# ---- design 1 ----
Figure 1. Register map, names as in the netlist (design 1).
The bar under the picture is 20 um long. Other sequential cells in the stronger gray, the rest of the logic in the fainter gray.
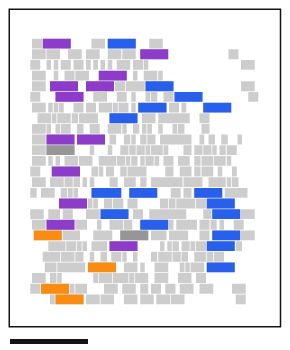

[src/rtl/pq_pkg.sv]
`default_nettype none
// ============================================================================
// Module : pq_pkg
// Desc   : Shared sizes and cell types for the priority-queue ID front end.
// Rev    : 1.0
// ============================================================================
package pq_pkg;
    localparam int QUEUE_DEPTH = 8;
    localparam int DATA_WIDTH  = 8;
    localparam int CNT_WIDTH   = $clog2(QUEUE_DEPTH);
    localparam int ID_WIDTH    = CNT_WIDTH + 1;
    localparam int ID_POOL     = 2 ** ID_WIDTH;

    typedef logic [ID_WIDTH-1:0]   id_t;
    typedef logic [DATA_WIDTH-1:0] data_t;
    typedef logic [CNT_WIDTH:0]    occ_t;

    typedef struct packed {
        data_t data;
        id_t   id;
    } cell_t;

    localparam occ_t c_occ_max = occ_t'(QUEUE_DEPTH);
endpackage
`default_nettype wire

[src/rtl/pq_id_frontend_if.sv]
`default_nettype none
// ============================================================================
// Module : pq_id_frontend_if
// Desc   : Push, queue and pop signal bundle for the ID front end.
// Rev    : 1.0
// ============================================================================
interface pq_id_frontend_if;
    import pq_pkg::*;

    logic  push_valid_i;
    logic  push_ready_o;
    data_t push_data_i;
    id_t   push_id_o;
    logic  pq_push_o;
    cell_t pq_cell_o;
    logic  pq_empty_i;
    cell_t pq_head_i;
    logic  pq_pop_o;
    logic  pop_valid_o;
    logic  pop_ready_i;
    data_t pop_data_o;
    id_t   pop_id_o;
    occ_t  occupancy_o;
    logic  err_o;

    // Front-end side
    modport slave (
        input  push_valid_i, push_data_i, pq_empty_i, pq_head_i, pop_ready_i,
        output push_ready_o, push_id_o, pq_push_o, pq_cell_o, pq_pop_o,
               pop_valid_o, pop_data_o, pop_id_o, occupancy_o, err_o
    );

    // Producer / queue / consumer side
    modport master (
        output push_valid_i, push_data_i, pq_empty_i, pq_head_i, pop_ready_i,
        input  push_ready_o, push_id_o, pq_push_o, pq_cell_o, pq_pop_o,
               pop_valid_o, pop_data_o, pop_id_o, occupancy_o, err_o
    );
endinterface
`default_nettype wire

[src/rtl/pq_free_list.sv]
`default_nettype none
// ============================================================================
// Module : pq_free_list
// Desc   : Busy bitmap of cell IDs with lowest-free-index allocation.
// Rev    : 1.0
// ============================================================================
module pq_free_list
    import pq_pkg::*;
(
    input  wire logic clk,
    input  wire logic rst,
    input  wire logic i_alloc,
    output id_t       o_free_id,
    input  wire logic i_release,
    input  id_t       i_release_id,
    output logic      o_release_err
);
    logic [ID_POOL-1:0] r_busy;
    id_t                w_free_id;

    // Scan high to low so the last hit is the lowest free index
    always_comb begin
        w_free_id = '0;
        for (int i = ID_POOL - 1; i >= 0; i--) begin
            if (!r_busy[i]) w_free_id = id_t'(i);
        end
    end

    assign o_free_id     = w_free_id;
    assign o_release_err = i_release && !r_busy[i_release_id];

    // A released ID is only visible as free after this edge, never same-cycle
    always_ff @(posedge clk) begin
        if (rst) begin
            r_busy <= '0;
        end else begin
            if (i_alloc) r_busy[w_free_id] <= 1'b1;
            if (i_release && r_busy[i_release_id]) r_busy[i_release_id] <= 1'b0;
        end
    end
endmodule
`default_nettype wire

[src/rtl/pq_id_frontend.sv]
`default_nettype none
// ============================================================================
// Module : pq_id_frontend
// Desc   : Push ID allocation, registered queue push, pop glue and occupancy.
// Rev    : 1.0
// ============================================================================
module pq_id_frontend
    import pq_pkg::*;
(
    input wire logic          clk_i,
    input wire logic          rst_i,
    pq_id_frontend_if.slave   bus
);
    logic  w_push_ready;
    logic  w_accept;
    logic  w_pop;
    logic  w_release_err;
    id_t   w_free_id;

    logic  r_push;
    cell_t r_cell;
    occ_t  r_occ;
    logic  r_err;

    // Space is judged on registered occupancy only; a same-cycle pop does not help
    assign w_push_ready = !rst_i && (r_occ < c_occ_max);
    assign w_accept     = bus.push_valid_i && w_push_ready;
    assign w_pop        = !bus.pq_empty_i && bus.pop_ready_i;

    pq_free_list u_free_list (
        .clk           (clk_i),
        .rst           (rst_i),
        .i_alloc       (w_accept),
        .o_free_id     (w_free_id),
        .i_release     (w_pop),
        .i_release_id  (bus.pq_head_i.id),
        .o_release_err (w_release_err)
    );

    always_ff @(posedge clk_i) begin
        if (rst_i) begin
            r_push <= 1'b0;
            r_cell <= '0;
            r_occ  <= '0;
            r_err  <= 1'b0;
        end else begin
            r_push <= w_accept;
            if (w_accept) r_cell <= '{data: bus.push_data_i, id: w_free_id};
            if (w_accept && !w_pop) begin
                if (r_occ != c_occ_max) r_occ <= r_occ + occ_t'(1);
            end else if (w_pop && !w_accept) begin
                if (r_occ != '0) r_occ <= r_occ - occ_t'(1);
            end
            if (w_pop && w_release_err) r_err <= 1'b1;
        end
    end

    assign bus.push_ready_o = w_push_ready;
    assign bus.push_id_o    = w_free_id;
    assign bus.pq_push_o    = r_push;
    assign bus.pq_cell_o    = r_cell;
    assign bus.pq_pop_o     = w_pop;
    assign bus.pop_valid_o  = !bus.pq_empty_i;
    assign bus.pop_data_o   = bus.pq_head_i.data;
    assign bus.pop_id_o     = bus.pq_head_i.id;
    assign bus.occupancy_o  = r_occ;
    assign bus.err_o        = r_err;
endmodule
`default_nettype wire

[src/flat_wrapper.sv]
// flat-port wrapper written by rule: the top's interface ports become plain ports
module pq_id_frontend_flat import pq_pkg::*;
  (clk_i, rst_i, bus_push_valid_i, bus_push_data_i, bus_pq_empty_i, bus_pq_head_i, bus_pop_ready_i, bus_push_ready_o, bus_push_id_o, bus_pq_push_o, bus_pq_cell_o, bus_pq_pop_o, bus_pop_valid_o, bus_pop_data_o, bus_pop_id_o, bus_occupancy_o, bus_err_o);
  pq_id_frontend_if bus_i ();
  input wire logic clk_i;
  input wire logic rst_i;
  input wire logic [$bits(bus_i.push_valid_i)-1:0] bus_push_valid_i;
  input wire logic [$bits(bus_i.push_data_i)-1:0] bus_push_data_i;
  input wire logic [$bits(bus_i.pq_empty_i)-1:0] bus_pq_empty_i;
  input wire logic [$bits(bus_i.pq_head_i)-1:0] bus_pq_head_i;
  input wire logic [$bits(bus_i.pop_ready_i)-1:0] bus_pop_ready_i;
  output wire logic [$bits(bus_i.push_ready_o)-1:0] bus_push_ready_o;
  output wire logic [$bits(bus_i.push_id_o)-1:0] bus_push_id_o;
  output wire logic [$bits(bus_i.pq_push_o)-1:0] bus_pq_push_o;
  output wire logic [$bits(bus_i.pq_cell_o)-1:0] bus_pq_cell_o;
  output wire logic [$bits(bus_i.pq_pop_o)-1:0] bus_pq_pop_o;
  output wire logic [$bits(bus_i.pop_valid_o)-1:0] bus_pop_valid_o;
  output wire logic [$bits(bus_i.pop_data_o)-1:0] bus_pop_data_o;
  output wire logic [$bits(bus_i.pop_id_o)-1:0] bus_pop_id_o;
  output wire logic [$bits(bus_i.occupancy_o)-1:0] bus_occupancy_o;
  output wire logic [$bits(bus_i.err_o)-1:0] bus_err_o;
  assign bus_i.push_valid_i = bus_push_valid_i;
  assign bus_i.push_data_i = bus_push_data_i;
  assign bus_i.pq_empty_i = bus_pq_empty_i;
  assign bus_i.pq_head_i = bus_pq_head_i;
  assign bus_i.pop_ready_i = bus_pop_ready_i;
  assign bus_push_ready_o = bus_i.push_ready_o;
  assign bus_push_id_o = bus_i.push_id_o;
  assign bus_pq_push_o = bus_i.pq_push_o;
  assign bus_pq_cell_o = bus_i.pq_cell_o;
  assign bus_pq_pop_o = bus_i.pq_pop_o;
  assign bus_pop_valid_o = bus_i.pop_valid_o;
  assign bus_pop_data_o = bus_i.pop_data_o;
  assign bus_pop_id_o = bus_i.pop_id_o;
  assign bus_occupancy_o = bus_i.occupancy_o;
  assign bus_err_o = bus_i.err_o;
  pq_id_frontend u_core (.clk_i(clk_i), .rst_i(rst_i), .bus(bus_i));
endmodule
[config.mk]
export PLATFORM = sky130hd
export DESIGN_NAME = pq_id_frontend_flat
export DESIGN_NICKNAME = d
export VERILOG_FILES = /design/src/rtl/pq_pkg.sv /design/src/rtl/pq_id_frontend_if.sv /design/src/rtl/pq_free_list.sv /design/src/rtl/pq_id_frontend.sv /design/src/flat_wrapper.sv
export SDC_FILE = /design/constraint.sdc
export NUM_CORES = 1
export LEC_CHECK = 0
export ABC_AREA = 0
export CAP_MARGIN = 5
export CORE_ASPECT_RATIO = 1.2
export CORE_MARGIN = 5
export CORE_UTILIZATION = 46
export CTS_CLUSTER_SIZE = 8
export DETAILED_ROUTE_END_ITERATION = 16
export GPL_TIMING_DRIVEN = 0
export MAX_ROUTING_LAYER = met4
export PLACE_DENSITY = 0.82
export SETUP_SLACK_MARGIN = 0.2
export SKIP_CTS_REPAIR_TIMING = 1
export SYNTH_ARGS = -nofsm -noshare
export SYNTH_HDL_FRONTEND = slang
export SYNTH_SLANG_ARGS = --single-unit
[constraint.sdc]
create_clock -name clk_i -period 3.1 [get_ports clk_i]
set_input_delay 0.62 -clock clk_i [delete_from_list [all_inputs] [get_ports clk_i]]
set_output_delay 0.62 -clock clk_i [all_outputs]
set_load 0.01 [all_outputs]
# ---- design 2 ----
===== src/rtl/flag_sequencer.sv =====
// flag_sequencer: sequences one ALU instruction through execute, flag write-back and branch-condition evaluation
module flag_sequencer #(
  parameter int ALU_LAT = 1
) (
  input  logic       clk,
  input  logic       rst,
  input  logic       instr_valid,
  output logic       instr_ready,
  input  logic       flag_we,
  input  logic       is_branch,
  input  logic [3:0] cond,
  input  logic [3:0] flags,
  output logic       alu_go,
  output logic       c14,
  output logic       done,
  output logic       branch_taken,
  output logic       busy
);
  localparam logic [2:0] IDLE = 3'd0, EXEC = 3'd1, WRITE = 3'd2, EVAL = 3'd3, DONE = 3'd4;
  localparam logic [1:0] CNT_INIT = 2'(ALU_LAT - 1);
  logic [2:0] state_q, state_d;
  logic [1:0] cnt_q, cnt_d;
  logic [3:0] cond_q, cond_d;
  logic fwe_q, fwe_d, br_q, br_d, bt_q, bt_d;
  logic [7:0] base;
  logic take;
  always_comb begin
    base = {1'b1, !flags[0] && (flags[1] == flags[2]), flags[1] == flags[2], flags[3] && !flags[0],
            flags[2], flags[1], flags[3], flags[0]};
    take = base[cond_q[3:1]] ^ cond_q[0];
  end
  always_comb begin
    state_d = state_q;
    cnt_d = cnt_q;
    cond_d = cond_q;
    fwe_d = fwe_q;
    br_d = br_q;
    bt_d = bt_q;
    case (state_q)
      IDLE: if (instr_valid) begin
        state_d = EXEC;
        cnt_d = CNT_INIT;
        cond_d = cond;
        fwe_d = flag_we;
        br_d = is_branch;
        bt_d = 1'b0;
      end
      EXEC: begin
        cnt_d = cnt_q - 2'd1;
        if (cnt_q == 2'd0) state_d = fwe_q ? WRITE : br_q ? EVAL : DONE;
      end
      WRITE: state_d = br_q ? EVAL : DONE;
      EVAL: begin
        bt_d = take;
        state_d = DONE;
      end
      default: state_d = IDLE;
    endcase
  end
  always_ff @(posedge clk) begin
    if (rst) begin
      state_q <= IDLE;
      cnt_q <= 2'd0;
      cond_q <= 4'd0;
      fwe_q <= 1'b0;
      br_q <= 1'b0;
      bt_q <= 1'b0;
    end else begin
      state_q <= state_d;
      cnt_q <= cnt_d;
      cond_q <= cond_d;
      fwe_q <= fwe_d;
      br_q <= br_d;
      bt_q <= bt_d;
    end
  end
  assign instr_ready = !rst && state_q == IDLE;
  assign busy = !rst && state_q != IDLE;
  assign alu_go = !rst && state_q == EXEC && cnt_q == CNT_INIT;
  assign c14 = !rst && state_q == WRITE;
  assign done = !rst && state_q == DONE;
  assign branch_taken = !rst && bt_q;
endmodule


===== config.mk =====
export PLATFORM = sky130hd
export DESIGN_NAME = flag_sequencer
export DESIGN_NICKNAME = d
export VERILOG_FILES = /design/src/rtl/flag_sequencer.sv
export SDC_FILE = /design/constraint.sdc
export NUM_CORES = 1
export LEC_CHECK = 0
export ABC_AREA = 1
export CAP_MARGIN = 30
export CORE_MARGIN = 10
export CORE_UTILIZATION = 52
export CTS_BUF_LIST = sky130_fd_sc_hd__clkbuf_2 sky130_fd_sc_hd__clkbuf_4 sky130_fd_sc_hd__clkbuf_8
export DETAILED_ROUTE_END_ITERATION = 6
export PLACE_DENSITY_LB_ADDON = 0.25
export SLEW_MARGIN = 20
export SYNTH_ARGS = -nofsm -noshare
export SYNTH_HDL_FRONTEND = slang
export SYNTH_SLANG_ARGS = --single-unit

===== constraint.sdc =====
create_clock -name clk -period 2.5 [get_ports clk]
set_clock_uncertainty 0.1 [all_clocks]
set_input_delay 0.5 -clock clk [delete_from_list [all_inputs] [get_ports clk]]
set_output_delay 0.5 -clock clk [all_outputs]
set_load 0.02 [all_outputs]

# ---- design 3 ----
===== src/rtl/gestion_piles_pkg.sv =====
// Shared constants, FSM state type and height saturation helper for the stacking game.
// Also used by the gravity block so column numbering and height limits agree.
package gestion_piles_pkg;

  localparam logic [2:0] MAX_HAUTEUR     = 3'd7;
  localparam logic [1:0] COL_GAUCHE      = 2'd0;
  localparam logic [1:0] COL_CENTRE      = 2'd1;
  localparam logic [1:0] COL_DROITE      = 2'd2;
  localparam int         NB_CLIGNOTE_DEF = 3;

  typedef enum logic [1:0] {
    JEU    = 2'd0,
    EFFACE = 2'd1,
    FIGE   = 2'd2
  } etat_t;

  // Add and subtract in 4 bits first, so +1 and -1 together cancel cleanly at 0 and at 7.
  function automatic logic [2:0] sat_hauteur(input logic [2:0] h, input logic inc, input logic dec);
    logic [3:0] t;
    t = {1'b0, h} + {3'b000, inc} - {3'b000, dec};
    if (t == 4'hF)
      return 3'd0;
    else if (t > {1'b0, MAX_HAUTEUR})
      return MAX_HAUTEUR;
    else
      return t[2:0];
  endfunction

endpackage


===== src/rtl/detecteur_front.sv =====
// Button synchroniser (2 flops) plus registered rising-edge detector.
// One press gives a single one-cycle event 3 clk edges after the input rises.
module detecteur_front (
  input  logic clk,
  input  logic rst_n,
  input  logic bouton,
  output logic front
);

  logic sync1, sync2, prec;

  always_ff @(posedge clk or negedge rst_n) begin
    if (!rst_n) begin
      sync1 <= 1'b0;
      sync2 <= 1'b0;
      prec  <= 1'b0;
      front <= 1'b0;
    end else begin
      sync1 <= bouton;
      sync2 <= sync1;
      prec  <= sync2;
      front <= sync2 & ~prec;
    end
  end

endmodule


===== src/rtl/gestion_piles.sv =====
// Column heights, cursor, score and line-clear flash for a three-column stacking game.
// Outputs are registered; inputs are one-cycle events with no backpressure.
module gestion_piles
  import gestion_piles_pkg::*;
#(
  parameter int NB_CLIGNOTE = NB_CLIGNOTE_DEF,
  parameter int SCORE_W     = 8
) (
  input  logic               clk,
  input  logic               reset_n,
  input  logic               pulse,
  input  logic               PlusGauche,
  input  logic               PlusCentre,
  input  logic               PlusDroite,
  input  logic               Aligne,
  input  logic               Perdu,
  input  logic               boutonGauche,
  input  logic               boutonDroite,
  output logic [2:0]         hauteurGauche,
  output logic [2:0]         hauteurCentre,
  output logic [2:0]         hauteurDroite,
  output logic [1:0]         col,
  output logic [SCORE_W-1:0] score,
  output logic               clignote
);

  localparam int             CPT_W   = (NB_CLIGNOTE > 1) ? $clog2(NB_CLIGNOTE) : 1;
  localparam logic [CPT_W-1:0] CPT_DER = CPT_W'(NB_CLIGNOTE - 1);

  logic             rst_meta, rst_n;
  etat_t            etat, etat_suiv;
  logic [CPT_W-1:0] cpt;
  logic             fin_efface, actif;
  logic             ev_gauche, ev_droite;

  // Reset asserts immediately, releases two edges later in the clk domain.
  always_ff @(posedge clk or negedge reset_n) begin
    if (!reset_n) begin
      rst_meta <= 1'b0;
      rst_n    <= 1'b0;
    end else begin
      rst_meta <= 1'b1;
      rst_n    <= rst_meta;
    end
  end

  detecteur_front u_front_gauche (
    .clk    (clk),
    .rst_n  (rst_n),
    .bouton (boutonGauche),
    .front  (ev_gauche)
  );

  detecteur_front u_front_droite (
    .clk    (clk),
    .rst_n  (rst_n),
    .bouton (boutonDroite),
    .front  (ev_droite)
  );

  always_ff @(posedge clk or negedge rst_n) begin
    if (!rst_n)
      etat <= JEU;
    else
      etat <= etat_suiv;
  end

  always_comb begin
    etat_suiv  = etat;
    fin_efface = 1'b0;
    case (etat)
      JEU: begin
        if (Perdu)
          etat_suiv = FIGE;
        else if (Aligne)
          etat_suiv = EFFACE;
      end
      EFFACE: begin
        if (Perdu)
          etat_suiv = FIGE;
        else if (pulse && cpt == CPT_DER) begin
          etat_suiv  = JEU;
          fin_efface = 1'b1;
        end
      end
      FIGE:    etat_suiv = FIGE;
      default: etat_suiv = JEU;
    endcase
  end

  assign actif = (etat != FIGE);

  always_ff @(posedge clk or negedge rst_n) begin
    if (!rst_n) begin
      hauteurGauche <= 3'd0;
      hauteurCentre <= 3'd0;
      hauteurDroite <= 3'd0;
      col           <= COL_CENTRE;
      score         <= '0;
      clignote      <= 1'b0;
      cpt           <= '0;
    end else begin
      hauteurGauche <= sat_hauteur(hauteurGauche, PlusGauche & actif, fin_efface);
      hauteurCentre <= sat_hauteur(hauteurCentre, PlusCentre & actif, fin_efface);
      hauteurDroite <= sat_hauteur(hauteurDroite, PlusDroite & actif, fin_efface);

      if (fin_efface && score != '1)
        score <= score + SCORE_W'(1);

      // Counter starts from 0 on entry and only advances on game ticks while flashing.
      if (etat_suiv == EFFACE)
        cpt <= (etat == EFFACE) ? cpt + CPT_W'(pulse) : '0;
      else
        cpt <= '0;
      clignote <= (etat_suiv == EFFACE);

      if (actif) begin
        if (ev_gauche && !ev_droite && col != COL_GAUCHE)
          col <= col - 2'd1;
        else if (ev_droite && !ev_gauche && col != COL_DROITE)
          col <= col + 2'd1;
      end
    end
  end

endmodule


===== config.mk =====
export PLATFORM = sky130hd
export DESIGN_NAME = gestion_piles
export DESIGN_NICKNAME = d
export VERILOG_FILES = /design/src/rtl/gestion_piles_pkg.sv /design/src/rtl/detecteur_front.sv /design/src/rtl/gestion_piles.sv
export SDC_FILE = /design/constraint.sdc
export NUM_CORES = 1
export LEC_CHECK = 0
export ABC_CLOCK_PERIOD_IN_PS = 2700
export CORE_MARGIN = 1
export CORE_UTILIZATION = 40
export CTS_BUF_LIST = sky130_fd_sc_hd__clkbuf_8
export CTS_CLUSTER_DIAMETER = 50
export DETAILED_ROUTE_END_ITERATION = 7
export GPL_ROUTABILITY_DRIVEN = 0
export PLACE_DENSITY = 0.67
export SLEW_MARGIN = 0
export SYNTH_ARGS = -nofsm -noshare
export SYNTH_HDL_FRONTEND = slang
export SYNTH_SLANG_ARGS = --single-unit

===== constraint.sdc =====
create_clock -name clk -period 2.7 [get_ports clk]
set_input_delay 0.27 -clock clk [delete_from_list [all_inputs] [get_ports clk]]
set_output_delay 0.27 -clock clk [all_outputs]
set_load 0.005 [all_outputs]

Figure 2. Gate-type map (design 3).
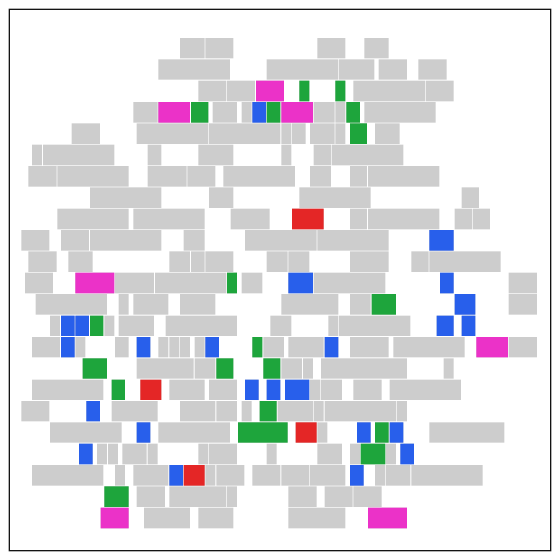
color	family	cells
green	NAND gates	19
red	AND-OR and OR-AND gates	4
magenta	multiplexers	7
blue	inverting AOI/OAI gates	24

==> out/results.txt, design 3 <==
Status -> completed
Antenna-violating nets left -> 0
Seq power -> 732 uW
Synth Register Bits -> 34
Fin worst setup slack -> 0.191 ns
Post-CTS sizing -> 0
TNS Setup -> 0 ns
Floorplan Nets -> 188
Grt met2 use -> 28.2%
Most common logic cells in the final layout -> 33 x dfrtp_1, 29 x clkdlybuf4s50_1, 25 x inv_1, 15 x a21oi_1, 12 x buf_4
Leak pwr -> 0.00113 uW
Number of enable flip-flop cells -> 0
H-tree depth -> 2
Slowest stage cell on the critical path -> clkdlybuf4s50_1
Crit Path Max Fanout -> 6
Commonest Layout Cell -> dfrtp_1
Initial antenna violation count -> 0
-- design 3: kinds of logic after synthesis --
kind of cell | count (synthesis) | share of synthesized area [%]
buffers and inverters | 27 | 6.52
flip-flops | 34 | 47.8
XOR/XNOR | 12 | 5.89
other | 1 | 0.210
AND/OR/NAND/NOR | 41 | 14.9
multiplexers | 7 | 4.14
adder cells (fa/ha/maj) | 14 | 11.1
AND-OR/OR-AND | 28 | 9.47
-- design 3: synthesized netlist by cell type, drive strengths merged (2+ instances only) --
cell type  number  area [um^2]
nor2            8         46.3
nor3            2         10.0
a21o            3         22.5
fa              3         60.1
buf             2         22.5
o21ai           4         20.0
ha             11          138
mux2i           4         40.0
nand4           5         31.3
nand2           4         15.0
nand4b          3         26.3
inv            25         93.8
nand3           6         42.5
mux2            3         33.8
a2111oi         2         17.5
a21oi          15         75.1
xor2            4         35.0
nor2b           4         25.0
dfrtp          33          826
nor3b           2         15.0
xnor2           8         70.1
-- design 3: layout make-up --
type,count,area (um^2)
inverter,25,93.8
tap,50,62.6
clock buffer,5,68.8
timing repair buffer,41,380
clock inverter,3,40.0
fill,369,1800
multi-input combinational,103,842
sequential,34,852
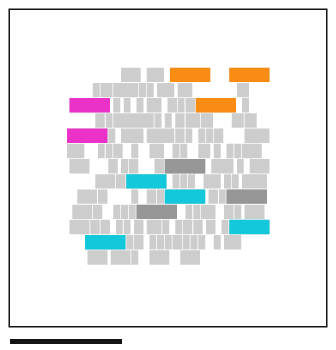
Figure 3: design 2, register map, names as in the netlist.
The bar under the picture is 20 um long. Other sequential cells in the stronger gray, the rest of the logic in the fainter gray.
color	netlist name	flops
cyan	cond_q	4
magenta	cnt_q	2
orange	state_q	3

==> out/results.txt, design 2 <==
Status -> completed
R2R depth -> 7
Buf+Inv Stages, Crit Path -> 2
Clock transition at path regs -> 0.08 ns
Distinct cells, synth -> 22
Iter 0 DRT Violations -> 9
Comb area share -> 38.9%
Crit path launch -> rst
Vias per inst -> 4.99
Die X -> 56.5 um
Power share of the combinational group -> 49.7%
Cycle use final -> 93.6%
Yosys warns -> 0
Buffers excl. clock -> 20
I/O pin total -> 19
Syn Area/Cell -> 6.65 um^2
Min cycle time layout -> 2.34 ns
Synth logic family -> simple AND/OR/NAND/NOR gates
## design 2: cells in the final DEF (no fill, tap or decap), drive strengths merged
cell type and n:
dlymetal6s2s 2, nand2 23, dfxtp 12, o21ai 6, clkbuf 4, clkdlybuf4s50 13
a21oi 9, buf 2, a22o 1, dlygate4sd2 3, o22ai 3, nand3 9
nor2 15, inv 20, a211oi 1, nor3 1, nor4 1, ha 1
## design 2: worst reg2reg max path, stage by stage, from the launching register on
cell and delay, ns:
dfxtp_1 0.38, nand2_2 0.09, nor2_2 0.20, inv_2 0.10, o22ai_4 0.13, inv_2 0.04, a21oi_1 0.11, nor2_1 0.06
## design 2: registers in the layout, indices dropped and copies added, names as in the netlist
| signal | cells |
|---|---|
| cond_q | 4 |
| state_q | 3 |
| cnt_q | 2 |
| br_q | 1 |
| bt_q | 1 |
| fwe_q | 1 |
## design 2: final timing paths
path	endpoint	slack [ns]
max	c14	0.16
min	cnt_q[0]	0.36
max reg2reg	state_q[0]	1.17
min reg2reg	cnt_q[0]	0.36
## design 2: layer usage
metal  track usage, %  routed length (um)  share of wire, %
met5                0                   0                 0
met4             5.15                  19               1.2
met3             4.49                  97               6.2
met2             15.2                 693                44
met1             11.7                 756                48
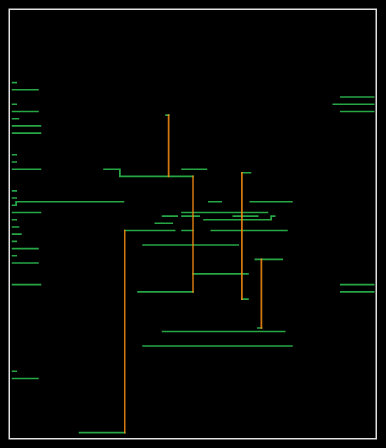
Figure 4: design 1, metal layers overlaid.
Two of the layers only.
color	layer	wire length
orange	met4	108 um
green	met3	325 um

About Figure 1:
color	netlist name	flops
orange	u_core.bus.occupancy_o	4
purple	u_core.bus.pq_cell_o	12
blue	u_core.u_free_list.r_busy	16

==> out/results.txt, design 1 <==
CP cell instances -> and3b_1 > nand4b_1 > a22o_1 > nand2b_2 > inv_1 > clkdlybuf4s50_1
Layout cells sized above 1 -> 15.3%
Synth Flop Type -> dfxtp_1
CTS root buffer -> clkbuf_8
CP top delay family -> simple AND/OR/NAND/NOR gates
Layout Cell Area excl Fill -> 2630 um^2
Peak VDD IR -> 0.000404 V
Port buffer count -> 52
Buf+Inv Stages, Crit Path -> 2
Status -> completed
Num tapcells -> 54
DP Wirelength -> 3.75 mm
Top-area cell share -> 35.6%
Grt met2 use -> 31.4%
Met1 Use GR -> 26.3%
Non-clk buf share -> 25.5%
WP depth -> 6
design 1: logic make-up (layout without fill, tap and decap cells):
logic type / after synthesis / in the layout / synth area share [%]
AOI/OAI and AO/OA: 54 / 54 / 19.3
DFF: 34 / 34 / 35.6
xor gates and xnor gates: 3 / 3 / 1.37
and+or+nand+nor: 94 / 94 / 25.0
adders and majority gates: 3 / 3 / 2.35
muxes: 7 / 7 / 6.93
buffers and inverters: 32 / 93 / 9.48
design 1: worst register-to-register path, delay by kind of cell (launching register included):
kind	cells	cell delay [ns]
adder cells (fa/ha/maj)	1	0.28
buffers and inverters	2	0.29
flip-flops	1	0.35
XOR/XNOR	1	0.18
AND-OR/OR-AND	2	0.42
AND/OR/NAND/NOR	3	0.58
design 1: per-stage QoR:
step	utilization (%)	std cells	setup slack, ns
2_1_floorplan	-	227	0.651
3_3_place_gp	63.0	333	0.267
3_5_place_dp	63.0	333	0.225
4_1_cts	65.3	341	0.0700
5_1_grt	66.1	342	0.203
6_report	66.1	342	0.287
design 1: routing by layer:
layer	share of wire, %	routed length, um
met5	0	0
met4	2.1	108
met3	6.4	324
met2	49	2480
met1	43	2160

==> screenshots <==
Drive-strength map.
shot_01.png
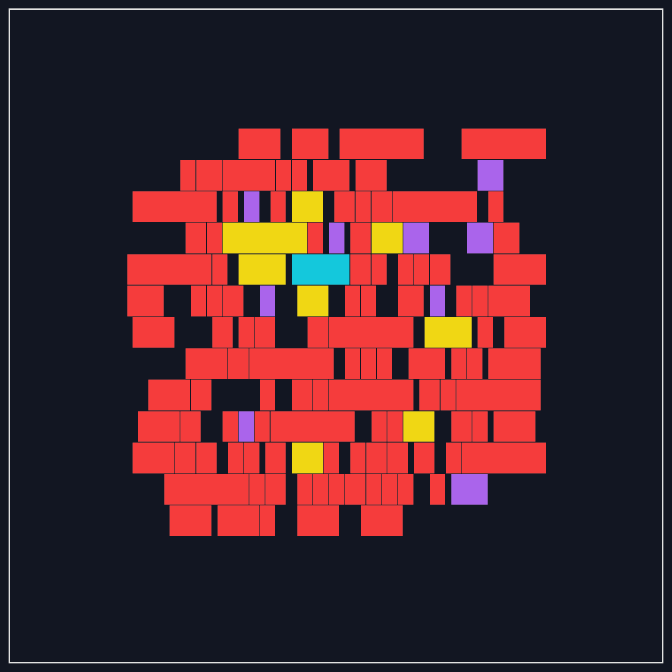
shot_02.png
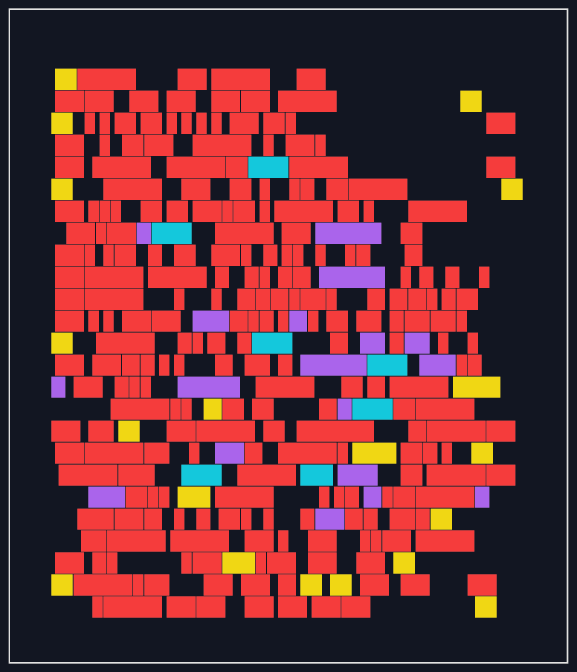
shot_03.png
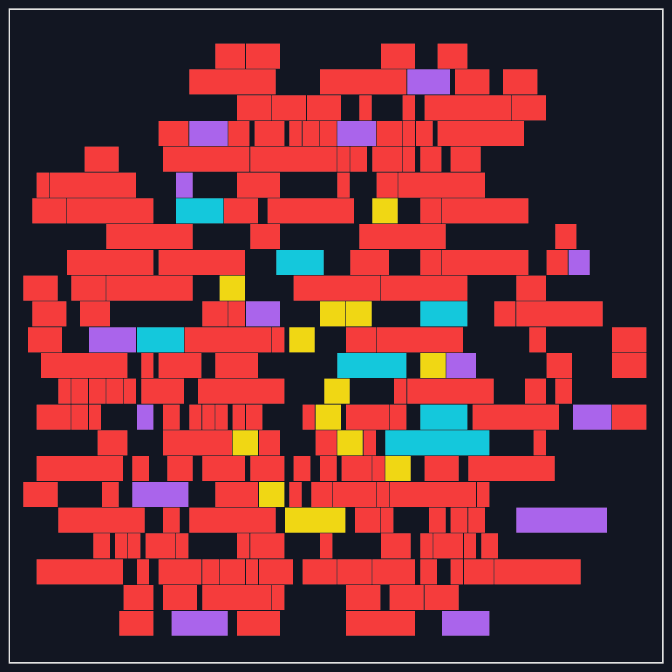
shot_02.png is design 1.
shot_03.png is design 3.
shot_01.png is design 2.


# ---- design 4 ----
===== src/rtl/bin_to_bcd_3d.sv =====
// ============================================================================
// Module   : bin_to_bcd_3d
// Brief    : Sequential 10-bit binary to 3-digit BCD converter (double dabble)
//            with registered digit outputs for a multiplexed 3-digit display.
//            A conversion takes 12 cycles, from start to the done pulse.
// Config   : BCD_OVERFLOW_SAT_EN - when defined, values above 999 show 9/9/9;
//            otherwise the digits show bin mod 1000. ovf is the same either way.
// Revision : 1.0 - initial release
// ============================================================================
`default_nettype none

module bin_to_bcd_3d (
  input  logic       Clk,
  input  logic       reset_n,
  input  logic       start,
  input  logic [9:0] bin,
  output logic       busy,
  output logic       done,
  output logic [3:0] SEG0,
  output logic [3:0] SEG1,
  output logic [3:0] SEG2,
  output logic       ovf
);

  typedef enum logic [1:0] {
    S_IDLE  = 2'd0,
    S_SHIFT = 2'd1,
    S_DONE  = 2'd2
  } state_t;

  localparam logic [3:0] c_ITERATIONS = 4'd10;

  state_t      r_state;
  logic [9:0]  r_sr;       // binary shift register, MSB shifted out first
  logic [15:0] r_scr;      // BCD scratch: thousands/hundreds/tens/ones
  logic [3:0]  r_cnt;      // remaining SHIFT iterations
  logic        r_pend;     // a finished result waits to be published

  logic [15:0] w_adj;
  logic [15:0] w_scr_next;
  logic [9:0]  w_sr_next;
  logic        w_ovf;
  logic [11:0] w_digits;

  // Add-3 correction on every scratch nibble that is 5 or more
  always_comb begin
    w_adj = r_scr;
    for (int i = 0; i < 4; i++) begin
      if (r_scr[i*4 +: 4] >= 4'd5) begin
        w_adj[i*4 +: 4] = r_scr[i*4 +: 4] + 4'd3;
      end
    end
    w_scr_next = {w_adj[14:0], r_sr[9]};
    w_sr_next  = {r_sr[8:0], 1'b0};
  end

  // Final digit selection from the completed scratch register
  always_comb begin
    w_ovf = (r_scr[15:12] != 4'd0);
`ifdef BCD_OVERFLOW_SAT_EN
    w_digits = w_ovf ? 12'h999 : r_scr[11:0];
`else
    w_digits = r_scr[11:0];
`endif
  end

  // Control FSM, datapath and registered outputs
  always_ff @(posedge Clk) begin
    if (!reset_n) begin
      r_state <= S_IDLE;
      r_sr    <= '0;
      r_scr   <= '0;
      r_cnt   <= '0;
      r_pend  <= 1'b0;
      busy    <= 1'b0;
      done    <= 1'b0;
      SEG0    <= '0;
      SEG1    <= '0;
      SEG2    <= '0;
      ovf     <= 1'b0;
    end else begin
      // busy lags the state by one cycle so it covers the 11 cycles between
      // capture and the done pulse, and is low while done is high
      busy <= (r_state == S_SHIFT) || (r_state == S_DONE);
      done <= 1'b0;
      case (r_state)
        S_IDLE: begin
          // Publish the result finished in DONE; the scratch still holds it
          // even if a new start clears it at this same edge
          if (r_pend) begin
            SEG2   <= w_digits[11:8];
            SEG1   <= w_digits[7:4];
            SEG0   <= w_digits[3:0];
            ovf    <= w_ovf;
            done   <= 1'b1;
            r_pend <= 1'b0;
          end
          if (start) begin
            r_sr    <= bin;
            r_scr   <= '0;
            r_cnt   <= c_ITERATIONS;
            r_state <= S_SHIFT;
          end
        end
        S_SHIFT: begin
          r_scr <= w_scr_next;
          r_sr  <= w_sr_next;
          r_cnt <= r_cnt - 4'd1;
          if (r_cnt == 4'd1) begin
            r_state <= S_DONE;
          end
        end
        S_DONE: begin
          r_pend  <= 1'b1;
          r_state <= S_IDLE;
        end
        default: begin
          r_state <= S_IDLE;
        end
      endcase
    end
  end

endmodule

`default_nettype wire


===== config.mk =====
export PLATFORM = sky130hd
export DESIGN_NAME = bin_to_bcd_3d
export DESIGN_NICKNAME = d
export VERILOG_FILES = /design/src/rtl/bin_to_bcd_3d.sv
export SDC_FILE = /design/constraint.sdc
export NUM_CORES = 1
export LEC_CHECK = 0
export CAP_MARGIN = 20
export CORE_ASPECT_RATIO = 0.6
export CORE_MARGIN = 1.5
export CORE_UTILIZATION = 40
export CTS_BUF_LIST = sky130_fd_sc_hd__clkbuf_4
export CTS_CLUSTER_DIAMETER = 50
export DETAILED_ROUTE_END_ITERATION = 7
export GPL_ROUTABILITY_DRIVEN = 0
export PLACE_DENSITY = 0.72
export SETUP_SLACK_MARGIN = 0.2
export SLEW_MARGIN = 20
export SYNTH_ARGS = -nofsm -noshare
export SYNTH_HDL_FRONTEND = slang
export SYNTH_SLANG_ARGS = --single-unit

===== constraint.sdc =====
create_clock -name Clk -period 1.7 [get_ports Clk]
set_input_delay 0.34 -clock Clk [delete_from_list [all_inputs] [get_ports Clk]]
set_output_delay 0.34 -clock Clk [all_outputs]
set_load 0.02 [all_outputs]

# ---- design 5 ----
`config.mk`:
```
export PLATFORM = sky130hd
export DESIGN_NAME = period_filter_mc
export DESIGN_NICKNAME = d
export VERILOG_FILES = /design/src/rtl/period_filter_pkg.sv /design/src/rtl/period_filter_mc_tracker.sv /design/src/rtl/period_filter_mc.sv
export SDC_FILE = /design/constraint.sdc
export NUM_CORES = 1
export LEC_CHECK = 0
export ABC_CLOCK_PERIOD_IN_PS = 7660
export CAP_MARGIN = 20
export CORE_MARGIN = 3
export CORE_UTILIZATION = 30
export CTS_CLUSTER_SIZE = 12
export DETAILED_ROUTE_END_ITERATION = 8
export GPL_TIMING_DRIVEN = 0
export PLACE_DENSITY = 0.55
export SETUP_SLACK_MARGIN = 0.5
export SLEW_MARGIN = 30
export SYNTH_ARGS = -nofsm -noshare
export SYNTH_HDL_FRONTEND = slang
export SYNTH_SLANG_ARGS = --single-unit
```
`constraint.sdc`:
```
create_clock -name CLK -period 7.66 [get_ports CLK]
set_clock_uncertainty 0.1 [all_clocks]
set_input_delay 2.298 -clock CLK [delete_from_list [all_inputs] [get_ports CLK]]
set_output_delay 2.298 -clock CLK [all_outputs]
set_load 0.05 [all_outputs]
```
`src/rtl/period_filter_pkg.sv`:
```
// Shared types and arithmetic for the multi-channel period filter.
// Optional filter seeding on channel start: PERIOD_FILTER_SEED_EN.
package period_filter_pkg;

  typedef enum logic [1:0] {
    ST_IDLE = 2'd0,
    ST_HALF = 2'd1,
    ST_RUN  = 2'd2
  } ch_state_t;

  localparam int PF_MAXW = 64;

  function automatic int idx_width(input int n);
    return (n > 1) ? $clog2(n) : 1;
  endfunction

  // y + ((x - y) >>> k); callers zero-extend and truncate to their width
  function automatic logic [PF_MAXW-1:0] kpow2_step(
    input logic [PF_MAXW-1:0] y,
    input logic [PF_MAXW-1:0] x,
    input int unsigned        k
  );
    logic signed [PF_MAXW:0] d;
    d = ($signed({1'b0, x}) - $signed({1'b0, y})) >>> k;
    return PF_MAXW'({1'b0, y} + d);
  endfunction

endpackage

```
`src/rtl/period_filter_mc_tracker.sv`:
```
// Per-channel half-period pairing, liveness FSM and no-edge timeout.
// Optional filter seeding on channel start: PERIOD_FILTER_SEED_EN.
module period_channel_tracker
  import period_filter_pkg::*;
#(
  parameter int DURATION_BITS = 15,
  parameter int TIMEOUT_BITS  = 16
) (
  input  logic                     CLK,
  input  logic                     RESET,
  input  logic                     i_valid,
  input  logic [DURATION_BITS-1:0] i_duration,
  output logic                     o_run,
  output logic [DURATION_BITS:0]   o_period,
  output logic [DURATION_BITS:0]   o_sum,
  output logic                     o_unf_valid,
  output logic                     o_timeout,
  output logic                     o_seed
);

  localparam logic [TIMEOUT_BITS-1:0] TO_MAX = '1;

  ch_state_t                r_state;
  ch_state_t                w_state_nxt;
  logic [DURATION_BITS-1:0] r_prev;
  logic [DURATION_BITS:0]   r_period;
  logic [DURATION_BITS:0]   w_sum;
  logic [TIMEOUT_BITS-1:0]  r_cnt;
  logic [TIMEOUT_BITS-1:0]  w_cnt_nxt;
  logic                     r_unf_valid;
  logic                     w_upd;

  always_comb begin
    w_sum       = {1'b0, r_prev} + {1'b0, i_duration};
    w_cnt_nxt   = r_cnt;
    w_state_nxt = r_state;
    w_upd       = 1'b0;
    if (i_valid) begin
      w_cnt_nxt = '0;
      unique case (r_state)
        ST_IDLE: w_state_nxt = ST_HALF;
        default: begin
          w_state_nxt = ST_RUN;
          w_upd       = 1'b1;
        end
      endcase
    end else begin
      if (r_cnt != TO_MAX)
        w_cnt_nxt = r_cnt + TIMEOUT_BITS'(1);
      // an edge in the saturating cycle keeps the channel alive
      if (w_cnt_nxt == TO_MAX)
        w_state_nxt = ST_IDLE;
    end
  end

  always_ff @(posedge CLK) begin
    if (RESET) begin
      r_state     <= ST_IDLE;
      r_prev      <= '0;
      r_period    <= '0;
      r_cnt       <= '0;
      r_unf_valid <= 1'b0;
    end else begin
      r_state     <= w_state_nxt;
      r_cnt       <= w_cnt_nxt;
      r_unf_valid <= w_upd;
      if (i_valid)
        r_prev <= i_duration;
      if (w_upd)
        r_period <= w_sum;
    end
  end

  assign o_run       = (r_state == ST_RUN);
  assign o_period    = r_period;
  assign o_sum       = w_sum;
  assign o_unf_valid = r_unf_valid;
  assign o_timeout   = (r_cnt == TO_MAX);
  assign o_seed      = i_valid && (r_state == ST_HALF);

endmodule

```
`src/rtl/period_filter_mc.sv`:
```
// Multi-channel period pairing and cascaded k=2^-K IIR smoothing.
// Optional filter seeding on channel start: PERIOD_FILTER_SEED_EN.
module period_filter_mc
  import period_filter_pkg::*;
#(
  parameter int CHANNELS       = 2,
  parameter int DURATION_BITS  = 15,
  parameter int INTERNAL_BITS  = 32,
  parameter int OUTPUT_BITS    = 32,
  parameter int FILTER_STAGES  = 4,
  parameter int FILTER_K_SHIFT = 6,
  parameter int TIMEOUT_BITS   = 16
) (
  input  logic                                CLK,
  input  logic                                RESET,
  input  logic [CHANNELS-1:0]                 IN_VALID,
  input  logic [CHANNELS*DURATION_BITS-1:0]   IN_DURATION,
  output logic [CHANNELS-1:0]                 UNFILTERED_VALID,
  output logic [CHANNELS*(DURATION_BITS+1)-1:0] UNFILTERED_DURATION,
  output logic                                OUT_VALID,
  output logic [idx_width(CHANNELS)-1:0]      OUT_CHANNEL,
  output logic [OUTPUT_BITS-1:0]              OUT_DURATION,
  output logic [CHANNELS-1:0]                 TIMEOUT
);

  localparam int CW    = idx_width(CHANNELS);
  localparam int SW    = idx_width(FILTER_STAGES);
  localparam int ALIGN = INTERNAL_BITS - DURATION_BITS - 1;
  localparam logic [CW-1:0] CH_LAST = CW'(CHANNELS - 1);
  localparam logic [SW-1:0] ST_LAST = SW'(FILTER_STAGES - 1);
`ifdef PERIOD_FILTER_SEED_EN
  localparam bit SEED_EN = 1'b1;
`else
  localparam bit SEED_EN = 1'b0;
`endif

  logic [CHANNELS-1:0]      w_run;
  logic [CHANNELS-1:0]      w_seed;
  logic [INTERNAL_BITS-1:0] w_per_al  [CHANNELS];
  logic [INTERNAL_BITS-1:0] w_seed_al [CHANNELS];
  logic [INTERNAL_BITS-1:0] r_y [CHANNELS][FILTER_STAGES];
  logic [CW-1:0]            r_ch;
  logic [SW-1:0]            r_st;
  logic [INTERNAL_BITS-1:0] w_x;
  logic [INTERNAL_BITS-1:0] w_y;
  logic [INTERNAL_BITS-1:0] w_step;
  logic                     w_act;
  logic                     w_last;
  logic                     r_out_valid;
  logic [CW-1:0]            r_out_ch;
  logic [OUTPUT_BITS-1:0]   r_out_dur;

  for (genvar c = 0; c < CHANNELS; c++) begin : g_ch
    logic [DURATION_BITS:0] w_period;
    logic [DURATION_BITS:0] w_sum;

    period_channel_tracker #(
      .DURATION_BITS(DURATION_BITS),
      .TIMEOUT_BITS (TIMEOUT_BITS)
    ) u_trk (
      .CLK        (CLK),
      .RESET      (RESET),
      .i_valid    (IN_VALID[c]),
      .i_duration (IN_DURATION[c*DURATION_BITS +: DURATION_BITS]),
      .o_run      (w_run[c]),
      .o_period   (w_period),
      .o_sum      (w_sum),
      .o_unf_valid(UNFILTERED_VALID[c]),
      .o_timeout  (TIMEOUT[c]),
      .o_seed     (w_seed[c])
    );

    assign UNFILTERED_DURATION[c*(DURATION_BITS+1) +: DURATION_BITS+1]
      = w_period;
    assign w_per_al[c]  = INTERNAL_BITS'(w_period) << ALIGN;
    assign w_seed_al[c] = INTERNAL_BITS'(w_sum) << ALIGN;
  end

  // stage 0 reads the period, later stages the stage just updated
  always_comb begin
    w_act  = w_run[r_ch];
    w_last = (r_st == ST_LAST);
    w_y    = r_y[r_ch][r_st];
    w_x    = (r_st == '0) ? w_per_al[r_ch]
                          : r_y[r_ch][r_st - SW'(1)];
    w_step = INTERNAL_BITS'(kpow2_step(PF_MAXW'(w_y), PF_MAXW'(w_x),
                                       FILTER_K_SHIFT));
  end

  always_ff @(posedge CLK) begin
    if (RESET) begin
      r_ch <= '0;
      r_st <= '0;
    end else if (w_last) begin
      r_st <= '0;
      r_ch <= (r_ch == CH_LAST) ? '0 : r_ch + CW'(1);
    end else begin
      r_st <= r_st + SW'(1);
    end
  end

  always_ff @(posedge CLK) begin
    if (RESET) begin
      for (int c = 0; c < CHANNELS; c++)
        for (int s = 0; s < FILTER_STAGES; s++)
          r_y[c][s] <= '0;
    end else begin
      for (int c = 0; c < CHANNELS; c++)
        for (int s = 0; s < FILTER_STAGES; s++)
          if (SEED_EN && w_seed[c])
            r_y[c][s] <= w_seed_al[c];
          else if (w_act && r_ch == CW'(c) && r_st == SW'(s))
            r_y[c][s] <= w_step;
    end
  end

  always_ff @(posedge CLK) begin
    if (RESET) begin
      r_out_valid <= 1'b0;
      r_out_ch    <= '0;
      r_out_dur   <= '0;
    end else begin
      r_out_valid <= w_act && w_last;
      if (w_act && w_last) begin
        r_out_ch  <= r_ch;
        r_out_dur <= w_step[INTERNAL_BITS-1 -: OUTPUT_BITS];
      end
    end
  end

  assign OUT_VALID    = r_out_valid;
  assign OUT_CHANNEL  = r_out_ch;
  assign OUT_DURATION = r_out_dur;

endmodule

```
# ---- design 6 ----
==> config.mk <==
export PLATFORM = sky130hd
export DESIGN_NAME = axi4_lite_fanout_rd_n
export DESIGN_NICKNAME = d
export VERILOG_FILES = /design/src/rtl/axi4_lite_fanout_rd_n.sv
export SDC_FILE = /design/constraint.sdc
export NUM_CORES = 1
export LEC_CHECK = 0
export ABC_AREA = 1
export CAP_MARGIN = 25
export CORE_AREA = 2 2 100 102
export CTS_BUF_LIST = sky130_fd_sc_hd__clkbuf_2 sky130_fd_sc_hd__clkbuf_4 sky130_fd_sc_hd__clkbuf_8
export CTS_CLUSTER_DIAMETER = 100
export DETAILED_ROUTE_END_ITERATION = 10
export DIE_AREA = 0 0 102 104
export PLACE_DENSITY = 0.72
export SETUP_SLACK_MARGIN = 0.15
export SLEW_MARGIN = 40
export SYNTH_ARGS = -nofsm -noshare
export SYNTH_HDL_FRONTEND = slang
export SYNTH_SLANG_ARGS = --single-unit
==> constraint.sdc <==
create_clock -name aclk -period 2.4 [get_ports aclk]
set_clock_uncertainty 0.1 [all_clocks]
set_input_delay 0.24 -clock aclk [delete_from_list [all_inputs] [get_ports aclk]]
set_output_delay 0.24 -clock aclk [all_outputs]
set_load 0.01 [all_outputs]
==> src/rtl/axi4_lite_fanout_rd_n.sv <==
// AXI4-Lite read fanout: one slave read port routed to NM master read ports
// through a BASE/MASK address map. Responses come back in order only, so the
// block stays locked on one target until every outstanding read has returned.
// Unmapped reads are answered locally with DECERR.
module axi4_lite_fanout_rd_n #(
    parameter int              A       = 32,
    parameter int              D       = 32,
    parameter int              NM      = 4,
    parameter int              MAX_OUT = 4,
    parameter logic [NM*A-1:0] BASE    = '0,
    parameter logic [NM*A-1:0] MASK    = '0
) (
    input  logic            aclk,
    input  logic            aresetn,
    input  logic [A-1:0]    s_araddr,
    input  logic            s_arvalid,
    output logic            s_arready,
    output logic [D-1:0]    s_rdata,
    output logic [1:0]      s_rresp,
    output logic            s_rvalid,
    input  logic            s_rready,
    output logic [A-1:0]    m_araddr,
    output logic [NM-1:0]   m_arvalid,
    input  logic [NM-1:0]   m_arready,
    input  logic [NM*D-1:0] m_rdata,
    input  logic [NM*2-1:0] m_rresp,
    input  logic [NM-1:0]   m_rvalid,
    output logic [NM-1:0]   m_rready
);
    localparam int            TW      = $clog2(NM);
    localparam int            CW      = $clog2(MAX_OUT + 1);
    localparam logic [CW-1:0] CNT_MAX = CW'(MAX_OUT);
    localparam logic [CW-1:0] CNT_ONE = CW'(1);

    typedef enum logic [1:0] {IDLE, BUSY, DECERR} state_t;

    state_t        state_q;
    logic [CW-1:0] cnt_q;      // reads accepted but not yet answered
    logic [TW-1:0] tgt_q;      // port currently owning the read path
    logic          ar_vld_q;   // AR stage holds a request for port tgt_q
    logic [A-1:0]  araddr_q;

    logic [NM-1:0] hit;
    logic          mapped;
    logic [TW-1:0] sel;
    logic [NM-1:0] tgt_oh;
    logic          ar_ok;
    logic          ar_hs;
    logic          ar_map_hs;
    logic          r_hs;

    for (genvar i = 0; i < NM; i++) begin : g_dec
        assign hit[i] = ((s_araddr & MASK[i*A +: A]) == BASE[i*A +: A]);
    end

    // Priority encode the decode hits; the lowest index wins on overlap
    always_comb begin
        mapped = 1'b0;
        sel    = '0;
        for (int i = NM - 1; i >= 0; i--) begin
            if (hit[i]) begin
                mapped = 1'b1;
                sel    = TW'(i);
            end
        end
    end

    assign tgt_oh = NM'(1) << tgt_q;

    // AR acceptance: in BUSY only same-target reads may join, and only while
    // the stage can take them and the outstanding limit is not reached
    always_comb begin
        ar_ok = 1'b0;
        case (state_q)
            IDLE:    ar_ok = !ar_vld_q;
            BUSY:    ar_ok = (!ar_vld_q || m_arready[tgt_q]) && mapped &&
                             (sel == tgt_q) && (cnt_q < CNT_MAX);
            default: ar_ok = 1'b0;
        endcase
    end

    // Held low while reset is asserted so the slave never sees a ready
    assign s_arready = aresetn && ar_ok;
    assign ar_hs     = s_arvalid && s_arready;
    assign ar_map_hs = ar_hs && mapped;

    // Return path: mux the owning port in BUSY, synthesize DECERR locally
    always_comb begin
        s_rvalid = 1'b0;
        s_rdata  = '0;
        s_rresp  = 2'b00;
        case (state_q)
            BUSY: begin
                s_rvalid = m_rvalid[tgt_q];
                s_rdata  = m_rdata[tgt_q*D +: D];
                s_rresp  = m_rresp[tgt_q*2 +: 2];
            end
            DECERR: begin
                s_rvalid = 1'b1;
                s_rresp  = 2'b11;
            end
            default: ;
        endcase
    end

    assign r_hs      = (state_q == BUSY) && s_rvalid && s_rready;
    assign m_rready  = (s_rready && (state_q == BUSY)) ? tgt_oh : '0;
    assign m_arvalid = ar_vld_q ? tgt_oh : '0;
    assign m_araddr  = araddr_q;

    // Control FSM, outstanding counter and single-entry AR stage
    always_ff @(posedge aclk or negedge aresetn) begin
        if (!aresetn) begin
            state_q  <= IDLE;
            cnt_q    <= '0;
            tgt_q    <= '0;
            ar_vld_q <= 1'b0;
            araddr_q <= '0;
        end else begin
            // A new accept takes priority so a drain and reload share a cycle
            if (ar_map_hs) begin
                ar_vld_q <= 1'b1;
                araddr_q <= s_araddr;
            end else if (ar_vld_q && m_arready[tgt_q]) begin
                ar_vld_q <= 1'b0;
            end

            case (state_q)
                IDLE: begin
                    if (ar_hs) begin
                        if (mapped) begin
                            tgt_q   <= sel;
                            cnt_q   <= CNT_ONE;
                            state_q <= BUSY;
                        end else begin
                            state_q <= DECERR;
                        end
                    end
                end
                BUSY: begin
                    if (ar_map_hs && !r_hs) begin
                        cnt_q <= cnt_q + CNT_ONE;
                    end else if (!ar_map_hs && r_hs) begin
                        cnt_q <= cnt_q - CNT_ONE;
                        if (cnt_q == CNT_ONE) state_q <= IDLE;
                    end
                end
                DECERR: begin
                    if (s_rready) state_q <= IDLE;
                end
                default: state_q <= IDLE;
            endcase
        end
    end

endmodule

Figure 5. Gate-type map (design 4).
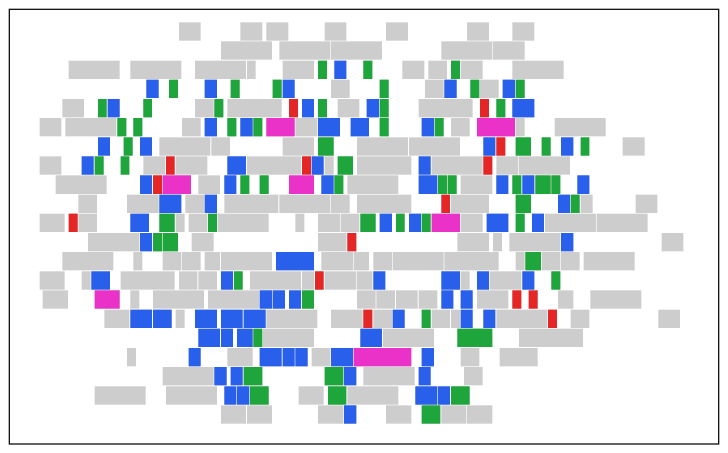
color	family	cells	most used
green	NAND gates	60	nand2_1
red	inverters	15	inv_1
magenta	multiplexers	7	mux2_2
blue	inverting AOI/OAI gates	79	a21oi_1
Non-Filler Instances: 392
Commonest Layout Cell: nand2_1
Comb area share: 43.3%

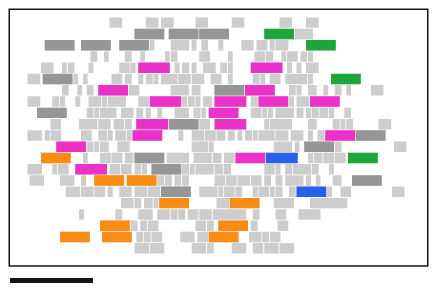
Figure 6: design 4, register map, names as in the netlist.
The bar under the picture is 20 um long. Other sequential cells in the stronger gray, the rest of the logic in the fainter gray.
color	netlist name	flops
orange	r_sr	10
magenta	r_scr	16
green	SEG2	4
blue	r_state	2
not colored	16

==> out/results.txt, design 4 <==
Min cycle time layout -> 1.46 ns
Vias -> 1937
Status -> completed
Vias per inst -> 4.94
Pwr dens -> 750 nW/um^2
Wire per inst -> 12.2 um
Hold_sp -> r_scr[13]
Number of enable flip-flop cells -> 0
Synthesis area per yosys -> 2280 um^2
Crit path launch -> r_scr[13]
Seq power -> 1220 uW
Clk_skew -> 0.00387 ns
Starting Density -> 41.2%
Crit path capture -> r_scr[14]
Clock Sinks -> 48
Fin. Hold Viols -> 0
Distinct cells, synth -> 36
MUX share of area -> 3.84%
Adder Area Share -> 7.67%
Ant. Diodes -> 0
-- design 4: flip-flops by register name, summed over array words and instances, names as in the netlist, 2 cells and up --
register  cells
r_scr        16
r_sr         10
SEG0          4
SEG1          4
SEG2          4
r_cnt         4
r_state       2
-- design 4: timing repair --
action / CTS / global route
resized: 22 / 19
cloned: 0 / 1
pin swaps: 0 / 4
buffers inserted: 0 / 5
setup endpoints to repair: 35 / 22
-- design 4: layout make-up --
class,count,area (um^2)
inverter,15,56.3
fill,507,2700
sequential,48,971
multi-input combinational,191,1230
tap,80,100
clock inverter,1,3.75
clock buffer,7,52.6
timing repair buffer,50,428
-- design 4: per-layer routing --
layer | GRT usage [%] | vias up | routed length [um] | part of all wire (%)
met4 | 7.85 | 0 | 94 | 2.0
met1 | 23.5 | 878 | 2550 | 53
met5 | 0 | - | 0 | 0
met3 | 4.09 | 9 | 219 | 4.6
li1 | - | 1010 | - | -
met2 | 22.6 | 40 | 1910 | 40
-- design 4: worst max-delay path: stages (launching register included) --
cell	delay, ns
dfxtp_2	0.35
inv_1	0.07
ha_1	0.19
nand2b_1	0.16
a21oi_2	0.18
mux2_2	0.35
o21ai_1	0.11
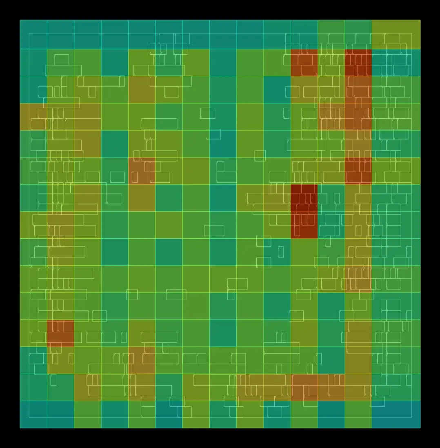
Figure 7: design 6, congestion heat map.
final core occ: 37.0%
wire per inst: 13.6 um
met1 Use GR: 16.7%

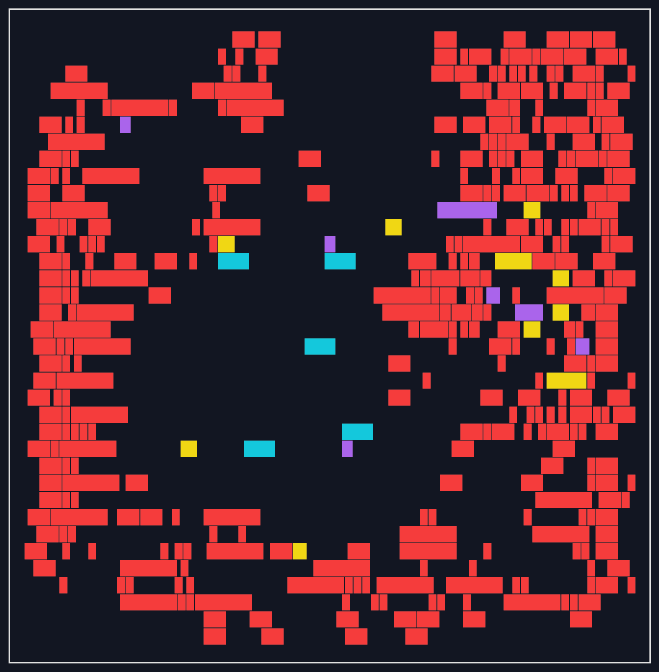
Figure 8: design 6, drive-strength map.
color	size	cells	share
cyan	drive 6 and up	5	1.2%
purple	drive 2	7	1.7%
yellow	drive 3 to 4	10	2.5%
red	drive 1 or less	383	95%

==> out/results.txt, design 6 <==
Status -> completed
Clock buffers -> 6
Critical Path Start Type -> register
Synth cell count leaders -> 139 x nand2_1, 43 x inv_1, 37 x dfrtp_1
DP Wirelength -> 5.58 mm
Starting Density -> 20.1%
Async SR Flop Fraction -> 100%
Final setup fails -> 0
Capturing point of the worst reg2reg path -> m_araddr[31]
Switching share of power -> 37.7%
Layout cells sized above 1 -> 5.43%
First-pass GRT wire length -> 11.2 mm
Comb area share -> 20.5%
Synth Flop Type -> dfrtp_1
Synth area leader -> dfrtp_1
Vias -> 2105
Initial antenna violation count -> 0
Leak pwr -> 0.00185 uW
Adder Area Share -> 1.95%
Fin. Hold Viols -> 0
Synth area leaders -> dfrtp_1 48%, nand2_1 27%, inv_1 8.4%, buf_4 2.7%, ha_1 2.0%
Synth logic family -> simple AND/OR/NAND/NOR gates
Peak VDD IR -> 0.000380 V
Late-Pin Clk Latency -> 0.28 ns
WHS -> 0.378 ns
H-tree depth -> 2
Most used routing layer -> met2
## design 6: worst min-delay path by stage
stage                         to  cells after the start
floorplan               ar_vld_q                      0
global placement      state_q[0]                      2
detailed placement    state_q[0]                      2
CTS                 m_araddr[26]                      3
global route        m_araddr[27]                      3
finish              m_araddr[24]                      3
## design 6: cell usage in the layout (no fill, tap or decap), drive strengths merged
master / n
xnor2: 1
clkdlybuf4s50: 140
nand3: 4
dfrtp: 37
a21oi: 2
conb: 6
inv: 44
xor2: 1
clkinv: 2
nand4: 1
buf: 7
clkbuf: 6
nor3b: 1
o21ai: 5
nor2: 2
ha: 3
and2: 1
nand2: 141
dlygate4sd3: 1
## design 6: worst max-delay path, stage by stage, from the launching register on
cell             delay (ns)
dfrtp_2                0.46
buf_4                  0.20
nand2_1                0.07
nand2_2                0.10
and2_1                 0.13
clkdlybuf4s50_1        0.53
## design 6: timing repair
item	in CTS	in global routing
endpoints found under the hold margin	36	0
hold buffers	1	0
resized	0	1
buffers inserted	0	2
setup endpoints to repair	0	8
## design 6: routing by layer
layer | vias to the layer above | wire, um
met3 | 6 | 1050
li1 | 1022 | -
met4 | 0 | 86
met5 | - | 0
met1 | 954 | 3220
met2 | 123 | 2940
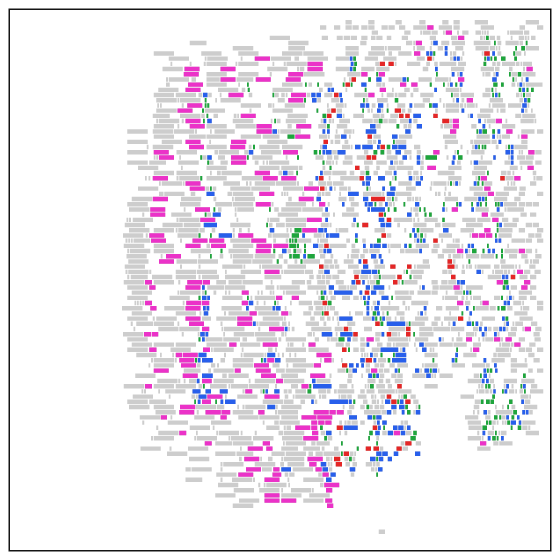
Figure 9: design 5, gate-type map.
color	family	cells	most used
green	NAND gates	266	nand2_1
blue	inverting AOI/OAI gates	350	a21oi_1
red	AND-OR and OR-AND gates	69	a21o_1
magenta	multiplexers	212	mux4_2
Non-Filler Instances: 3435
Comb area share: 43.6%
Commonest Layout Cell: nor2_1

==> out/results.txt, design 5 <==
Late-Pin Clk Latency -> 0.59 ns
Post-synthesis cell count from yosys -> 2191
Relative slew slack -> 31.5%
Setup slack, reg-to-reg -> 0.38 ns
Pint -> 5830 uW
Flop count -> 394
Pin count of the biggest net entering global routing -> 33
Final Wtd Congestion -> 0.899
Yosys warns -> 0
Logic area -> 12500 um^2
Worst Hold Depth -> 2
Worst endpoint required time -> 7.87 ns
Hold Crit Endpoint -> OUT_DURATION[17]
Status -> completed
MUX share of area -> 15.0%
Grt met2 use -> 31.6%
Floorplan Nets -> 2319
design 5: sequential cells by signal (all words and copies together) (netlist names), named ones only:
signal	cells
g_ch.u_trk.r_cnt	32
g_ch.u_trk.r_prev	30
g_ch.u_trk.r_state	4
OUT_VALID	1
OUT_CHANNEL	1
r_y	256
OUT_DURATION	32
r_st	2
g_ch.u_trk.o_unf_valid	2
g_ch.u_trk.o_period	32
r_ch	1
design 5: worst max-delay path by stage:
stage,cells after the start,endpoint,start
after CTS,41,r_y[1][29],r_st[0]
final,37,r_y[0][95],r_st[0]
after detailed placement,28,r_y[0][93],r_st[1]
after global placement,31,r_y[0][28],r_st[1]
after global routing,38,r_y[1][29],r_st[0]
after floorplan,34,r_y[0][29],register
design 5: what timing repair did:
| action | in CTS | in global routing |
|---|---|---|
| gates cloned | 1 | 0 |
| hold buffers | 0 | 0 |
| resized | 180 | 115 |
| setup endpoints to repair | 257 | 193 |
| pin swaps | 46 | 49 |
| buffers inserted | 67 | 27 |
design 5: per-layer routing:
layer / part of all wire, % / up-vias / wire length (um)
met1: 41 / 9218 / 32200
met4: 3.3 / 0 / 2600
met3: 8.3 / 146 / 6480
met5: 0 / - / 0
met2: 47 / 777 / 36500
li1: - / 8529 / -

# ---- design 7 ----
Figure 10. I/O pins on the die edge (design 7).
The bar under the picture is 10 um long. Pins as bars across the die edge, other pins in gray.
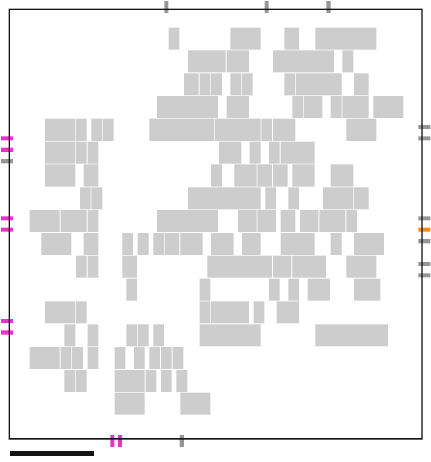

===== src/rtl/uart_tx_fsm.sv =====
// UART transmit frame controller: sequences start, data, optional parity and stop bits
// around an external serializer. Define UART_TX_STOP2_EN for a second stop bit.
module uart_tx_fsm #(
  parameter int DATA_WIDTH = 8
) (
  input  logic                  clk,
  input  logic                  rst,
  input  logic [DATA_WIDTH-1:0] P_DATA,
  input  logic                  data_valid,
  input  logic                  PAR_EN,
  input  logic                  PAR_TYP,
  input  logic                  ser_done,
  input  logic                  ser_data,
  output logic                  ser_en,
  output logic                  busy,
  output logic                  TX_OUT,
  output logic                  tx_done,
  output logic                  sync_err
);

  localparam int BW = (DATA_WIDTH > 1) ? $clog2(DATA_WIDTH) : 1;
  localparam logic [BW-1:0] BCNT_LAST = BW'(DATA_WIDTH - 1);

`ifdef UART_TX_STOP2_EN
  typedef enum logic [2:0] {
    IDLE   = 3'd0,
    START  = 3'd1,
    DATA   = 3'd2,
    PARITY = 3'd3,
    STOP   = 3'd4,
    STOP2  = 3'd5
  } state_t;
`else
  typedef enum logic [2:0] {
    IDLE   = 3'd0,
    START  = 3'd1,
    DATA   = 3'd2,
    PARITY = 3'd3,
    STOP   = 3'd4
  } state_t;
`endif

  state_t          state_reg;
  logic [BW-1:0]   bcnt_reg;
  logic            par_bit_reg;
  logic            par_en_reg;
  logic            sync_err_reg;
  logic            bcnt_last;

  assign bcnt_last = (bcnt_reg == BCNT_LAST);

  always_ff @(posedge clk) begin
    if (rst) begin
      state_reg    <= IDLE;
      bcnt_reg     <= '0;
      par_bit_reg  <= 1'b0;
      par_en_reg   <= 1'b0;
      sync_err_reg <= 1'b0;
    end else begin
      case (state_reg)
        IDLE: begin
          bcnt_reg <= '0;
          if (data_valid) begin
            state_reg   <= START;
            // Parity type is folded into the captured bit, so later PAR_TYP changes cannot leak in.
            par_bit_reg <= (^P_DATA) ^ PAR_TYP;
            par_en_reg  <= PAR_EN;
          end
        end
        START: begin
          state_reg <= DATA;
        end
        DATA: begin
          // Serializer done must coincide exactly with the last counted bit.
          if (ser_done != bcnt_last) begin
            sync_err_reg <= 1'b1;
          end
          if (bcnt_last) begin
            bcnt_reg  <= '0;
            state_reg <= par_en_reg ? PARITY : STOP;
          end else begin
            bcnt_reg <= bcnt_reg + 1'b1;
          end
        end
        PARITY: begin
          state_reg <= STOP;
        end
`ifdef UART_TX_STOP2_EN
        STOP: begin
          state_reg <= STOP2;
        end
        STOP2: begin
          state_reg <= IDLE;
        end
`else
        STOP: begin
          state_reg <= IDLE;
        end
`endif
        default: begin
          state_reg <= IDLE;
          bcnt_reg  <= '0;
        end
      endcase
    end
  end

  assign busy     = (state_reg != IDLE);
  assign ser_en   = (state_reg == DATA);
  assign sync_err = sync_err_reg;
`ifdef UART_TX_STOP2_EN
  assign tx_done  = (state_reg == STOP2);
`else
  assign tx_done  = (state_reg == STOP);
`endif

  always_comb begin
    TX_OUT = 1'b1;
    case (state_reg)
      START:   TX_OUT = 1'b0;
      DATA:    TX_OUT = ser_data;
      PARITY:  TX_OUT = par_bit_reg;
      default: TX_OUT = 1'b1;
    endcase
  end

endmodule


===== config.mk =====
export PLATFORM = sky130hd
export DESIGN_NAME = uart_tx_fsm
export DESIGN_NICKNAME = d
export VERILOG_FILES = /design/src/rtl/uart_tx_fsm.sv
export SDC_FILE = /design/constraint.sdc
export NUM_CORES = 1
export LEC_CHECK = 0
export ABC_AREA = 1
export CAP_MARGIN = 20
export CELL_PAD_IN_SITES_DETAIL_PLACEMENT = 0
export CELL_PAD_IN_SITES_GLOBAL_PLACEMENT = 1
export CORE_AREA = 2 2 47 49
export CTS_BUF_LIST = sky130_fd_sc_hd__clkbuf_4
export CTS_CLUSTER_SIZE = 14
export DETAILED_ROUTE_END_ITERATION = 10
export DIE_AREA = 0 0 49 51
export GPL_TIMING_DRIVEN = 0
export HOLD_SLACK_MARGIN = 0.08
export PLACE_DENSITY_LB_ADDON = 0.3
export SLEW_MARGIN = 15
export SYNTH_ARGS = -nofsm -noshare
export SYNTH_HDL_FRONTEND = slang
export SYNTH_SLANG_ARGS = --single-unit

===== constraint.sdc =====
create_clock -name clk -period 1.3 [get_ports clk]
set_input_delay 0.13 -clock clk [delete_from_list [all_inputs] [get_ports clk]]
set_output_delay 0.13 -clock clk [all_outputs]
set_load 0.005 [all_outputs]

# ---- design 8 ----
===== config.mk =====
export PLATFORM = sky130hd
export DESIGN_NAME = lb_timeout_slice
export DESIGN_NICKNAME = d
export VERILOG_FILES = /design/src/rtl/lb_timeout_slice.sv
export SDC_FILE = /design/constraint.sdc
export NUM_CORES = 1
export LEC_CHECK = 0
export ABC_AREA = 0
export CAP_MARGIN = 15
export CORE_MARGIN = 2
export CORE_UTILIZATION = 35
export CTS_BUF_LIST = sky130_fd_sc_hd__clkbuf_4 sky130_fd_sc_hd__clkbuf_8 sky130_fd_sc_hd__clkbuf_16
export CTS_CLUSTER_DIAMETER = 50
export CTS_CLUSTER_SIZE = 28
export DETAILED_ROUTE_END_ITERATION = 8
export PLACE_DENSITY = 0.73
export SYNTH_ARGS = -nofsm -noshare
export SYNTH_HDL_FRONTEND = slang
export SYNTH_SLANG_ARGS = --single-unit

===== constraint.sdc =====
create_clock -name clk -period 2.53 [get_ports clk]
set_input_delay 0.6325 -clock clk [delete_from_list [all_inputs] [get_ports clk]]
set_output_delay 0.6325 -clock clk [all_outputs]
set_load 0.02 [all_outputs]

===== src/rtl/lb_timeout_slice.sv =====
`default_nettype none
// ============================================================================
// Module   : lb_timeout_slice
// Purpose  : Local-bus register slice with a downstream response watchdog.
// Revision : 1.0 - initial release
// ============================================================================
module lb_timeout_slice #(
  parameter int          ADDR_W   = 16,
  parameter int          DATA_W   = 32,
  parameter int          STRB_W   = DATA_W / 8,
  parameter int          TIMEOUT  = 16,
  parameter logic [31:0] ERR_DATA = 32'hDEADC0DE
) (
  input  logic              clk,
  input  logic              rst,
  input  logic [ADDR_W-1:0] s_waddr,
  input  logic [DATA_W-1:0] s_wdata,
  input  logic [STRB_W-1:0] s_wstrb,
  input  logic              s_wen,
  output logic              s_wready,
  input  logic [ADDR_W-1:0] s_raddr,
  input  logic              s_ren,
  output logic [DATA_W-1:0] s_rdata,
  output logic              s_rvalid,
  output logic [ADDR_W-1:0] m_waddr,
  output logic [DATA_W-1:0] m_wdata,
  output logic [STRB_W-1:0] m_wstrb,
  output logic              m_wen,
  input  logic              m_wready,
  output logic [ADDR_W-1:0] m_raddr,
  output logic              m_ren,
  input  logic [DATA_W-1:0] m_rdata,
  input  logic              m_rvalid,
  output logic              tmo_pulse,
  output logic [7:0]        tmo_cnt
);

  localparam logic              c_wdog_en   = (TIMEOUT != 0);
  localparam logic [7:0]        c_wdog_last = 8'(TIMEOUT - 1);
  localparam logic [DATA_W-1:0] c_err_data  = DATA_W'(ERR_DATA);

  typedef enum logic [1:0] {
    IDLE = 2'd0,
    WR   = 2'd1,
    RD   = 2'd2,
    RESP = 2'd3
  } state_t;

  state_t            r_state;
  state_t            w_state_nxt;
  logic [7:0]        r_wdog;
  logic [DATA_W-1:0] r_rdata;
  logic              w_resp;
  logic              w_expire;

  // A response on the expiry edge takes priority over the watchdog.
  assign w_resp   = ((r_state == WR) && m_wready) || ((r_state == RD) && m_rvalid);
  assign w_expire = c_wdog_en && ((r_state == WR) || (r_state == RD)) &&
                    (r_wdog == c_wdog_last) && !w_resp;

  always_ff @(posedge clk or negedge rst) begin
    if (!rst) begin
      r_state <= IDLE;
    end else begin
      r_state <= w_state_nxt;
    end
  end

  always_comb begin
    w_state_nxt = r_state;
    s_wready    = 1'b0;
    m_wen       = 1'b0;
    m_ren       = 1'b0;
    s_rvalid    = 1'b0;
    s_rdata     = '0;
    case (r_state)
      IDLE: begin
        s_wready = 1'b1;
        if (s_wen) begin
          w_state_nxt = WR;
        end else if (s_ren) begin
          w_state_nxt = RD;
        end
      end
      WR: begin
        m_wen = 1'b1;
        if (m_wready || w_expire) begin
          w_state_nxt = IDLE;
        end
      end
      RD: begin
        m_ren = 1'b1;
        if (m_rvalid || w_expire) begin
          w_state_nxt = RESP;
        end
      end
      RESP: begin
        s_rvalid    = 1'b1;
        s_rdata     = r_rdata;
        w_state_nxt = IDLE;
      end
      default: w_state_nxt = IDLE;
    endcase
  end

  always_ff @(posedge clk or negedge rst) begin
    if (!rst) begin
      r_wdog    <= 8'd0;
      r_rdata   <= '0;
      m_waddr   <= '0;
      m_wdata   <= '0;
      m_wstrb   <= '0;
      m_raddr   <= '0;
      tmo_pulse <= 1'b0;
      tmo_cnt   <= 8'd0;
    end else begin
      // Every WR/RD entry comes from IDLE, so clearing here resets per transaction.
      if (r_state == IDLE) begin
        r_wdog <= 8'd0;
      end else if (((r_state == WR) || (r_state == RD)) && !w_resp) begin
        r_wdog <= r_wdog + 8'd1;
      end

      if ((r_state == IDLE) && s_wen) begin
        m_waddr <= s_waddr;
        m_wdata <= s_wdata;
        m_wstrb <= s_wstrb;
      end else if ((r_state == IDLE) && s_ren) begin
        m_raddr <= s_raddr;
      end

      if ((r_state == RD) && m_rvalid) begin
        r_rdata <= m_rdata;
      end else if ((r_state == RD) && w_expire) begin
        r_rdata <= c_err_data;
      end

      tmo_pulse <= w_expire;
      if (w_expire && (tmo_cnt != 8'hFF)) begin
        tmo_cnt <= tmo_cnt + 8'd1;
      end
    end
  end

endmodule
`default_nettype wire


Figure 11. Gate-type map (design 8).
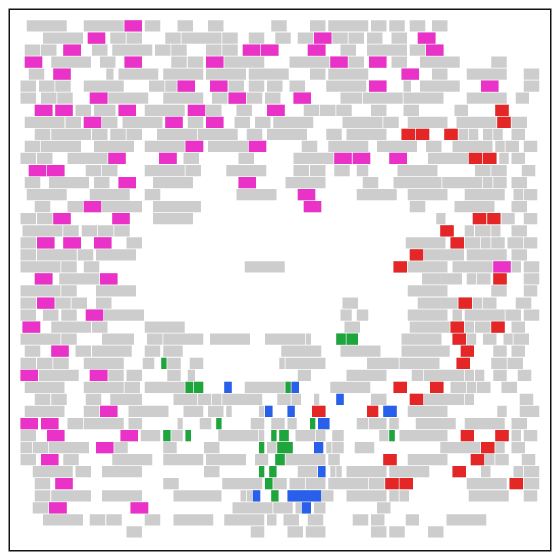
color	family	cells	most used	where
blue	inverting AOI/OAI gates	12	a21oi_1	bottom middle
red	AND-OR and OR-AND gates	34	o22a_1	a vertical strip on the right
magenta	multiplexers	69	mux2_2	spread over the die
green	NAND gates	20	nand2_1	bottom middle

==> out/results.txt, design 8 <==
Clk pwr share -> 26.2%
Ant. Diodes -> 0
Synth Register Bits -> 119
Seq power -> 3180 uW
Grt ovf -> 0
Worst endpoint required time -> 1.90 ns
Total Routing Usage GR -> 17.4%
Dpl cells -> 741
Synth area leader -> dfrtp_1
Crit Path Max Fanout -> 4
Mapped Cells -> 349
Status -> completed
Port buffer count -> 218
Unrepaired setup endpoints after global routing -> false
Cycle use final -> 97.0%
==> design 8: cell families (layout without fill, tap and decap cells) <==
logic type,Yosys count,after routing,share of synthesized area [%]
XOR/XNOR,12,12,2.16
flip-flops,119,119,61.2
multiplexers,69,69,16.0
AND/OR/NAND/NOR,76,76,9.43
AND-OR/OR-AND,46,46,7.76
adder cells (fa/ha/maj),6,6,1.54
buffers and inverters,21,265,1.95
==> design 8: layout make-up <==
cell class,instances,share of cell area (%)
Multi-Input combinational cell,209,22.7
Sequential cell,119,37.5
Clock buffer,20,5.80
Timing Repair Buffer,228,28.5
Tap cell,180,2.84
Clock inverter,12,2.50
Inverter,5,0.236
==> design 8: per-stage QoR <==
stage          area, um^2  setup WS, ns
2_1_floorplan        4870         0.546
4_1_cts              7930        0.0321
5_1_grt              7940        0.0115
3_3_place_gp         7310         0.158
6_report             7940        0.0771
3_5_place_dp         7310       -0.0507
==> design 8: what timing repair did <==
action	CTS	global route
gates cloned	0	0
resized	33	3
hold buffers	0	0
endpoints found under the setup margin	32	13
==> design 8: critical path, delay by kind of cell (launching register included) <==
family     cells  cell delay (ns)
flops          1             0.41
fa+ha+maj      1             0.24
buf+inv        2             0.75
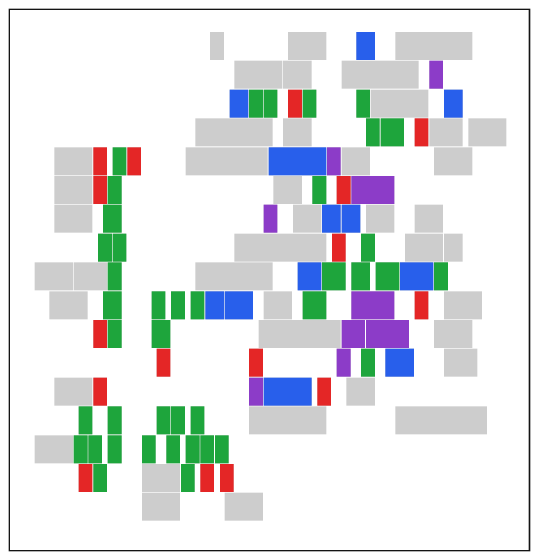
Figure 12: design 7, gate-type map.
color	family	cells	most used
green	NAND gates	41	nand2_1
red	inverters	16	inv_1
blue	inverting AOI/OAI gates	12	a21oi_1
purple	NOR gates	9	nor2_1

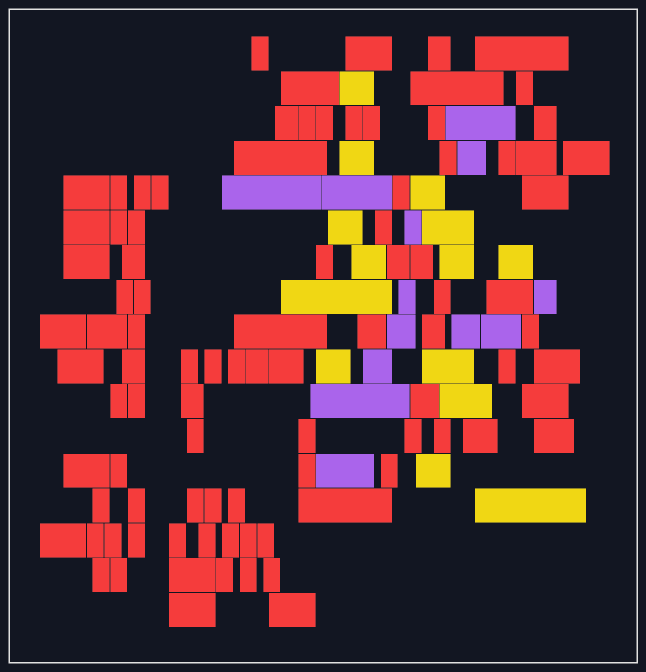
Figure 13: design 7, drive-strength map.
color	size	cells	share	most used
yellow	drive 3 to 4	14	12%	buf_4
red	drive 1 or less	92	77%	nand2_1
purple	drive 2	13	11%	nand2_2
fin worst setup slack: 0.0473 ns
Layout Cell Area excl Fill: 891 um^2

Notes on Figure 10 above:
color	port	pins	direction	edge
orange	ser_data	1	input	right
magenta	P_DATA	8	input	6 left, 2 bottom
all pins by edge	7 left, 7 right, 3 bottom, 3 top
Die X: 49 um
port buffer count: 18
DIE HEIGHT: 51 um

==> out/results.txt, design 7 <==
Status -> completed
DR pass1 iterations -> 2
Antenna-violating nets left -> 0
Hold/Removal Path Class -> primary input to register
Seq share, synth -> 30.5%
Floorplan core area -> 2060 um^2
# fillers -> 233
Fin. Hold Viols -> 0
Die area -> 2500 um^2
Met2 WL -> 555 um
Clock Sinks -> 9
Non-clk buf share -> 24.2%
Starting Density -> 28.6%
Multi-input gates -> 66
TNS Setup -> 0 ns
Wire per inst -> 7.93 um
Clock buffers -> 4
Dpl cells -> 138
Wl on met1 -> 527 um
Floorplan Nets -> 109
Pin count of the biggest net entering global routing -> 10
H-tree depth -> 1
Buffers excl. clock -> 24
Synth cell count leaders -> 34 x nand2_1, 14 x inv_1, 9 x dfxtp_1
Synth Register Bits -> 9
Clock-cell share of area -> 3.37%
FF-to-FF Start -> bcnt_reg[0]
Vias -> 632
[design 7: where the power goes]
part           switching, uW  leakage [uW]  internal, uW  total (uW)
clock network           91.0     0.0000184           139         230
registers               68.7     0.0000758           359         428
logic                    318      0.000349           312         631
total                    478      0.000443           811        1290
[design 7: critical path: stages, from the launching register on]
cell and delay [ns]:
dfxtp_2 0.35, inv_2 0.05, buf_4 0.13, nand2_2 0.10, dlygate4sd2_1 0.24
[design 7: metrics by stage]
step	cell area, um^2	hold slack (ns)
finish	891	0.264
CTS	885	0.266
detailed placement	806	0.463
global route	891	0.286
global placement	806	0.455
floorplan	591	0.320
[design 7: cells by family (layout without fill, tap and decap cells)]
| group | Yosys count | count (layout) | synth area share (%) |
|---|---|---|---|
| adders and majority gates | 2 | 2 | 4.24 |
| AOI/OAI and AO/OA | 12 | 12 | 14.2 |
| buffers and inverters | 17 | 44 | 10.8 |
| DFF | 9 | 9 | 30.5 |
| xor gates and xnor gates | 2 | 2 | 2.97 |
| and+or+nand+nor | 50 | 50 | 37.3 |

# ---- design 9 ----
Figure 14. Register map, names as in the netlist (design 9).
The bar under the picture is 100 um long. Other cells in gray.
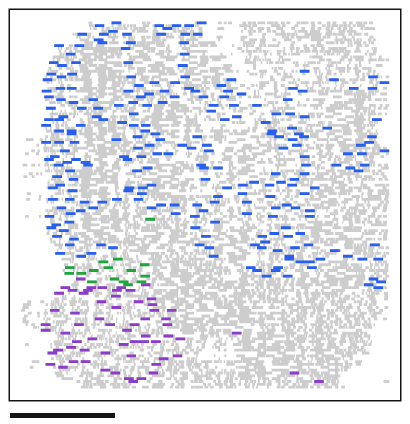

## src/rtl/reg_alias_file.sv

```systemverilog
// rtl/reg_alias_file.sv - rename-stage register file with alias table feeding a 16-entry ROB
// Resolves source operands to committed values or pending ROB tags and absorbs the ROB commit port.
module reg_alias_file #(
  parameter int NREGS     = 16,
  parameter int DW        = 16,
  parameter int ROB_DEPTH = 16,
  localparam int RW       = $clog2(NREGS),
  localparam int TW       = $clog2(ROB_DEPTH)
) (
  input  logic          clk,
  input  logic          rst_n,
  input  logic          in_valid    [4],
  input  logic          in_has_dest [4],
  input  logic [RW-1:0] in_dest     [4],
  input  logic [RW-1:0] in_src_a    [4],
  input  logic [RW-1:0] in_src_b    [4],
  output logic          dispatch_ready,
  input  logic [TW-1:0] rob_head,
  input  logic [TW-1:0] rob_size,
  output logic          rob_valid   [4],
  output logic [RW-1:0] rob_targets [4],
  output logic          src_a_busy  [4],
  output logic          src_b_busy  [4],
  output logic [TW-1:0] src_a_tag   [4],
  output logic [TW-1:0] src_b_tag   [4],
  output logic [DW-1:0] src_a_val   [4],
  output logic [DW-1:0] src_b_val   [4],
  input  logic          commit_we   [4],
  input  logic [RW-1:0] commit_reg  [4],
  input  logic [DW-1:0] commit_data [4],
  input  logic [TW-1:0] commit_tag  [4]
);

  typedef struct packed {
    logic          busy;
    logic [TW-1:0] tag;
    logic [DW-1:0] val;
  } opnd_t;

  logic [NREGS-1:0][DW-1:0] regs_q;
  logic [NREGS-1:0]         busy_q;
  logic [NREGS-1:0][TW-1:0] tag_q;

  logic [2:0]    n_valid;
  logic [TW:0]   occupancy;
  logic          fire  [4];
  logic [TW-1:0] alloc [4];

  always_comb begin
    n_valid = '0;
    for (int i = 0; i < 4; i++) begin
      n_valid = n_valid + {2'b00, in_valid[i]};
    end
    occupancy      = {1'b0, rob_size} + (TW+1)'(n_valid);
    dispatch_ready = (occupancy <= (TW+1)'(ROB_DEPTH - 1));
    for (int i = 0; i < 4; i++) begin
      fire[i]        = in_valid[i] & dispatch_ready;
      alloc[i]       = rob_head + TW'(i);
      rob_valid[i]   = fire[i];
      rob_targets[i] = in_has_dest[i] ? in_dest[i] : '0;
    end
  end

  // Younger in-group writers shadow the table; a same-cycle commit of the current tag is bypassed.
  function automatic opnd_t resolve(input int j, input logic [RW-1:0] s);
    opnd_t r;
    logic  hit;
    r   = '0;
    hit = 1'b0;
    if (s != '0) begin
      for (int i = 0; i < j; i++) begin
        if (fire[i] && in_has_dest[i] && in_dest[i] == s) begin
          hit    = 1'b1;
          r.busy = 1'b1;
          r.tag  = alloc[i];
        end
      end
      if (!hit) begin
        if (busy_q[s]) begin
          r.busy = 1'b1;
          r.tag  = tag_q[s];
          for (int k = 0; k < 4; k++) begin
            if (commit_we[k] && commit_reg[k] == s && commit_tag[k] == tag_q[s]) begin
              r.busy = 1'b0;
              r.tag  = '0;
              r.val  = commit_data[k];
            end
          end
        end else begin
          r.val = regs_q[s];
        end
      end
    end
    return r;
  endfunction

  always_comb begin
    opnd_t ra;
    opnd_t rb;
    for (int j = 0; j < 4; j++) begin
      ra            = resolve(j, in_src_a[j]);
      rb            = resolve(j, in_src_b[j]);
      src_a_busy[j] = ra.busy;
      src_a_tag[j]  = ra.tag;
      src_a_val[j]  = ra.val;
      src_b_busy[j] = rb.busy;
      src_b_tag[j]  = rb.tag;
      src_b_val[j]  = rb.val;
    end
  end

  // Later loop iterations override earlier ones, so highest commit lane and highest slot win,
  // and any rename beats a commit clear on the same register.
  always_ff @(posedge clk or negedge rst_n) begin
    if (!rst_n) begin
      regs_q <= '0;
      busy_q <= '0;
      tag_q  <= '0;
    end else begin
      for (int k = 0; k < 4; k++) begin
        if (commit_we[k] && commit_reg[k] != '0) begin
          regs_q[commit_reg[k]] <= commit_data[k];
          busy_q[commit_reg[k]] <= busy_q[commit_reg[k]] & (tag_q[commit_reg[k]] != commit_tag[k]);
        end
      end
      for (int i = 0; i < 4; i++) begin
        if (fire[i] && in_has_dest[i] && in_dest[i] != '0) begin
          busy_q[in_dest[i]] <= 1'b1;
          tag_q[in_dest[i]]  <= alloc[i];
        end
      end
    end
  end

endmodule

```

## config.mk

```make
export PLATFORM = sky130hd
export DESIGN_NAME = reg_alias_file
export DESIGN_NICKNAME = d
export VERILOG_FILES = /design/src/rtl/reg_alias_file.sv
export SDC_FILE = /design/constraint.sdc
export NUM_CORES = 2
export LEC_CHECK = 0
export CAP_MARGIN = 15
export CORE_MARGIN = 10
export CORE_UTILIZATION = 45
export CTS_CLUSTER_SIZE = 16
export DETAILED_ROUTE_END_ITERATION = 7
export PLACE_DENSITY = 0.6
export SLEW_MARGIN = 0
export SYNTH_ARGS = -nofsm -noshare
export SYNTH_HDL_FRONTEND = slang
export SYNTH_SLANG_ARGS = --single-unit
```

## constraint.sdc

```tcl
create_clock -name clk -period 10.35 [get_ports clk]
set_input_delay 1.035 -clock clk [delete_from_list [all_inputs] [get_ports clk]]
set_output_delay 1.035 -clock clk [all_outputs]
set_load 0.005 [all_outputs]
```

# ---- design 10 ----
===== src/rtl/digit_serial_pkg.sv =====
// Shared types and the one-bit full adder cell used by the digit-serial adder.
package digit_serial_pkg;

    typedef enum logic [1:0] {
        IDLE = 2'd0,
        RUN  = 2'd1,
        DONE = 2'd2
    } state_t;

    // Returns {carry_out, sum_bit}.
    function automatic logic [1:0] full_add(input logic x, input logic y, input logic ci);
        return {(x & y) | (ci & (x ^ y)), x ^ y ^ ci};
    endfunction

endpackage


===== src/rtl/digit_adder.sv =====
// Combinational N-bit ripple adder built from the full adder cell; also exposes
// the carry into its top bit so the caller can form signed overflow.
module digit_adder
    import digit_serial_pkg::*;
#(
    parameter int N = 4
) (
    input  logic [N-1:0] x,
    input  logic [N-1:0] y,
    input  logic         ci,
    output logic [N-1:0] s,
    output logic         co,
    output logic         c_msb_in
);

    logic [N:0] w_c;

    assign w_c[0] = ci;

    for (genvar i = 0; i < N; i++) begin : g_bit
        assign {w_c[i+1], s[i]} = full_add(x[i], y[i], w_c[i]);
    end

    assign co       = w_c[N];
    assign c_msb_in = w_c[N-1];

endmodule


===== src/rtl/digit_serial_adder.sv =====
// Multi-cycle adder/subtractor: WIDTH-bit operands processed DIGIT bits per clock,
// with valid/ready handshakes on both sides.
module digit_serial_adder
    import digit_serial_pkg::*;
#(
    parameter int WIDTH = 16,
    parameter int DIGIT = 4
) (
    input  logic             clk,
    input  logic             reset,
    input  logic             in_valid,
    output logic             in_ready,
    input  logic [WIDTH-1:0] a,
    input  logic [WIDTH-1:0] b,
    input  logic             cin,
    input  logic             sub,
    output logic             out_valid,
    input  logic             out_ready,
    output logic [WIDTH-1:0] sum,
    output logic             cout,
    output logic             ovf
);

    localparam int NCYC  = WIDTH / DIGIT;
    localparam int CNT_W = (NCYC > 1) ? $clog2(NCYC) : 1;

    if (WIDTH < 2 || DIGIT < 1 || (WIDTH % DIGIT) != 0) begin : g_bad_params
        $error("digit_serial_adder: WIDTH must be >= 2 and a multiple of DIGIT");
    end

    state_t             r_state;
    state_t             w_state_next;
    logic [WIDTH-1:0]   r_a;
    logic [WIDTH-1:0]   r_b;
    logic               r_carry;
    logic [CNT_W-1:0]   r_cnt;
    logic [WIDTH-1:0]   r_sum;
    logic               r_cout;
    logic               r_ovf;

    logic [DIGIT-1:0]   w_s;
    logic               w_co;
    logic               w_c_msb;
    logic               w_last;

    digit_adder #(.N(DIGIT)) u_digit_adder (
        .x        (r_a[DIGIT-1:0]),
        .y        (r_b[DIGIT-1:0]),
        .ci       (r_carry),
        .s        (w_s),
        .co       (w_co),
        .c_msb_in (w_c_msb)
    );

    assign w_last = (r_cnt == CNT_W'(NCYC - 1));

    // NOTE: sequential state uses non-blocking assignments so every register samples pre-edge values.
    always_ff @(posedge clk) begin
        if (reset) r_state <= IDLE;
        else       r_state <= w_state_next;
    end

    // NOTE: the default assignment up front keeps every path assigned, so no latch is inferred.
    always_comb begin
        w_state_next = r_state;
        case (r_state)
            IDLE:    if (in_valid)  w_state_next = RUN;
            RUN:     if (w_last)    w_state_next = DONE;
            DONE:    if (out_ready) w_state_next = IDLE;
            default:                w_state_next = IDLE;
        endcase
    end

    always_comb begin
        in_ready  = (r_state == IDLE);
        out_valid = (r_state == DONE);
    end

    // NOTE: datapath registers are reset too (these are flops, not a memory), so no X reaches sum/cout/ovf.
    always_ff @(posedge clk) begin
        if (reset) begin
            r_a     <= '0;
            r_b     <= '0;
            r_carry <= 1'b0;
            r_cnt   <= '0;
            r_sum   <= '0;
            r_cout  <= 1'b0;
            r_ovf   <= 1'b0;
        end else begin
            case (r_state)
                IDLE: begin
                    if (in_valid) begin
                        // Subtraction is a + ~b + 1, so the borrow-in rides on the initial carry.
                        r_a     <= a;
                        r_b     <= sub ? ~b : b;
                        r_carry <= sub ? 1'b1 : cin;
                        r_cnt   <= '0;
                    end
                end
                RUN: begin
                    r_sum   <= WIDTH'({w_s, r_sum} >> DIGIT);
                    r_a     <= r_a >> DIGIT;
                    r_b     <= r_b >> DIGIT;
                    r_carry <= w_co;
                    r_cnt   <= r_cnt + CNT_W'(1);
                    if (w_last) begin
                        r_cout <= w_co;
                        r_ovf  <= w_co ^ w_c_msb;
                    end
                end
                default: ;
            endcase
        end
    end

    assign sum  = r_sum;
    assign cout = r_cout;
    assign ovf  = r_ovf;

endmodule

===== config.mk =====
export PLATFORM = sky130hd
export DESIGN_NAME = digit_serial_adder
export DESIGN_NICKNAME = d
export VERILOG_FILES = /design/src/rtl/digit_serial_pkg.sv /design/src/rtl/digit_adder.sv /design/src/rtl/digit_serial_adder.sv
export SDC_FILE = /design/constraint.sdc
export NUM_CORES = 1
export LEC_CHECK = 0
export CAP_MARGIN = 20
export CORE_MARGIN = 3
export CORE_UTILIZATION = 50
export CTS_CLUSTER_SIZE = 12
export DETAILED_ROUTE_END_ITERATION = 12
export GPL_TIMING_DRIVEN = 0
export PLACE_DENSITY = 0.91
export REMOVE_ABC_BUFFERS = 1
export SYNTH_ARGS = -nofsm -noshare
export SYNTH_HDL_FRONTEND = slang
export SYNTH_HIERARCHICAL = 1
export SYNTH_SLANG_ARGS = --single-unit

===== constraint.sdc =====
create_clock -name clk -period 2.55 [get_ports clk]
set_input_delay 0.3825 -clock clk [delete_from_list [all_inputs] [get_ports clk]]
set_output_delay 0.3825 -clock clk [all_outputs]
set_load 0.03 [all_outputs]

# ---- design 11 ----
[src/rtl/bf16_acc_seq.sv]
// Sequences a run of BF16 elements through an external pipelined adder and
// returns the accumulated sum; the block itself never touches the data bits.
module bf16_acc_seq #(
    parameter int SIZE_DATA = 16,
    parameter int CNT_W     = 8,
    parameter int ADD_LAT   = 2
) (
    input  logic                 i_clk,
    input  logic                 i_rst_n,
    input  logic                 i_start,
    input  logic [CNT_W-1:0]     i_len,
    input  logic                 i_valid,
    input  logic [SIZE_DATA-1:0] i_data,
    output logic                 o_ready,
    output logic [SIZE_DATA-1:0] o_add_a,
    output logic [SIZE_DATA-1:0] o_add_b,
    input  logic [SIZE_DATA-1:0] i_add_s,
    output logic                 o_valid,
    output logic [SIZE_DATA-1:0] o_sum,
    input  logic                 i_out_ready,
    output logic                 o_busy
);
    // state  | meaning
    // S_IDLE | waiting for i_start, run length latched on start
    // S_LOAD | accepting next element, issues adder operands
    // S_WAIT | adder in flight, sum sampled when wait counter hits zero
    // S_DONE | o_sum presented until i_out_ready

    localparam int WCNT_W = $clog2(ADD_LAT + 2);
    localparam logic [WCNT_W-1:0] WAIT_LOAD = WCNT_W'(ADD_LAT);

    typedef enum logic [1:0] {S_IDLE, S_LOAD, S_WAIT, S_DONE} state_t;

    state_t                state_q, state_d;
    logic [CNT_W-1:0]      rem_q, rem_d;
    logic [WCNT_W-1:0]     wcnt_q, wcnt_d;
    logic [SIZE_DATA-1:0]  acc_q, acc_d;
    logic [SIZE_DATA-1:0]  add_a_q, add_a_d;
    logic [SIZE_DATA-1:0]  add_b_q, add_b_d;

    always_ff @(posedge i_clk or negedge i_rst_n) begin
        if (!i_rst_n) begin
            state_q <= S_IDLE;
            rem_q   <= '0;
            wcnt_q  <= '0;
            acc_q   <= '0;
            add_a_q <= '0;
            add_b_q <= '0;
        end else begin
            state_q <= state_d;
            rem_q   <= rem_d;
            wcnt_q  <= wcnt_d;
            acc_q   <= acc_d;
            add_a_q <= add_a_d;
            add_b_q <= add_b_d;
        end
    end

    always_comb begin
        state_d = state_q;
        rem_d   = rem_q;
        wcnt_d  = wcnt_q;
        acc_d   = acc_q;
        add_a_d = add_a_q;
        add_b_d = add_b_q;
        o_ready = 1'b0;
        o_valid = 1'b0;
        case (state_q)
            S_IDLE: begin
                if (i_start) begin
                    rem_d   = i_len;
                    acc_d   = '0;
                    state_d = (i_len == '0) ? S_DONE : S_LOAD;
                end
            end
            S_LOAD: begin
                o_ready = 1'b1;
                if (i_valid) begin
                    add_a_d = acc_q;
                    add_b_d = i_data;
                    wcnt_d  = WAIT_LOAD;
                    state_d = S_WAIT;
                end
            end
            S_WAIT: begin
                // the counter expires on the edge ADD_LAT+1 after issue
                if (wcnt_q != '0) begin
                    wcnt_d = wcnt_q - 1'b1;
                end else begin
                    acc_d = i_add_s;
                    if (rem_q != '0)
                        rem_d = rem_q - 1'b1;
                    state_d = (rem_q == CNT_W'(1)) ? S_DONE : S_LOAD;
                end
            end
            S_DONE: begin
                o_valid = 1'b1;
                if (i_out_ready)
                    state_d = S_IDLE;
            end
            default: state_d = S_IDLE;
        endcase
    end

    assign o_add_a = add_a_q;
    assign o_add_b = add_b_q;
    assign o_sum   = acc_q;
    assign o_busy  = (state_q != S_IDLE);

endmodule

[config.mk]
export PLATFORM = sky130hd
export DESIGN_NAME = bf16_acc_seq
export DESIGN_NICKNAME = d
export VERILOG_FILES = /design/src/rtl/bf16_acc_seq.sv
export SDC_FILE = /design/constraint.sdc
export NUM_CORES = 1
export LEC_CHECK = 0
export ABC_AREA = 1
export CAP_MARGIN = 25
export CORE_AREA = 2 2 79 81
export DETAILED_ROUTE_END_ITERATION = 8
export DIE_AREA = 0 0 81 83
export GPL_ROUTABILITY_DRIVEN = 1
export GPL_TIMING_DRIVEN = 1
export PLACE_DENSITY = 0.9
export SLEW_MARGIN = 40
export SYNTH_ARGS = -nofsm -noshare
export SYNTH_HDL_FRONTEND = slang
export SYNTH_SLANG_ARGS = --single-unit
[constraint.sdc]
create_clock -name i_clk -period 3.5 [get_ports i_clk]
set_clock_uncertainty 0.05 [all_clocks]
set_input_delay 0.525 -clock i_clk [delete_from_list [all_inputs] [get_ports i_clk]]
set_output_delay 0.525 -clock i_clk [all_outputs]
set_load 0.02 [all_outputs]
# ---- design 12 ----
===== src/rtl/srlvec_fifo.sv =====
// srlvec_fifo: first-word-fall-through FIFO on a per-bit SRL shift register
// (srlvec), with an occupancy counter and a registered output stage.
module srlvec #(
    parameter int NBITS = 8,
    parameter USE_SRL16 = "TRUE",
    localparam int DEPTH = (USE_SRL16 == "TRUE") ? 16 : 32,
    localparam int ADDR_BITS = (USE_SRL16 == "TRUE") ? 4 : 5
) (
    input  logic                 clk,
    input  logic                 ce,
    input  logic [ADDR_BITS-1:0] a,
    input  logic [NBITS-1:0]     din,
    output logic [NBITS-1:0]     dout
);
    logic [DEPTH-1:0][NBITS-1:0] sr_q, sr_d;
    always_comb sr_d = ce ? {sr_q[DEPTH-2:0], din} : sr_q;
    always_ff @(posedge clk) sr_q <= sr_d;
    assign dout = sr_q[a];
endmodule

module srlvec_fifo #(
    parameter int NBITS = 8,
    parameter USE_SRL16 = "TRUE",
    localparam int DEPTH = (USE_SRL16 == "TRUE") ? 16 : 32,
    localparam int ADDR_BITS = (USE_SRL16 == "TRUE") ? 4 : 5
) (
    input  logic                 clk,
    input  logic                 rst,
    input  logic [NBITS-1:0]     s_data,
    input  logic                 s_valid,
    output logic                 s_ready,
    output logic [NBITS-1:0]     m_data,
    output logic                 m_valid,
    input  logic                 m_ready,
    output logic [ADDR_BITS+1:0] count
);
    localparam logic [ADDR_BITS:0] CNT_FULL = (ADDR_BITS+1)'(DEPTH);
    localparam logic [ADDR_BITS:0] CNT_ONE = (ADDR_BITS+1)'(1);
    localparam logic [ADDR_BITS-1:0] A_ONE = ADDR_BITS'(1);
    logic [ADDR_BITS:0]   srl_cnt_q, srl_cnt_d;
    logic                 m_valid_q, m_valid_d;
    logic [NBITS-1:0]     m_data_q, m_data_d, srl_dout;
    logic [ADDR_BITS-1:0] srl_a;
    logic                 wr, load;
    srlvec #(.NBITS(NBITS), .USE_SRL16(USE_SRL16)) u_srl (
        .clk (clk),
        .ce  (wr),
        .a   (srl_a),
        .din (s_data),
        .dout(srl_dout)
    );
    // Oldest word sits at srl_cnt-1; the output register pulls it whenever it is empty or draining.
    always_comb begin
        s_ready   = !rst && (srl_cnt_q != CNT_FULL);
        wr        = s_valid && s_ready;
        load      = (srl_cnt_q != '0) && (!m_valid_q || m_ready);
        srl_a     = srl_cnt_q[ADDR_BITS-1:0] - A_ONE;
        srl_cnt_d = (wr && !load) ? srl_cnt_q + CNT_ONE :
                    (load && !wr) ? srl_cnt_q - CNT_ONE : srl_cnt_q;
        m_valid_d = load || (m_valid_q && !(m_ready && srl_cnt_q == '0));
        m_data_d  = load ? srl_dout : m_data_q;
    end
    always_ff @(posedge clk) begin
        if (rst) begin
            srl_cnt_q <= '0;
            m_valid_q <= 1'b0;
            m_data_q  <= '0;
        end else begin
            srl_cnt_q <= srl_cnt_d;
            m_valid_q <= m_valid_d;
            m_data_q  <= m_data_d;
        end
    end
    assign m_valid = m_valid_q;
    assign m_data  = m_data_q;
    assign count   = {1'b0, srl_cnt_q} + {{(ADDR_BITS+1){1'b0}}, m_valid_q};
endmodule

===== config.mk =====
export PLATFORM = sky130hd
export DESIGN_NAME = srlvec_fifo
export DESIGN_NICKNAME = d
export VERILOG_FILES = /design/src/rtl/srlvec_fifo.sv
export SDC_FILE = /design/constraint.sdc
export NUM_CORES = 1
export LEC_CHECK = 0
export ABC_CLOCK_PERIOD_IN_PS = 7270
export CORE_UTILIZATION = 30
export DETAILED_ROUTE_END_ITERATION = 10
export HOLD_SLACK_MARGIN = 0.15
export PLACE_DENSITY = 0.51
export SYNTH_ARGS = -nofsm -noshare
export SYNTH_HDL_FRONTEND = slang
export SYNTH_SLANG_ARGS = --single-unit
export TNS_END_PERCENT = 30

===== constraint.sdc =====
create_clock -name clk -period 7.27 [get_ports clk]
set_input_delay 1.454 -clock clk [delete_from_list [all_inputs] [get_ports clk]]
set_output_delay 1.454 -clock clk [all_outputs]
set_load 0.005 [all_outputs]

Figure 15. Metal layers overlaid (design 12).
Two of the layers only.
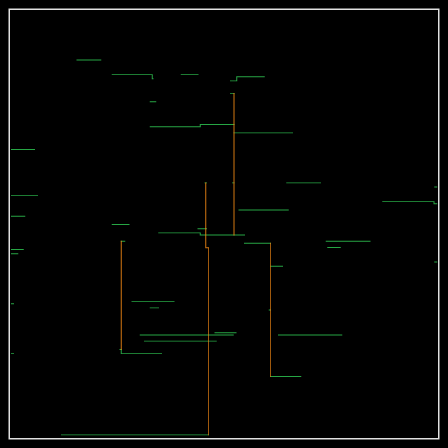
color	layer	wire length
orange	met4	208 um
green	met3	406 um
Total Routing Usage GR: 11.9%
wire per inst: 17.9 um
Vias: 2852
total wire length: 10.7 mm

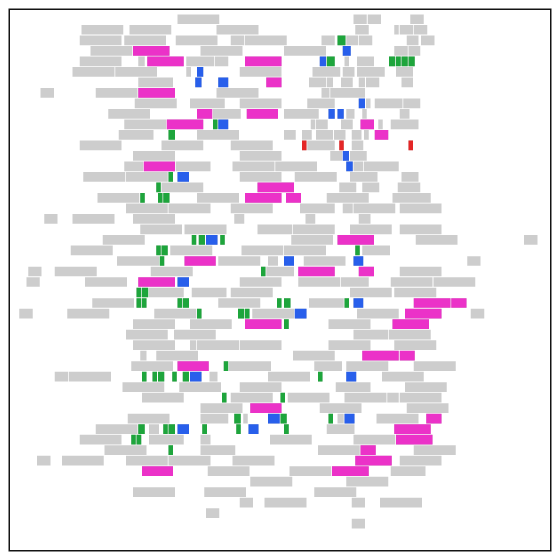
Figure 16: design 12, gate-type map.
color	family	cells	most used
green	NAND gates	55	nand2_1
blue	inverting AOI/OAI gates	24	a22oi_1
magenta	multiplexers	35	mux4_1
red	inverters	3	inv_1

==> out/results.txt, design 12 <==
DR WL met3 -> 405 um
Critical Path Start Type -> primary input
Status -> completed
Flop pwr share -> 37.6%
CTS root buffer -> clkbuf_16
Unrepaired setup endpoints after global routing -> false
Comb. pwr -> 866 uW
WHS -> 0.439 ns
Pin count of the biggest net entering global routing -> 89
Hold_sp -> u_srl.sr_q[105]
Seq power -> 1050 uW
Met3 GRT Util -> 3.34%
Relative slew slack -> 26.5%
Slowest stage cell on the critical path -> clkdlybuf4s50_1
Setup slack, reg-to-reg -> 3.71 ns
R2R depth -> 12
Synth Flop Type -> edfxtp_1
Floorplan core area -> 18600 um^2
Wl on met1 -> 5.17 mm
Vias per inst -> 4.79
H-tree depth -> 4
-- design 12: worst max-delay path, delay by kind of cell --
kind            cells  cell delay (ns)
buf+inv             2             1.13
compound gates      1             0.28
-- design 12: cells by family after synthesis --
kind of cell,count (synthesis),synth area share [%]
xor+xnor,10,1.87
mux,35,13.1
buf+inv,19,1.71
compound gates,26,3.21
simple gates,72,5.58
fa+ha+maj,9,2.11
flops,142,72.4
-- design 12: cell type report --
type	count	share of cell area, %
Clock buffer	18	6.43
Clock inverter	14	2.46
Inverter	3	0.165
Multi-Input combinational cell	152	21.8
Sequential cell	142	60.4
Tap cell	234	4.29
Timing Repair Buffer	32	4.51
-- design 12: cells in the final DEF (no fill, tap or decap), drive strengths merged, types with 3 or more instances in the layout --
cell and n:
dfxtp 14, mux2 8, nor2 9, clkinv 7, xor2 3, clkbuf 18, o2111ai 7, a21oi 5
o21ai 3, ha 8, nand3 17, a22oi 8, nand2 36, xnor2 7, mux4 25, edfxtp 128
clkinvlp 3, clkdlybuf4s50 27, inv 4, buf 5, bufinv 3
-- design 12: flip-flops by register name, indices dropped and copies added (netlist names) --
name / flops
m_valid: 1
u_srl.sr_q: 128
m_data: 8
srl_cnt_q: 5
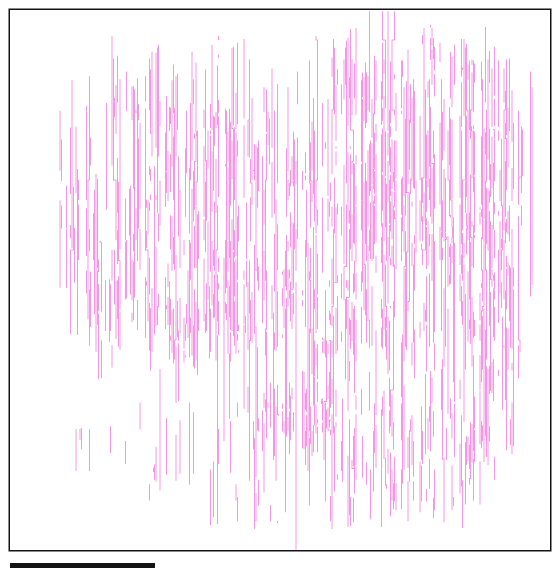
Figure 17: design 9, signal wires on met4.
The bar under the picture is 100 um long.
nets with wire on the layer	448
longest straight run	184 um
wire length on this layer	34.1 mm
share of all routed wire	9.9%
main direction	vertical
total wire length: 345 mm
Vias: 63000

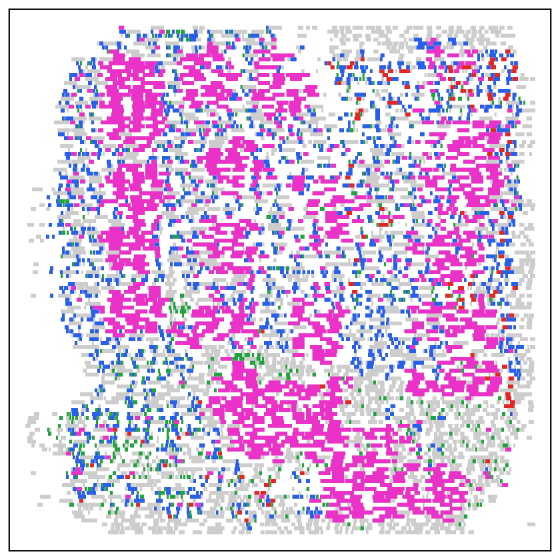
Figure 18: design 9, gate-type map.
color	family	cells	most used
magenta	multiplexers	1274	mux4_2
blue	inverting AOI/OAI gates	1594	a21oi_1
red	AND-OR and OR-AND gates	127	a221o_1
green	NAND gates	573	nand2_1
Commonest Layout Cell: mux4_2
Comb area share: 71.3%

## Picture notes: Figure 14
color	netlist name	flops
blue	regs_q	256
purple	tag_q	64
green	busy_q	16

==> out/results.txt, design 9 <==
Worst endpoint required time -> 9.32 ns
Initial antenna violation count -> 49
Met3 GRT Util -> 30.2%
Sw power -> 5220 uW
TNS Setup -> 0 ns
Seq share, synth -> 15.0%
CP cell instances -> clkdlybuf4s50_1 > inv_2 > buf_4 > mux2i_1 > xor2_1 > nor3_1 > nand3_2 > a21oi_4 > a221oi_1 > nor3_1 > clkdlybuf4s50_1
Post-CTS Setup Repair Bufs -> 0
Dpl cells -> 7456
Synth logic family -> multiplexers
Met2 WL -> 132 mm
I/O pin total -> 355
Post-CTS sizing -> 0
Die area -> 139000 um^2
Non-Filler Instances -> 7584
Synth Flop Type -> dfrtp_1
XORs/XNORs by Area -> 5.02%
Setup slack, reg-to-reg -> 5.93 ns
Worst Tran Pin Value -> 1.33 ns
DRC Markers -> 22
Clk pwr share -> 17.2%
Pint -> 5650 uW
Tot Pwr -> 10900 uW
Setup WS pre-CTS -> 2.71 ns
Failing checks -> DRC
TritonCTS clock tree -> done
AO/OA Area Share -> 20.0%
Max-slew violations -> 0
Port buffer count -> 354
Status -> finished with violations
[design 9: how the worst max path moves through the flow]
stage	to	slack, ns
final	src_a_val[48]	2.45
after floorplan	src_a_val[54]	5.13
after CTS	src_a_val[21]	2.69
after detailed placement	src_a_val[21]	2.71
after global placement	src_a_val[21]	2.78
after global routing	src_a_val[49]	2.43
[design 9: worst reg2reg max path, cell delays in order, from the launching register on]
cell and delay [ns]:
dfrtp_1 0.72, mux4_2 0.62, mux4_2 0.50, xnor2_1 0.36, nand4_1 0.59, nand2_1 0.66
nor2_1 0.10, a21oi_1 0.13, a2111oi_0 0.14, or4_1 0.49
[design 9: flip-flops by register name, summed over array words and instances (netlist names)]
register	cells
regs_q	256
busy_q	16
tag_q	64
[design 9: area by class of cell]
| type | instances | area [um^2] | area share (%) |
|---|---|---|---|
| Antenna cell | 30 | 75.1 | 0.121 |
| Inverter | 59 | 221 | 0.356 |
| Clock buffer | 68 | 1380 | 2.21 |
| Multi-Input combinational cell | 4821 | 44400 | 71.3 |
| Clock inverter | 19 | 285 | 0.459 |
| Timing Repair Buffer | 614 | 5430 | 8.72 |
| Sequential cell | 336 | 8410 | 13.5 |
| Tap cell | 1637 | 2050 | 3.29 |
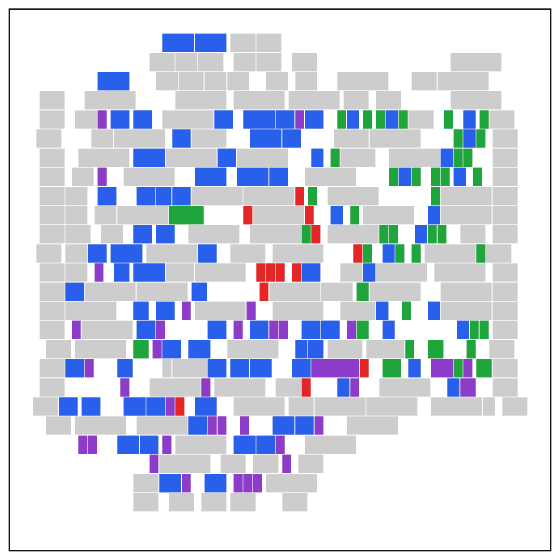
Figure 19: design 10, gate-type map.
color	family	cells	most used
red	inverters	13	inv_1
blue	inverting AOI/OAI gates	82	a22oi_1
purple	NOR gates	36	nor2_1
green	NAND gates	41	nand2_1

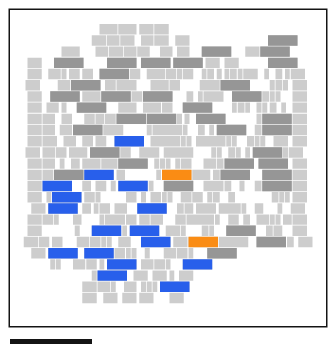
Figure 20: design 10, register map, names as in the netlist.
The bar under the picture is 20 um long. Other sequential cells in the stronger gray, the rest of the logic in the fainter gray.
color	netlist name	flops
blue	r_a	16
orange	r_cnt	2
fraction of area in registers: 34.9%
FF/Latch Area: 1100 um^2

==> out/results.txt, design 10 <==
CTS root buffer -> clkbuf_8
Yosys simple share -> 13.7%
Peak VDD IR -> 0.000360 V
Crit Path Max Fanout -> 3
Seq share, synth -> 44.0%
Synth area leader -> dfxtp_1
Unrepaired setup endpoints after global routing -> false
Synth Flop Type -> dfxtp_1
DP Wirelength -> 3.53 mm
Total Routing Usage GR -> 16.7%
Wire per inst -> 12.7 um
Tool warnings -> 25
Fin worst setup slack -> 0.275 ns
DRC Markers -> 0
Capturing point of the worst reg2reg path -> ovf
Setup WS pre-CTS -> 0.140 ns
Status -> completed
Max-slew violations -> 0
Pwr dens -> 567 nW/um^2
Layout Cell Area excl Fill -> 3160 um^2
Starting Density -> 52.3%
Buf+Inv Stages, Crit Path -> 4
## design 10: layer usage
metal / wire length (um) / vias up
met5: 0 / -
met4: 29 / 0
met1: 2190 / 964
met2: 2470 / 50
met3: 218 / 4
li1: - / 1035
## design 10: power by group
part           internal, uW  switching [uW]
Combinational           164             169
Clock                   248             254
Sequential              915            41.9
## design 10: layout by cell type (no fill, tap or decap), types with 2 or more instances in the layout
| master | count |
|---|---|
| inv_1 | 13 |
| fa_1 | 4 |
| nand2_1 | 34 |
| a22oi_1 | 21 |
| a211oi_1 | 14 |
| nand3_1 | 2 |
| o22ai_1 | 6 |
| xnor2_1 | 12 |
| o22ai_2 | 10 |
| nand2b_1 | 3 |
| xor2_1 | 5 |
| dfxtp_1 | 55 |
| a21oi_1 | 20 |
| nor2_1 | 33 |
| o2bb2ai_1 | 9 |
| clkdlybuf4s50_1 | 56 |
| clkbuf_8 | 7 |
## design 10: area by class of cell
cell class | count | area [um^2] | share of cell area, %
multi-input cells | 183 | 1210 | 38.4
flip-flops and latches | 55 | 1100 | 34.9
repair buffers | 60 | 612 | 19.4
well taps | 67 | 83.8 | 2.65
clock buffers | 8 | 100 | 3.17
inverters | 13 | 48.8 | 1.54
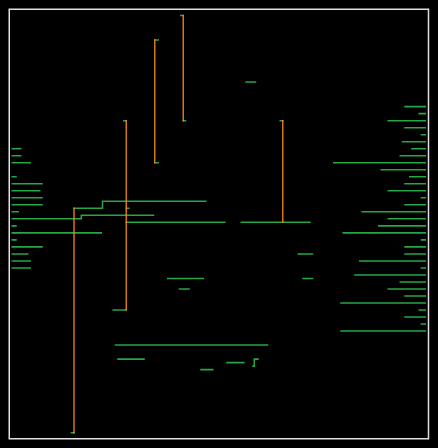
Figure 21: design 11, metal layers overlaid.
Two of the layers only.
color	layer	wire length
orange	met4	144 um
green	met3	423 um

==> out/results.txt, design 11 <==
# fillers -> 483
Comb area share -> 26.8%
Wl on met1 -> 2.74 mm
Post-CTS sizing -> 0
Non-clk buf share -> 24.5%
CP peak stage delay -> 0.60 ns
DR pass1 iterations -> 4
Status -> completed
Mapped Cells -> 298
Layout cells sized above 1 -> 11.8%
Synth Cell Area -> 2780 um^2
Slowest stage cell on the critical path -> clkdlybuf4s50_1
CTS root buffer -> clkbuf_8
Final core occ -> 68.0%
Pin count of the biggest net entering global routing -> 38
Synth Register Bits -> 60
Fraction of area in registers -> 38.0%
Fmax -> 0.455 GHz
DP Wirelength -> 4.72 mm
Setup slack, reg-to-reg -> 1.60 ns
Crit path capture -> o_ready
Critical Path Start Type -> register
Peak VDD IR -> 0.000503 V
Num tapcells -> 75
WP depth -> 4
Floorplan Nets -> 347
Worst endpoint required time -> 2.92 ns
Top-area cell share -> 53.9%
WHS -> 0.177 ns
[design 11: cells by family (layout without fill, tap and decap cells)]
logic type               Yosys count  after routing  share of synthesized area, %
flip-flops                        60             60                          53.9
AND-OR/OR-AND                     46             46                          8.49
AND/OR/NAND/NOR                  121            121                          19.0
adder cells (fa/ha/maj)            4              4                          1.80
multiplexers                      16             16                          8.63
buffers and inverters             51            153                          8.13
[design 11: power groups by stage]
stage	clock, uW	combinational, uW	sequential [uW]
2_1_floorplan	0	962	1550
3_3_place_gp	0	2000	1250
3_5_place_dp	0	2060	1260
4_1_cts	599	2070	1260
5_1_grt	634	2240	1290
6_report	586	2050	1260
[design 11: routing by layer]
| layer | up-vias | global-route usage (%) |
|---|---|---|
| met4 | 0 | 9.09 |
| met3 | 12 | 5.43 |
| li1 | 1154 | - |
| met2 | 83 | 31.7 |
| met5 | - | 0 |
| met1 | 1085 | 23.9 |
[design 11: metrics by stage]
| step | setup slack [ns] | cell area [um^2] |
|---|---|---|
| floorplan | 2.12 | 2780 |
| global placement | 1.29 | 3770 |
| detailed placement | 1.22 | 3770 |
| CTS | 1.31 | 3950 |
| global route | 1.24 | 3960 |
| finish | 1.30 | 3960 |

# ---- design 13 ----
### src/rtl/assertion_monitor.sv
// assertion_monitor: warm-up gated property checker with sticky fail, counters, first-fail capture; optional history buffer via ASSERT_MON_HISTORY_EN
module assertion_monitor #(
  parameter int DATA_W     = 4,
  parameter int CNT_W      = 8,
  parameter int TS_W       = 16,
  parameter int WARMUP     = 2,
  parameter int HIST_DEPTH = 4
) (
  input  logic              clk,
  input  logic              rst,
  input  logic              en,
  input  logic              valid_in,
  input  logic [DATA_W-1:0] data_in,
  input  logic              clear,
  output logic              fail,
  output logic              fail_pulse,
  output logic [CNT_W-1:0]  violations,
  output logic [TS_W-1:0]   timestamp,
  output logic [TS_W-1:0]   first_fail_time,
  output logic [DATA_W-1:0] first_fail_data,
  output logic [1:0]        state
`ifdef ASSERT_MON_HISTORY_EN
  ,
  input  logic [$clog2(HIST_DEPTH)-1:0] hist_addr,
  output logic [DATA_W-1:0]             hist_data
`endif
);
  typedef enum logic [1:0] {WARM = 2'd0, ARMED = 2'd1, FAILED = 2'd2} state_t;
  localparam int WC_W = WARMUP > 0 ? $clog2(WARMUP + 1) : 1;
  localparam state_t INIT = WARMUP == 0 ? ARMED : WARM;
  state_t st;
  logic [WC_W-1:0] wcnt;
  logic holds;
  logic viol;
  assign state = st;
  // only an explicit 1 counts as holding, so X/Z on valid_in fails safe
  always_comb begin
    holds = 1'b0;
    if (valid_in) holds = 1'b1;
  end
  assign viol = en && !holds && st != WARM;
`ifdef ASSERT_MON_HISTORY_EN
  localparam int AW = $clog2(HIST_DEPTH);
  logic [DATA_W-1:0] hist [HIST_DEPTH];
  logic [AW-1:0] wp;
  assign hist_data = hist[wp - AW'(1) - hist_addr];
  always_ff @(posedge clk) begin
    if (!rst || clear) begin
      wp <= '0;
      for (int i = 0; i < HIST_DEPTH; i++) hist[i] <= '0;
    end else if (en && st != FAILED) begin
      hist[wp] <= data_in;
      wp <= wp + AW'(1);
    end
  end
`endif
  always_ff @(posedge clk) begin
    if (!rst || clear) begin
      st <= INIT;
      wcnt <= '0;
      fail <= 1'b0;
      fail_pulse <= 1'b0;
      violations <= '0;
      timestamp <= '0;
      first_fail_time <= '0;
      first_fail_data <= '0;
    end else begin
      fail_pulse <= 1'b0;
      if (en) begin
        timestamp <= timestamp + TS_W'(timestamp != '1);
        if (st == WARM) begin
          wcnt <= wcnt + WC_W'(1);
          if (wcnt == WC_W'(WARMUP - 1)) st <= ARMED;
        end
        if (viol) begin
          violations <= violations + CNT_W'(violations != '1);
          if (st == ARMED) begin
            st <= FAILED;
            fail <= 1'b1;
            fail_pulse <= 1'b1;
            first_fail_time <= timestamp;
            first_fail_data <= data_in;
          end
        end
      end
    end
  end
endmodule

### config.mk
export PLATFORM = sky130hd
export DESIGN_NAME = assertion_monitor
export DESIGN_NICKNAME = d
export VERILOG_FILES = /design/src/rtl/assertion_monitor.sv
export SDC_FILE = /design/constraint.sdc
export NUM_CORES = 1
export LEC_CHECK = 0
export ABC_AREA = 1
export CAP_MARGIN = 5
export CORE_ASPECT_RATIO = 1.25
export CORE_MARGIN = 2
export CORE_UTILIZATION = 29
export DETAILED_ROUTE_END_ITERATION = 10
export GPL_TIMING_DRIVEN = 0
export SYNTH_ARGS = -nofsm -noshare
export SYNTH_HDL_FRONTEND = slang
export SYNTH_SLANG_ARGS = --single-unit
export TNS_END_PERCENT = 50
### constraint.sdc
create_clock -name clk -period 2 [get_ports clk]
set_input_delay 0.3 -clock clk [delete_from_list [all_inputs] [get_ports clk]]
set_output_delay 0.3 -clock clk [all_outputs]
set_load 0.02 [all_outputs]
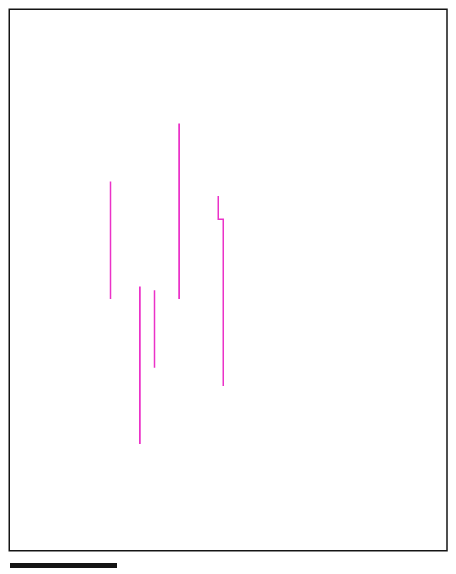
Figure 22: design 13, signal wires on met4.
The bar under the picture is 20 um long.
nets with wire on the layer	5
longest straight run	32.6 um
share of all routed wire	2.3%
main direction	vertical
wire length on this layer	134 um
Vias: 2152
total wire length: 5.78 mm

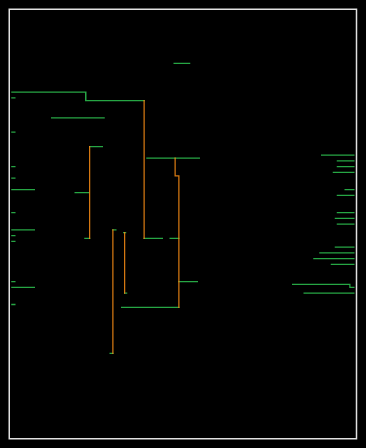
Figure 23: design 13, metal layers overlaid.
Two of the layers only.
color	layer	wire length
orange	met4	134 um
green	met3	210 um

==> out/results.txt <==
# fillers -> 778
Non-CTS inverters -> 35
Top Layer Used -> met4
Mapped Cells -> 296
DRC Markers -> 0
Clock transition at path regs -> 0.09 ns
Starting Density -> 29.9%
Hold Crit Endpoint -> fail
Synth Register Bits -> 50
Hold_sp -> fail
Comb area share -> 34.6%
Post-synthesis cell count from yosys -> 296
Leak pwr -> 0.00115 uW
Seq power -> 999 uW
DR WL met3 -> 209 um
Status -> completed
Fin. Hold Viols -> 0
Final setup fails -> 0
[Yosys cell counts]
master     n
a211oi_1   1
a21oi_1   15
buf_2      4
buf_6      1
clkbuf_1   2
clkinv_1   1
dfxtp_1   50
ha_1       6
inv_1     33
inv_2      1
nand2_1   61
nand2_2    1
nand2_4    1
nand3_1   30
nand3_2    1
nand3b_1   1
nand4_1    3
nand4_4    1
nor2_1    39
nor2_2     3
nor2_4     3
nor2_8     1
nor3_1     8
nor3b_2    1
nor4_1     1
o21ai_0   16
o21ai_1   10
xor2_1     1
[per-stage QoR]
| step | worst slack [ns] | TNS (ns) | utilization (%) | std cells | area (um^2) |
|---|---|---|---|---|---|
| 2_1_floorplan | 0.0721 | 0 | - | 296 | 2200 |
| 3_3_place_gp | -0.0953 | -0.235 | 39.1 | 444 | 2880 |
| 3_5_place_dp | -0.105 | -0.304 | 39.1 | 444 | 2880 |
| 4_1_cts | -0.00188 | -0.00188 | 40.6 | 454 | 2990 |
| 5_1_grt | -0.0301 | -0.0927 | 41.9 | 460 | 3080 |
| 6_report | 0.115 | 0 | 41.9 | 460 | 3080 |


==> layout pictures side by side <==
Metal layers overlaid.
Two of the layers only.
panel A
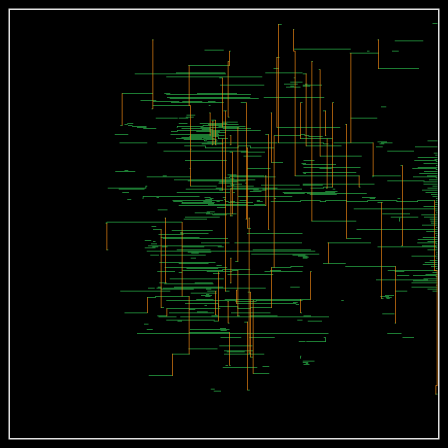
panel B
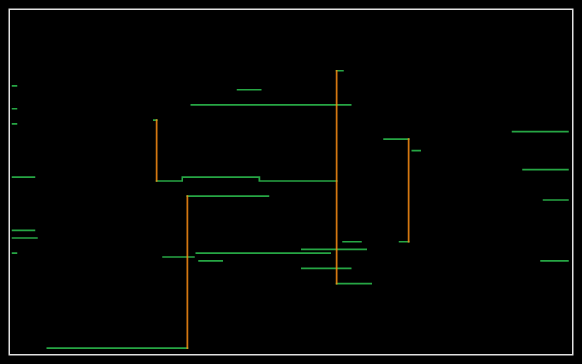
panel C
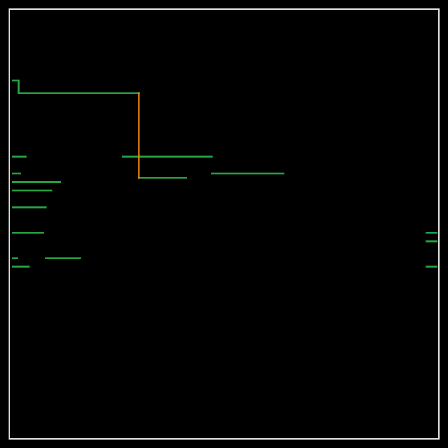
panel D
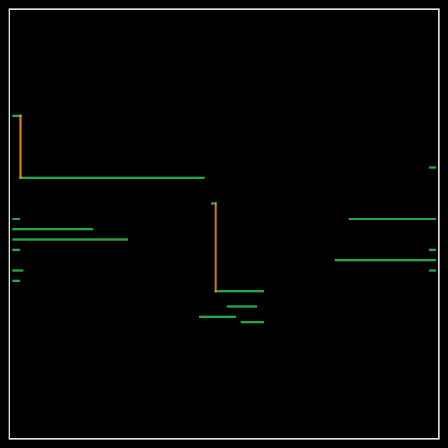
panel E
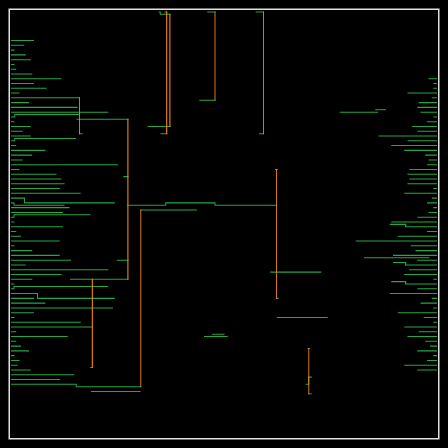
panel F
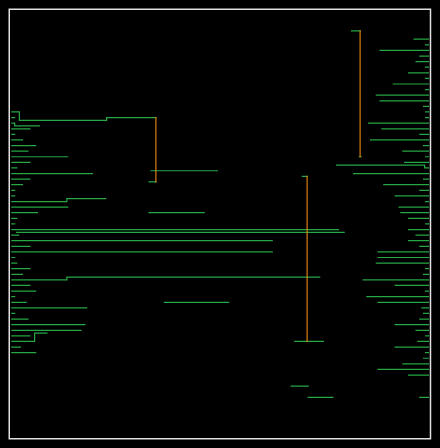
Of these, least wire: panel D
design 2 -> panel D
design 3 -> panel C
design 5 -> panel A
design 8 -> panel E
design 4 -> panel B
design 6 -> panel F


==> gallery <==
Gate-type map.
picture 1
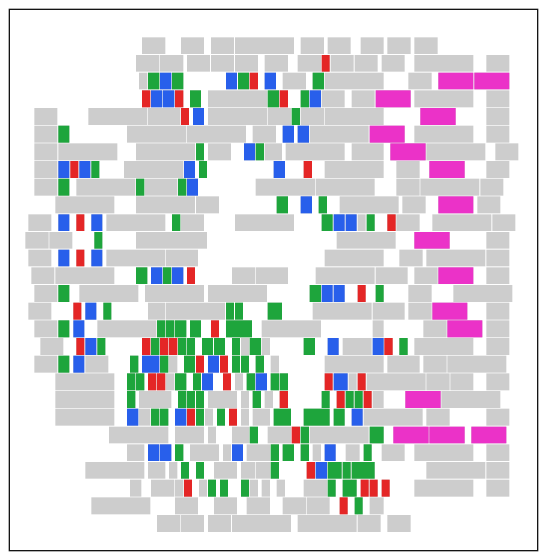
picture 2
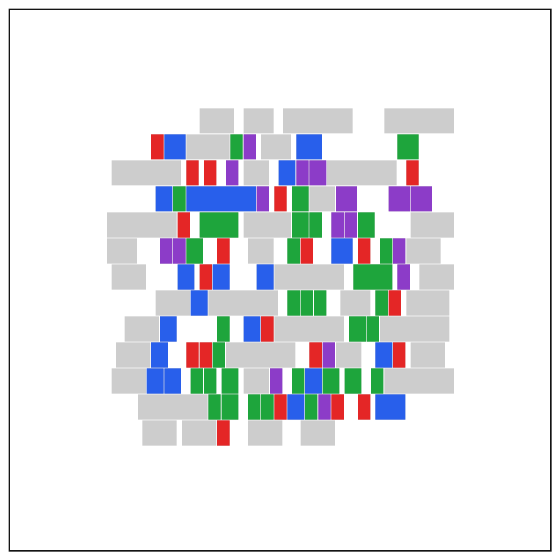
picture 3
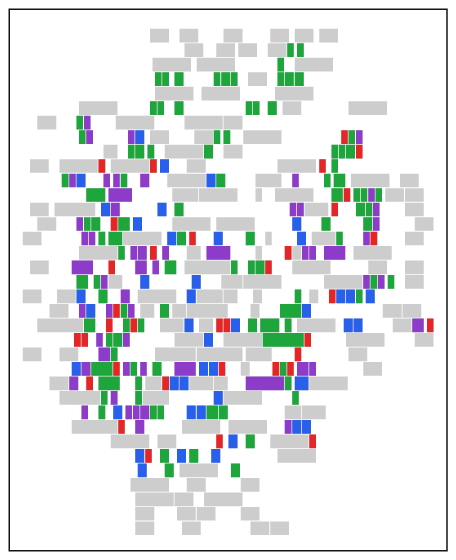
picture 4
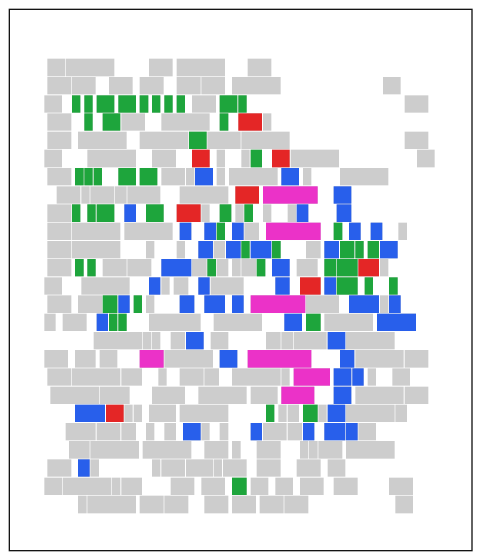
picture 5
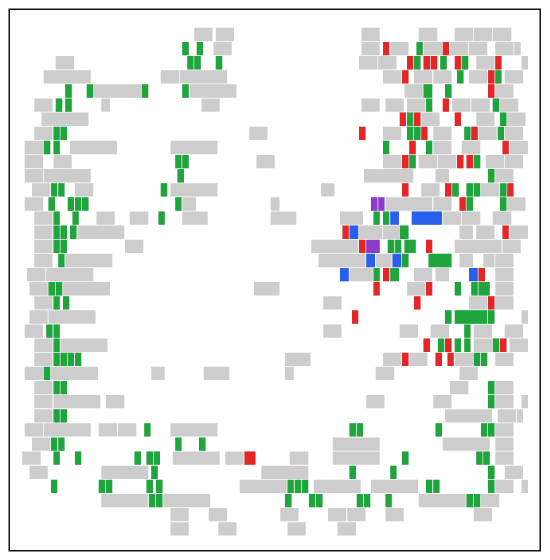
Design 1 is picture 4.
Design 2 is picture 2.
Design 13 is picture 3.
Design 11 is picture 1.
Design 6 is picture 5.

Key to picture 1:
color	family	cells	most used
green	NAND gates	96	nand2_1
red	inverters	39	inv_1
magenta	multiplexers	16	mux2_4
blue	inverting AOI/OAI gates	45	o21ai_1

No activity file was given, so power comes from the tool's default toggle rates.
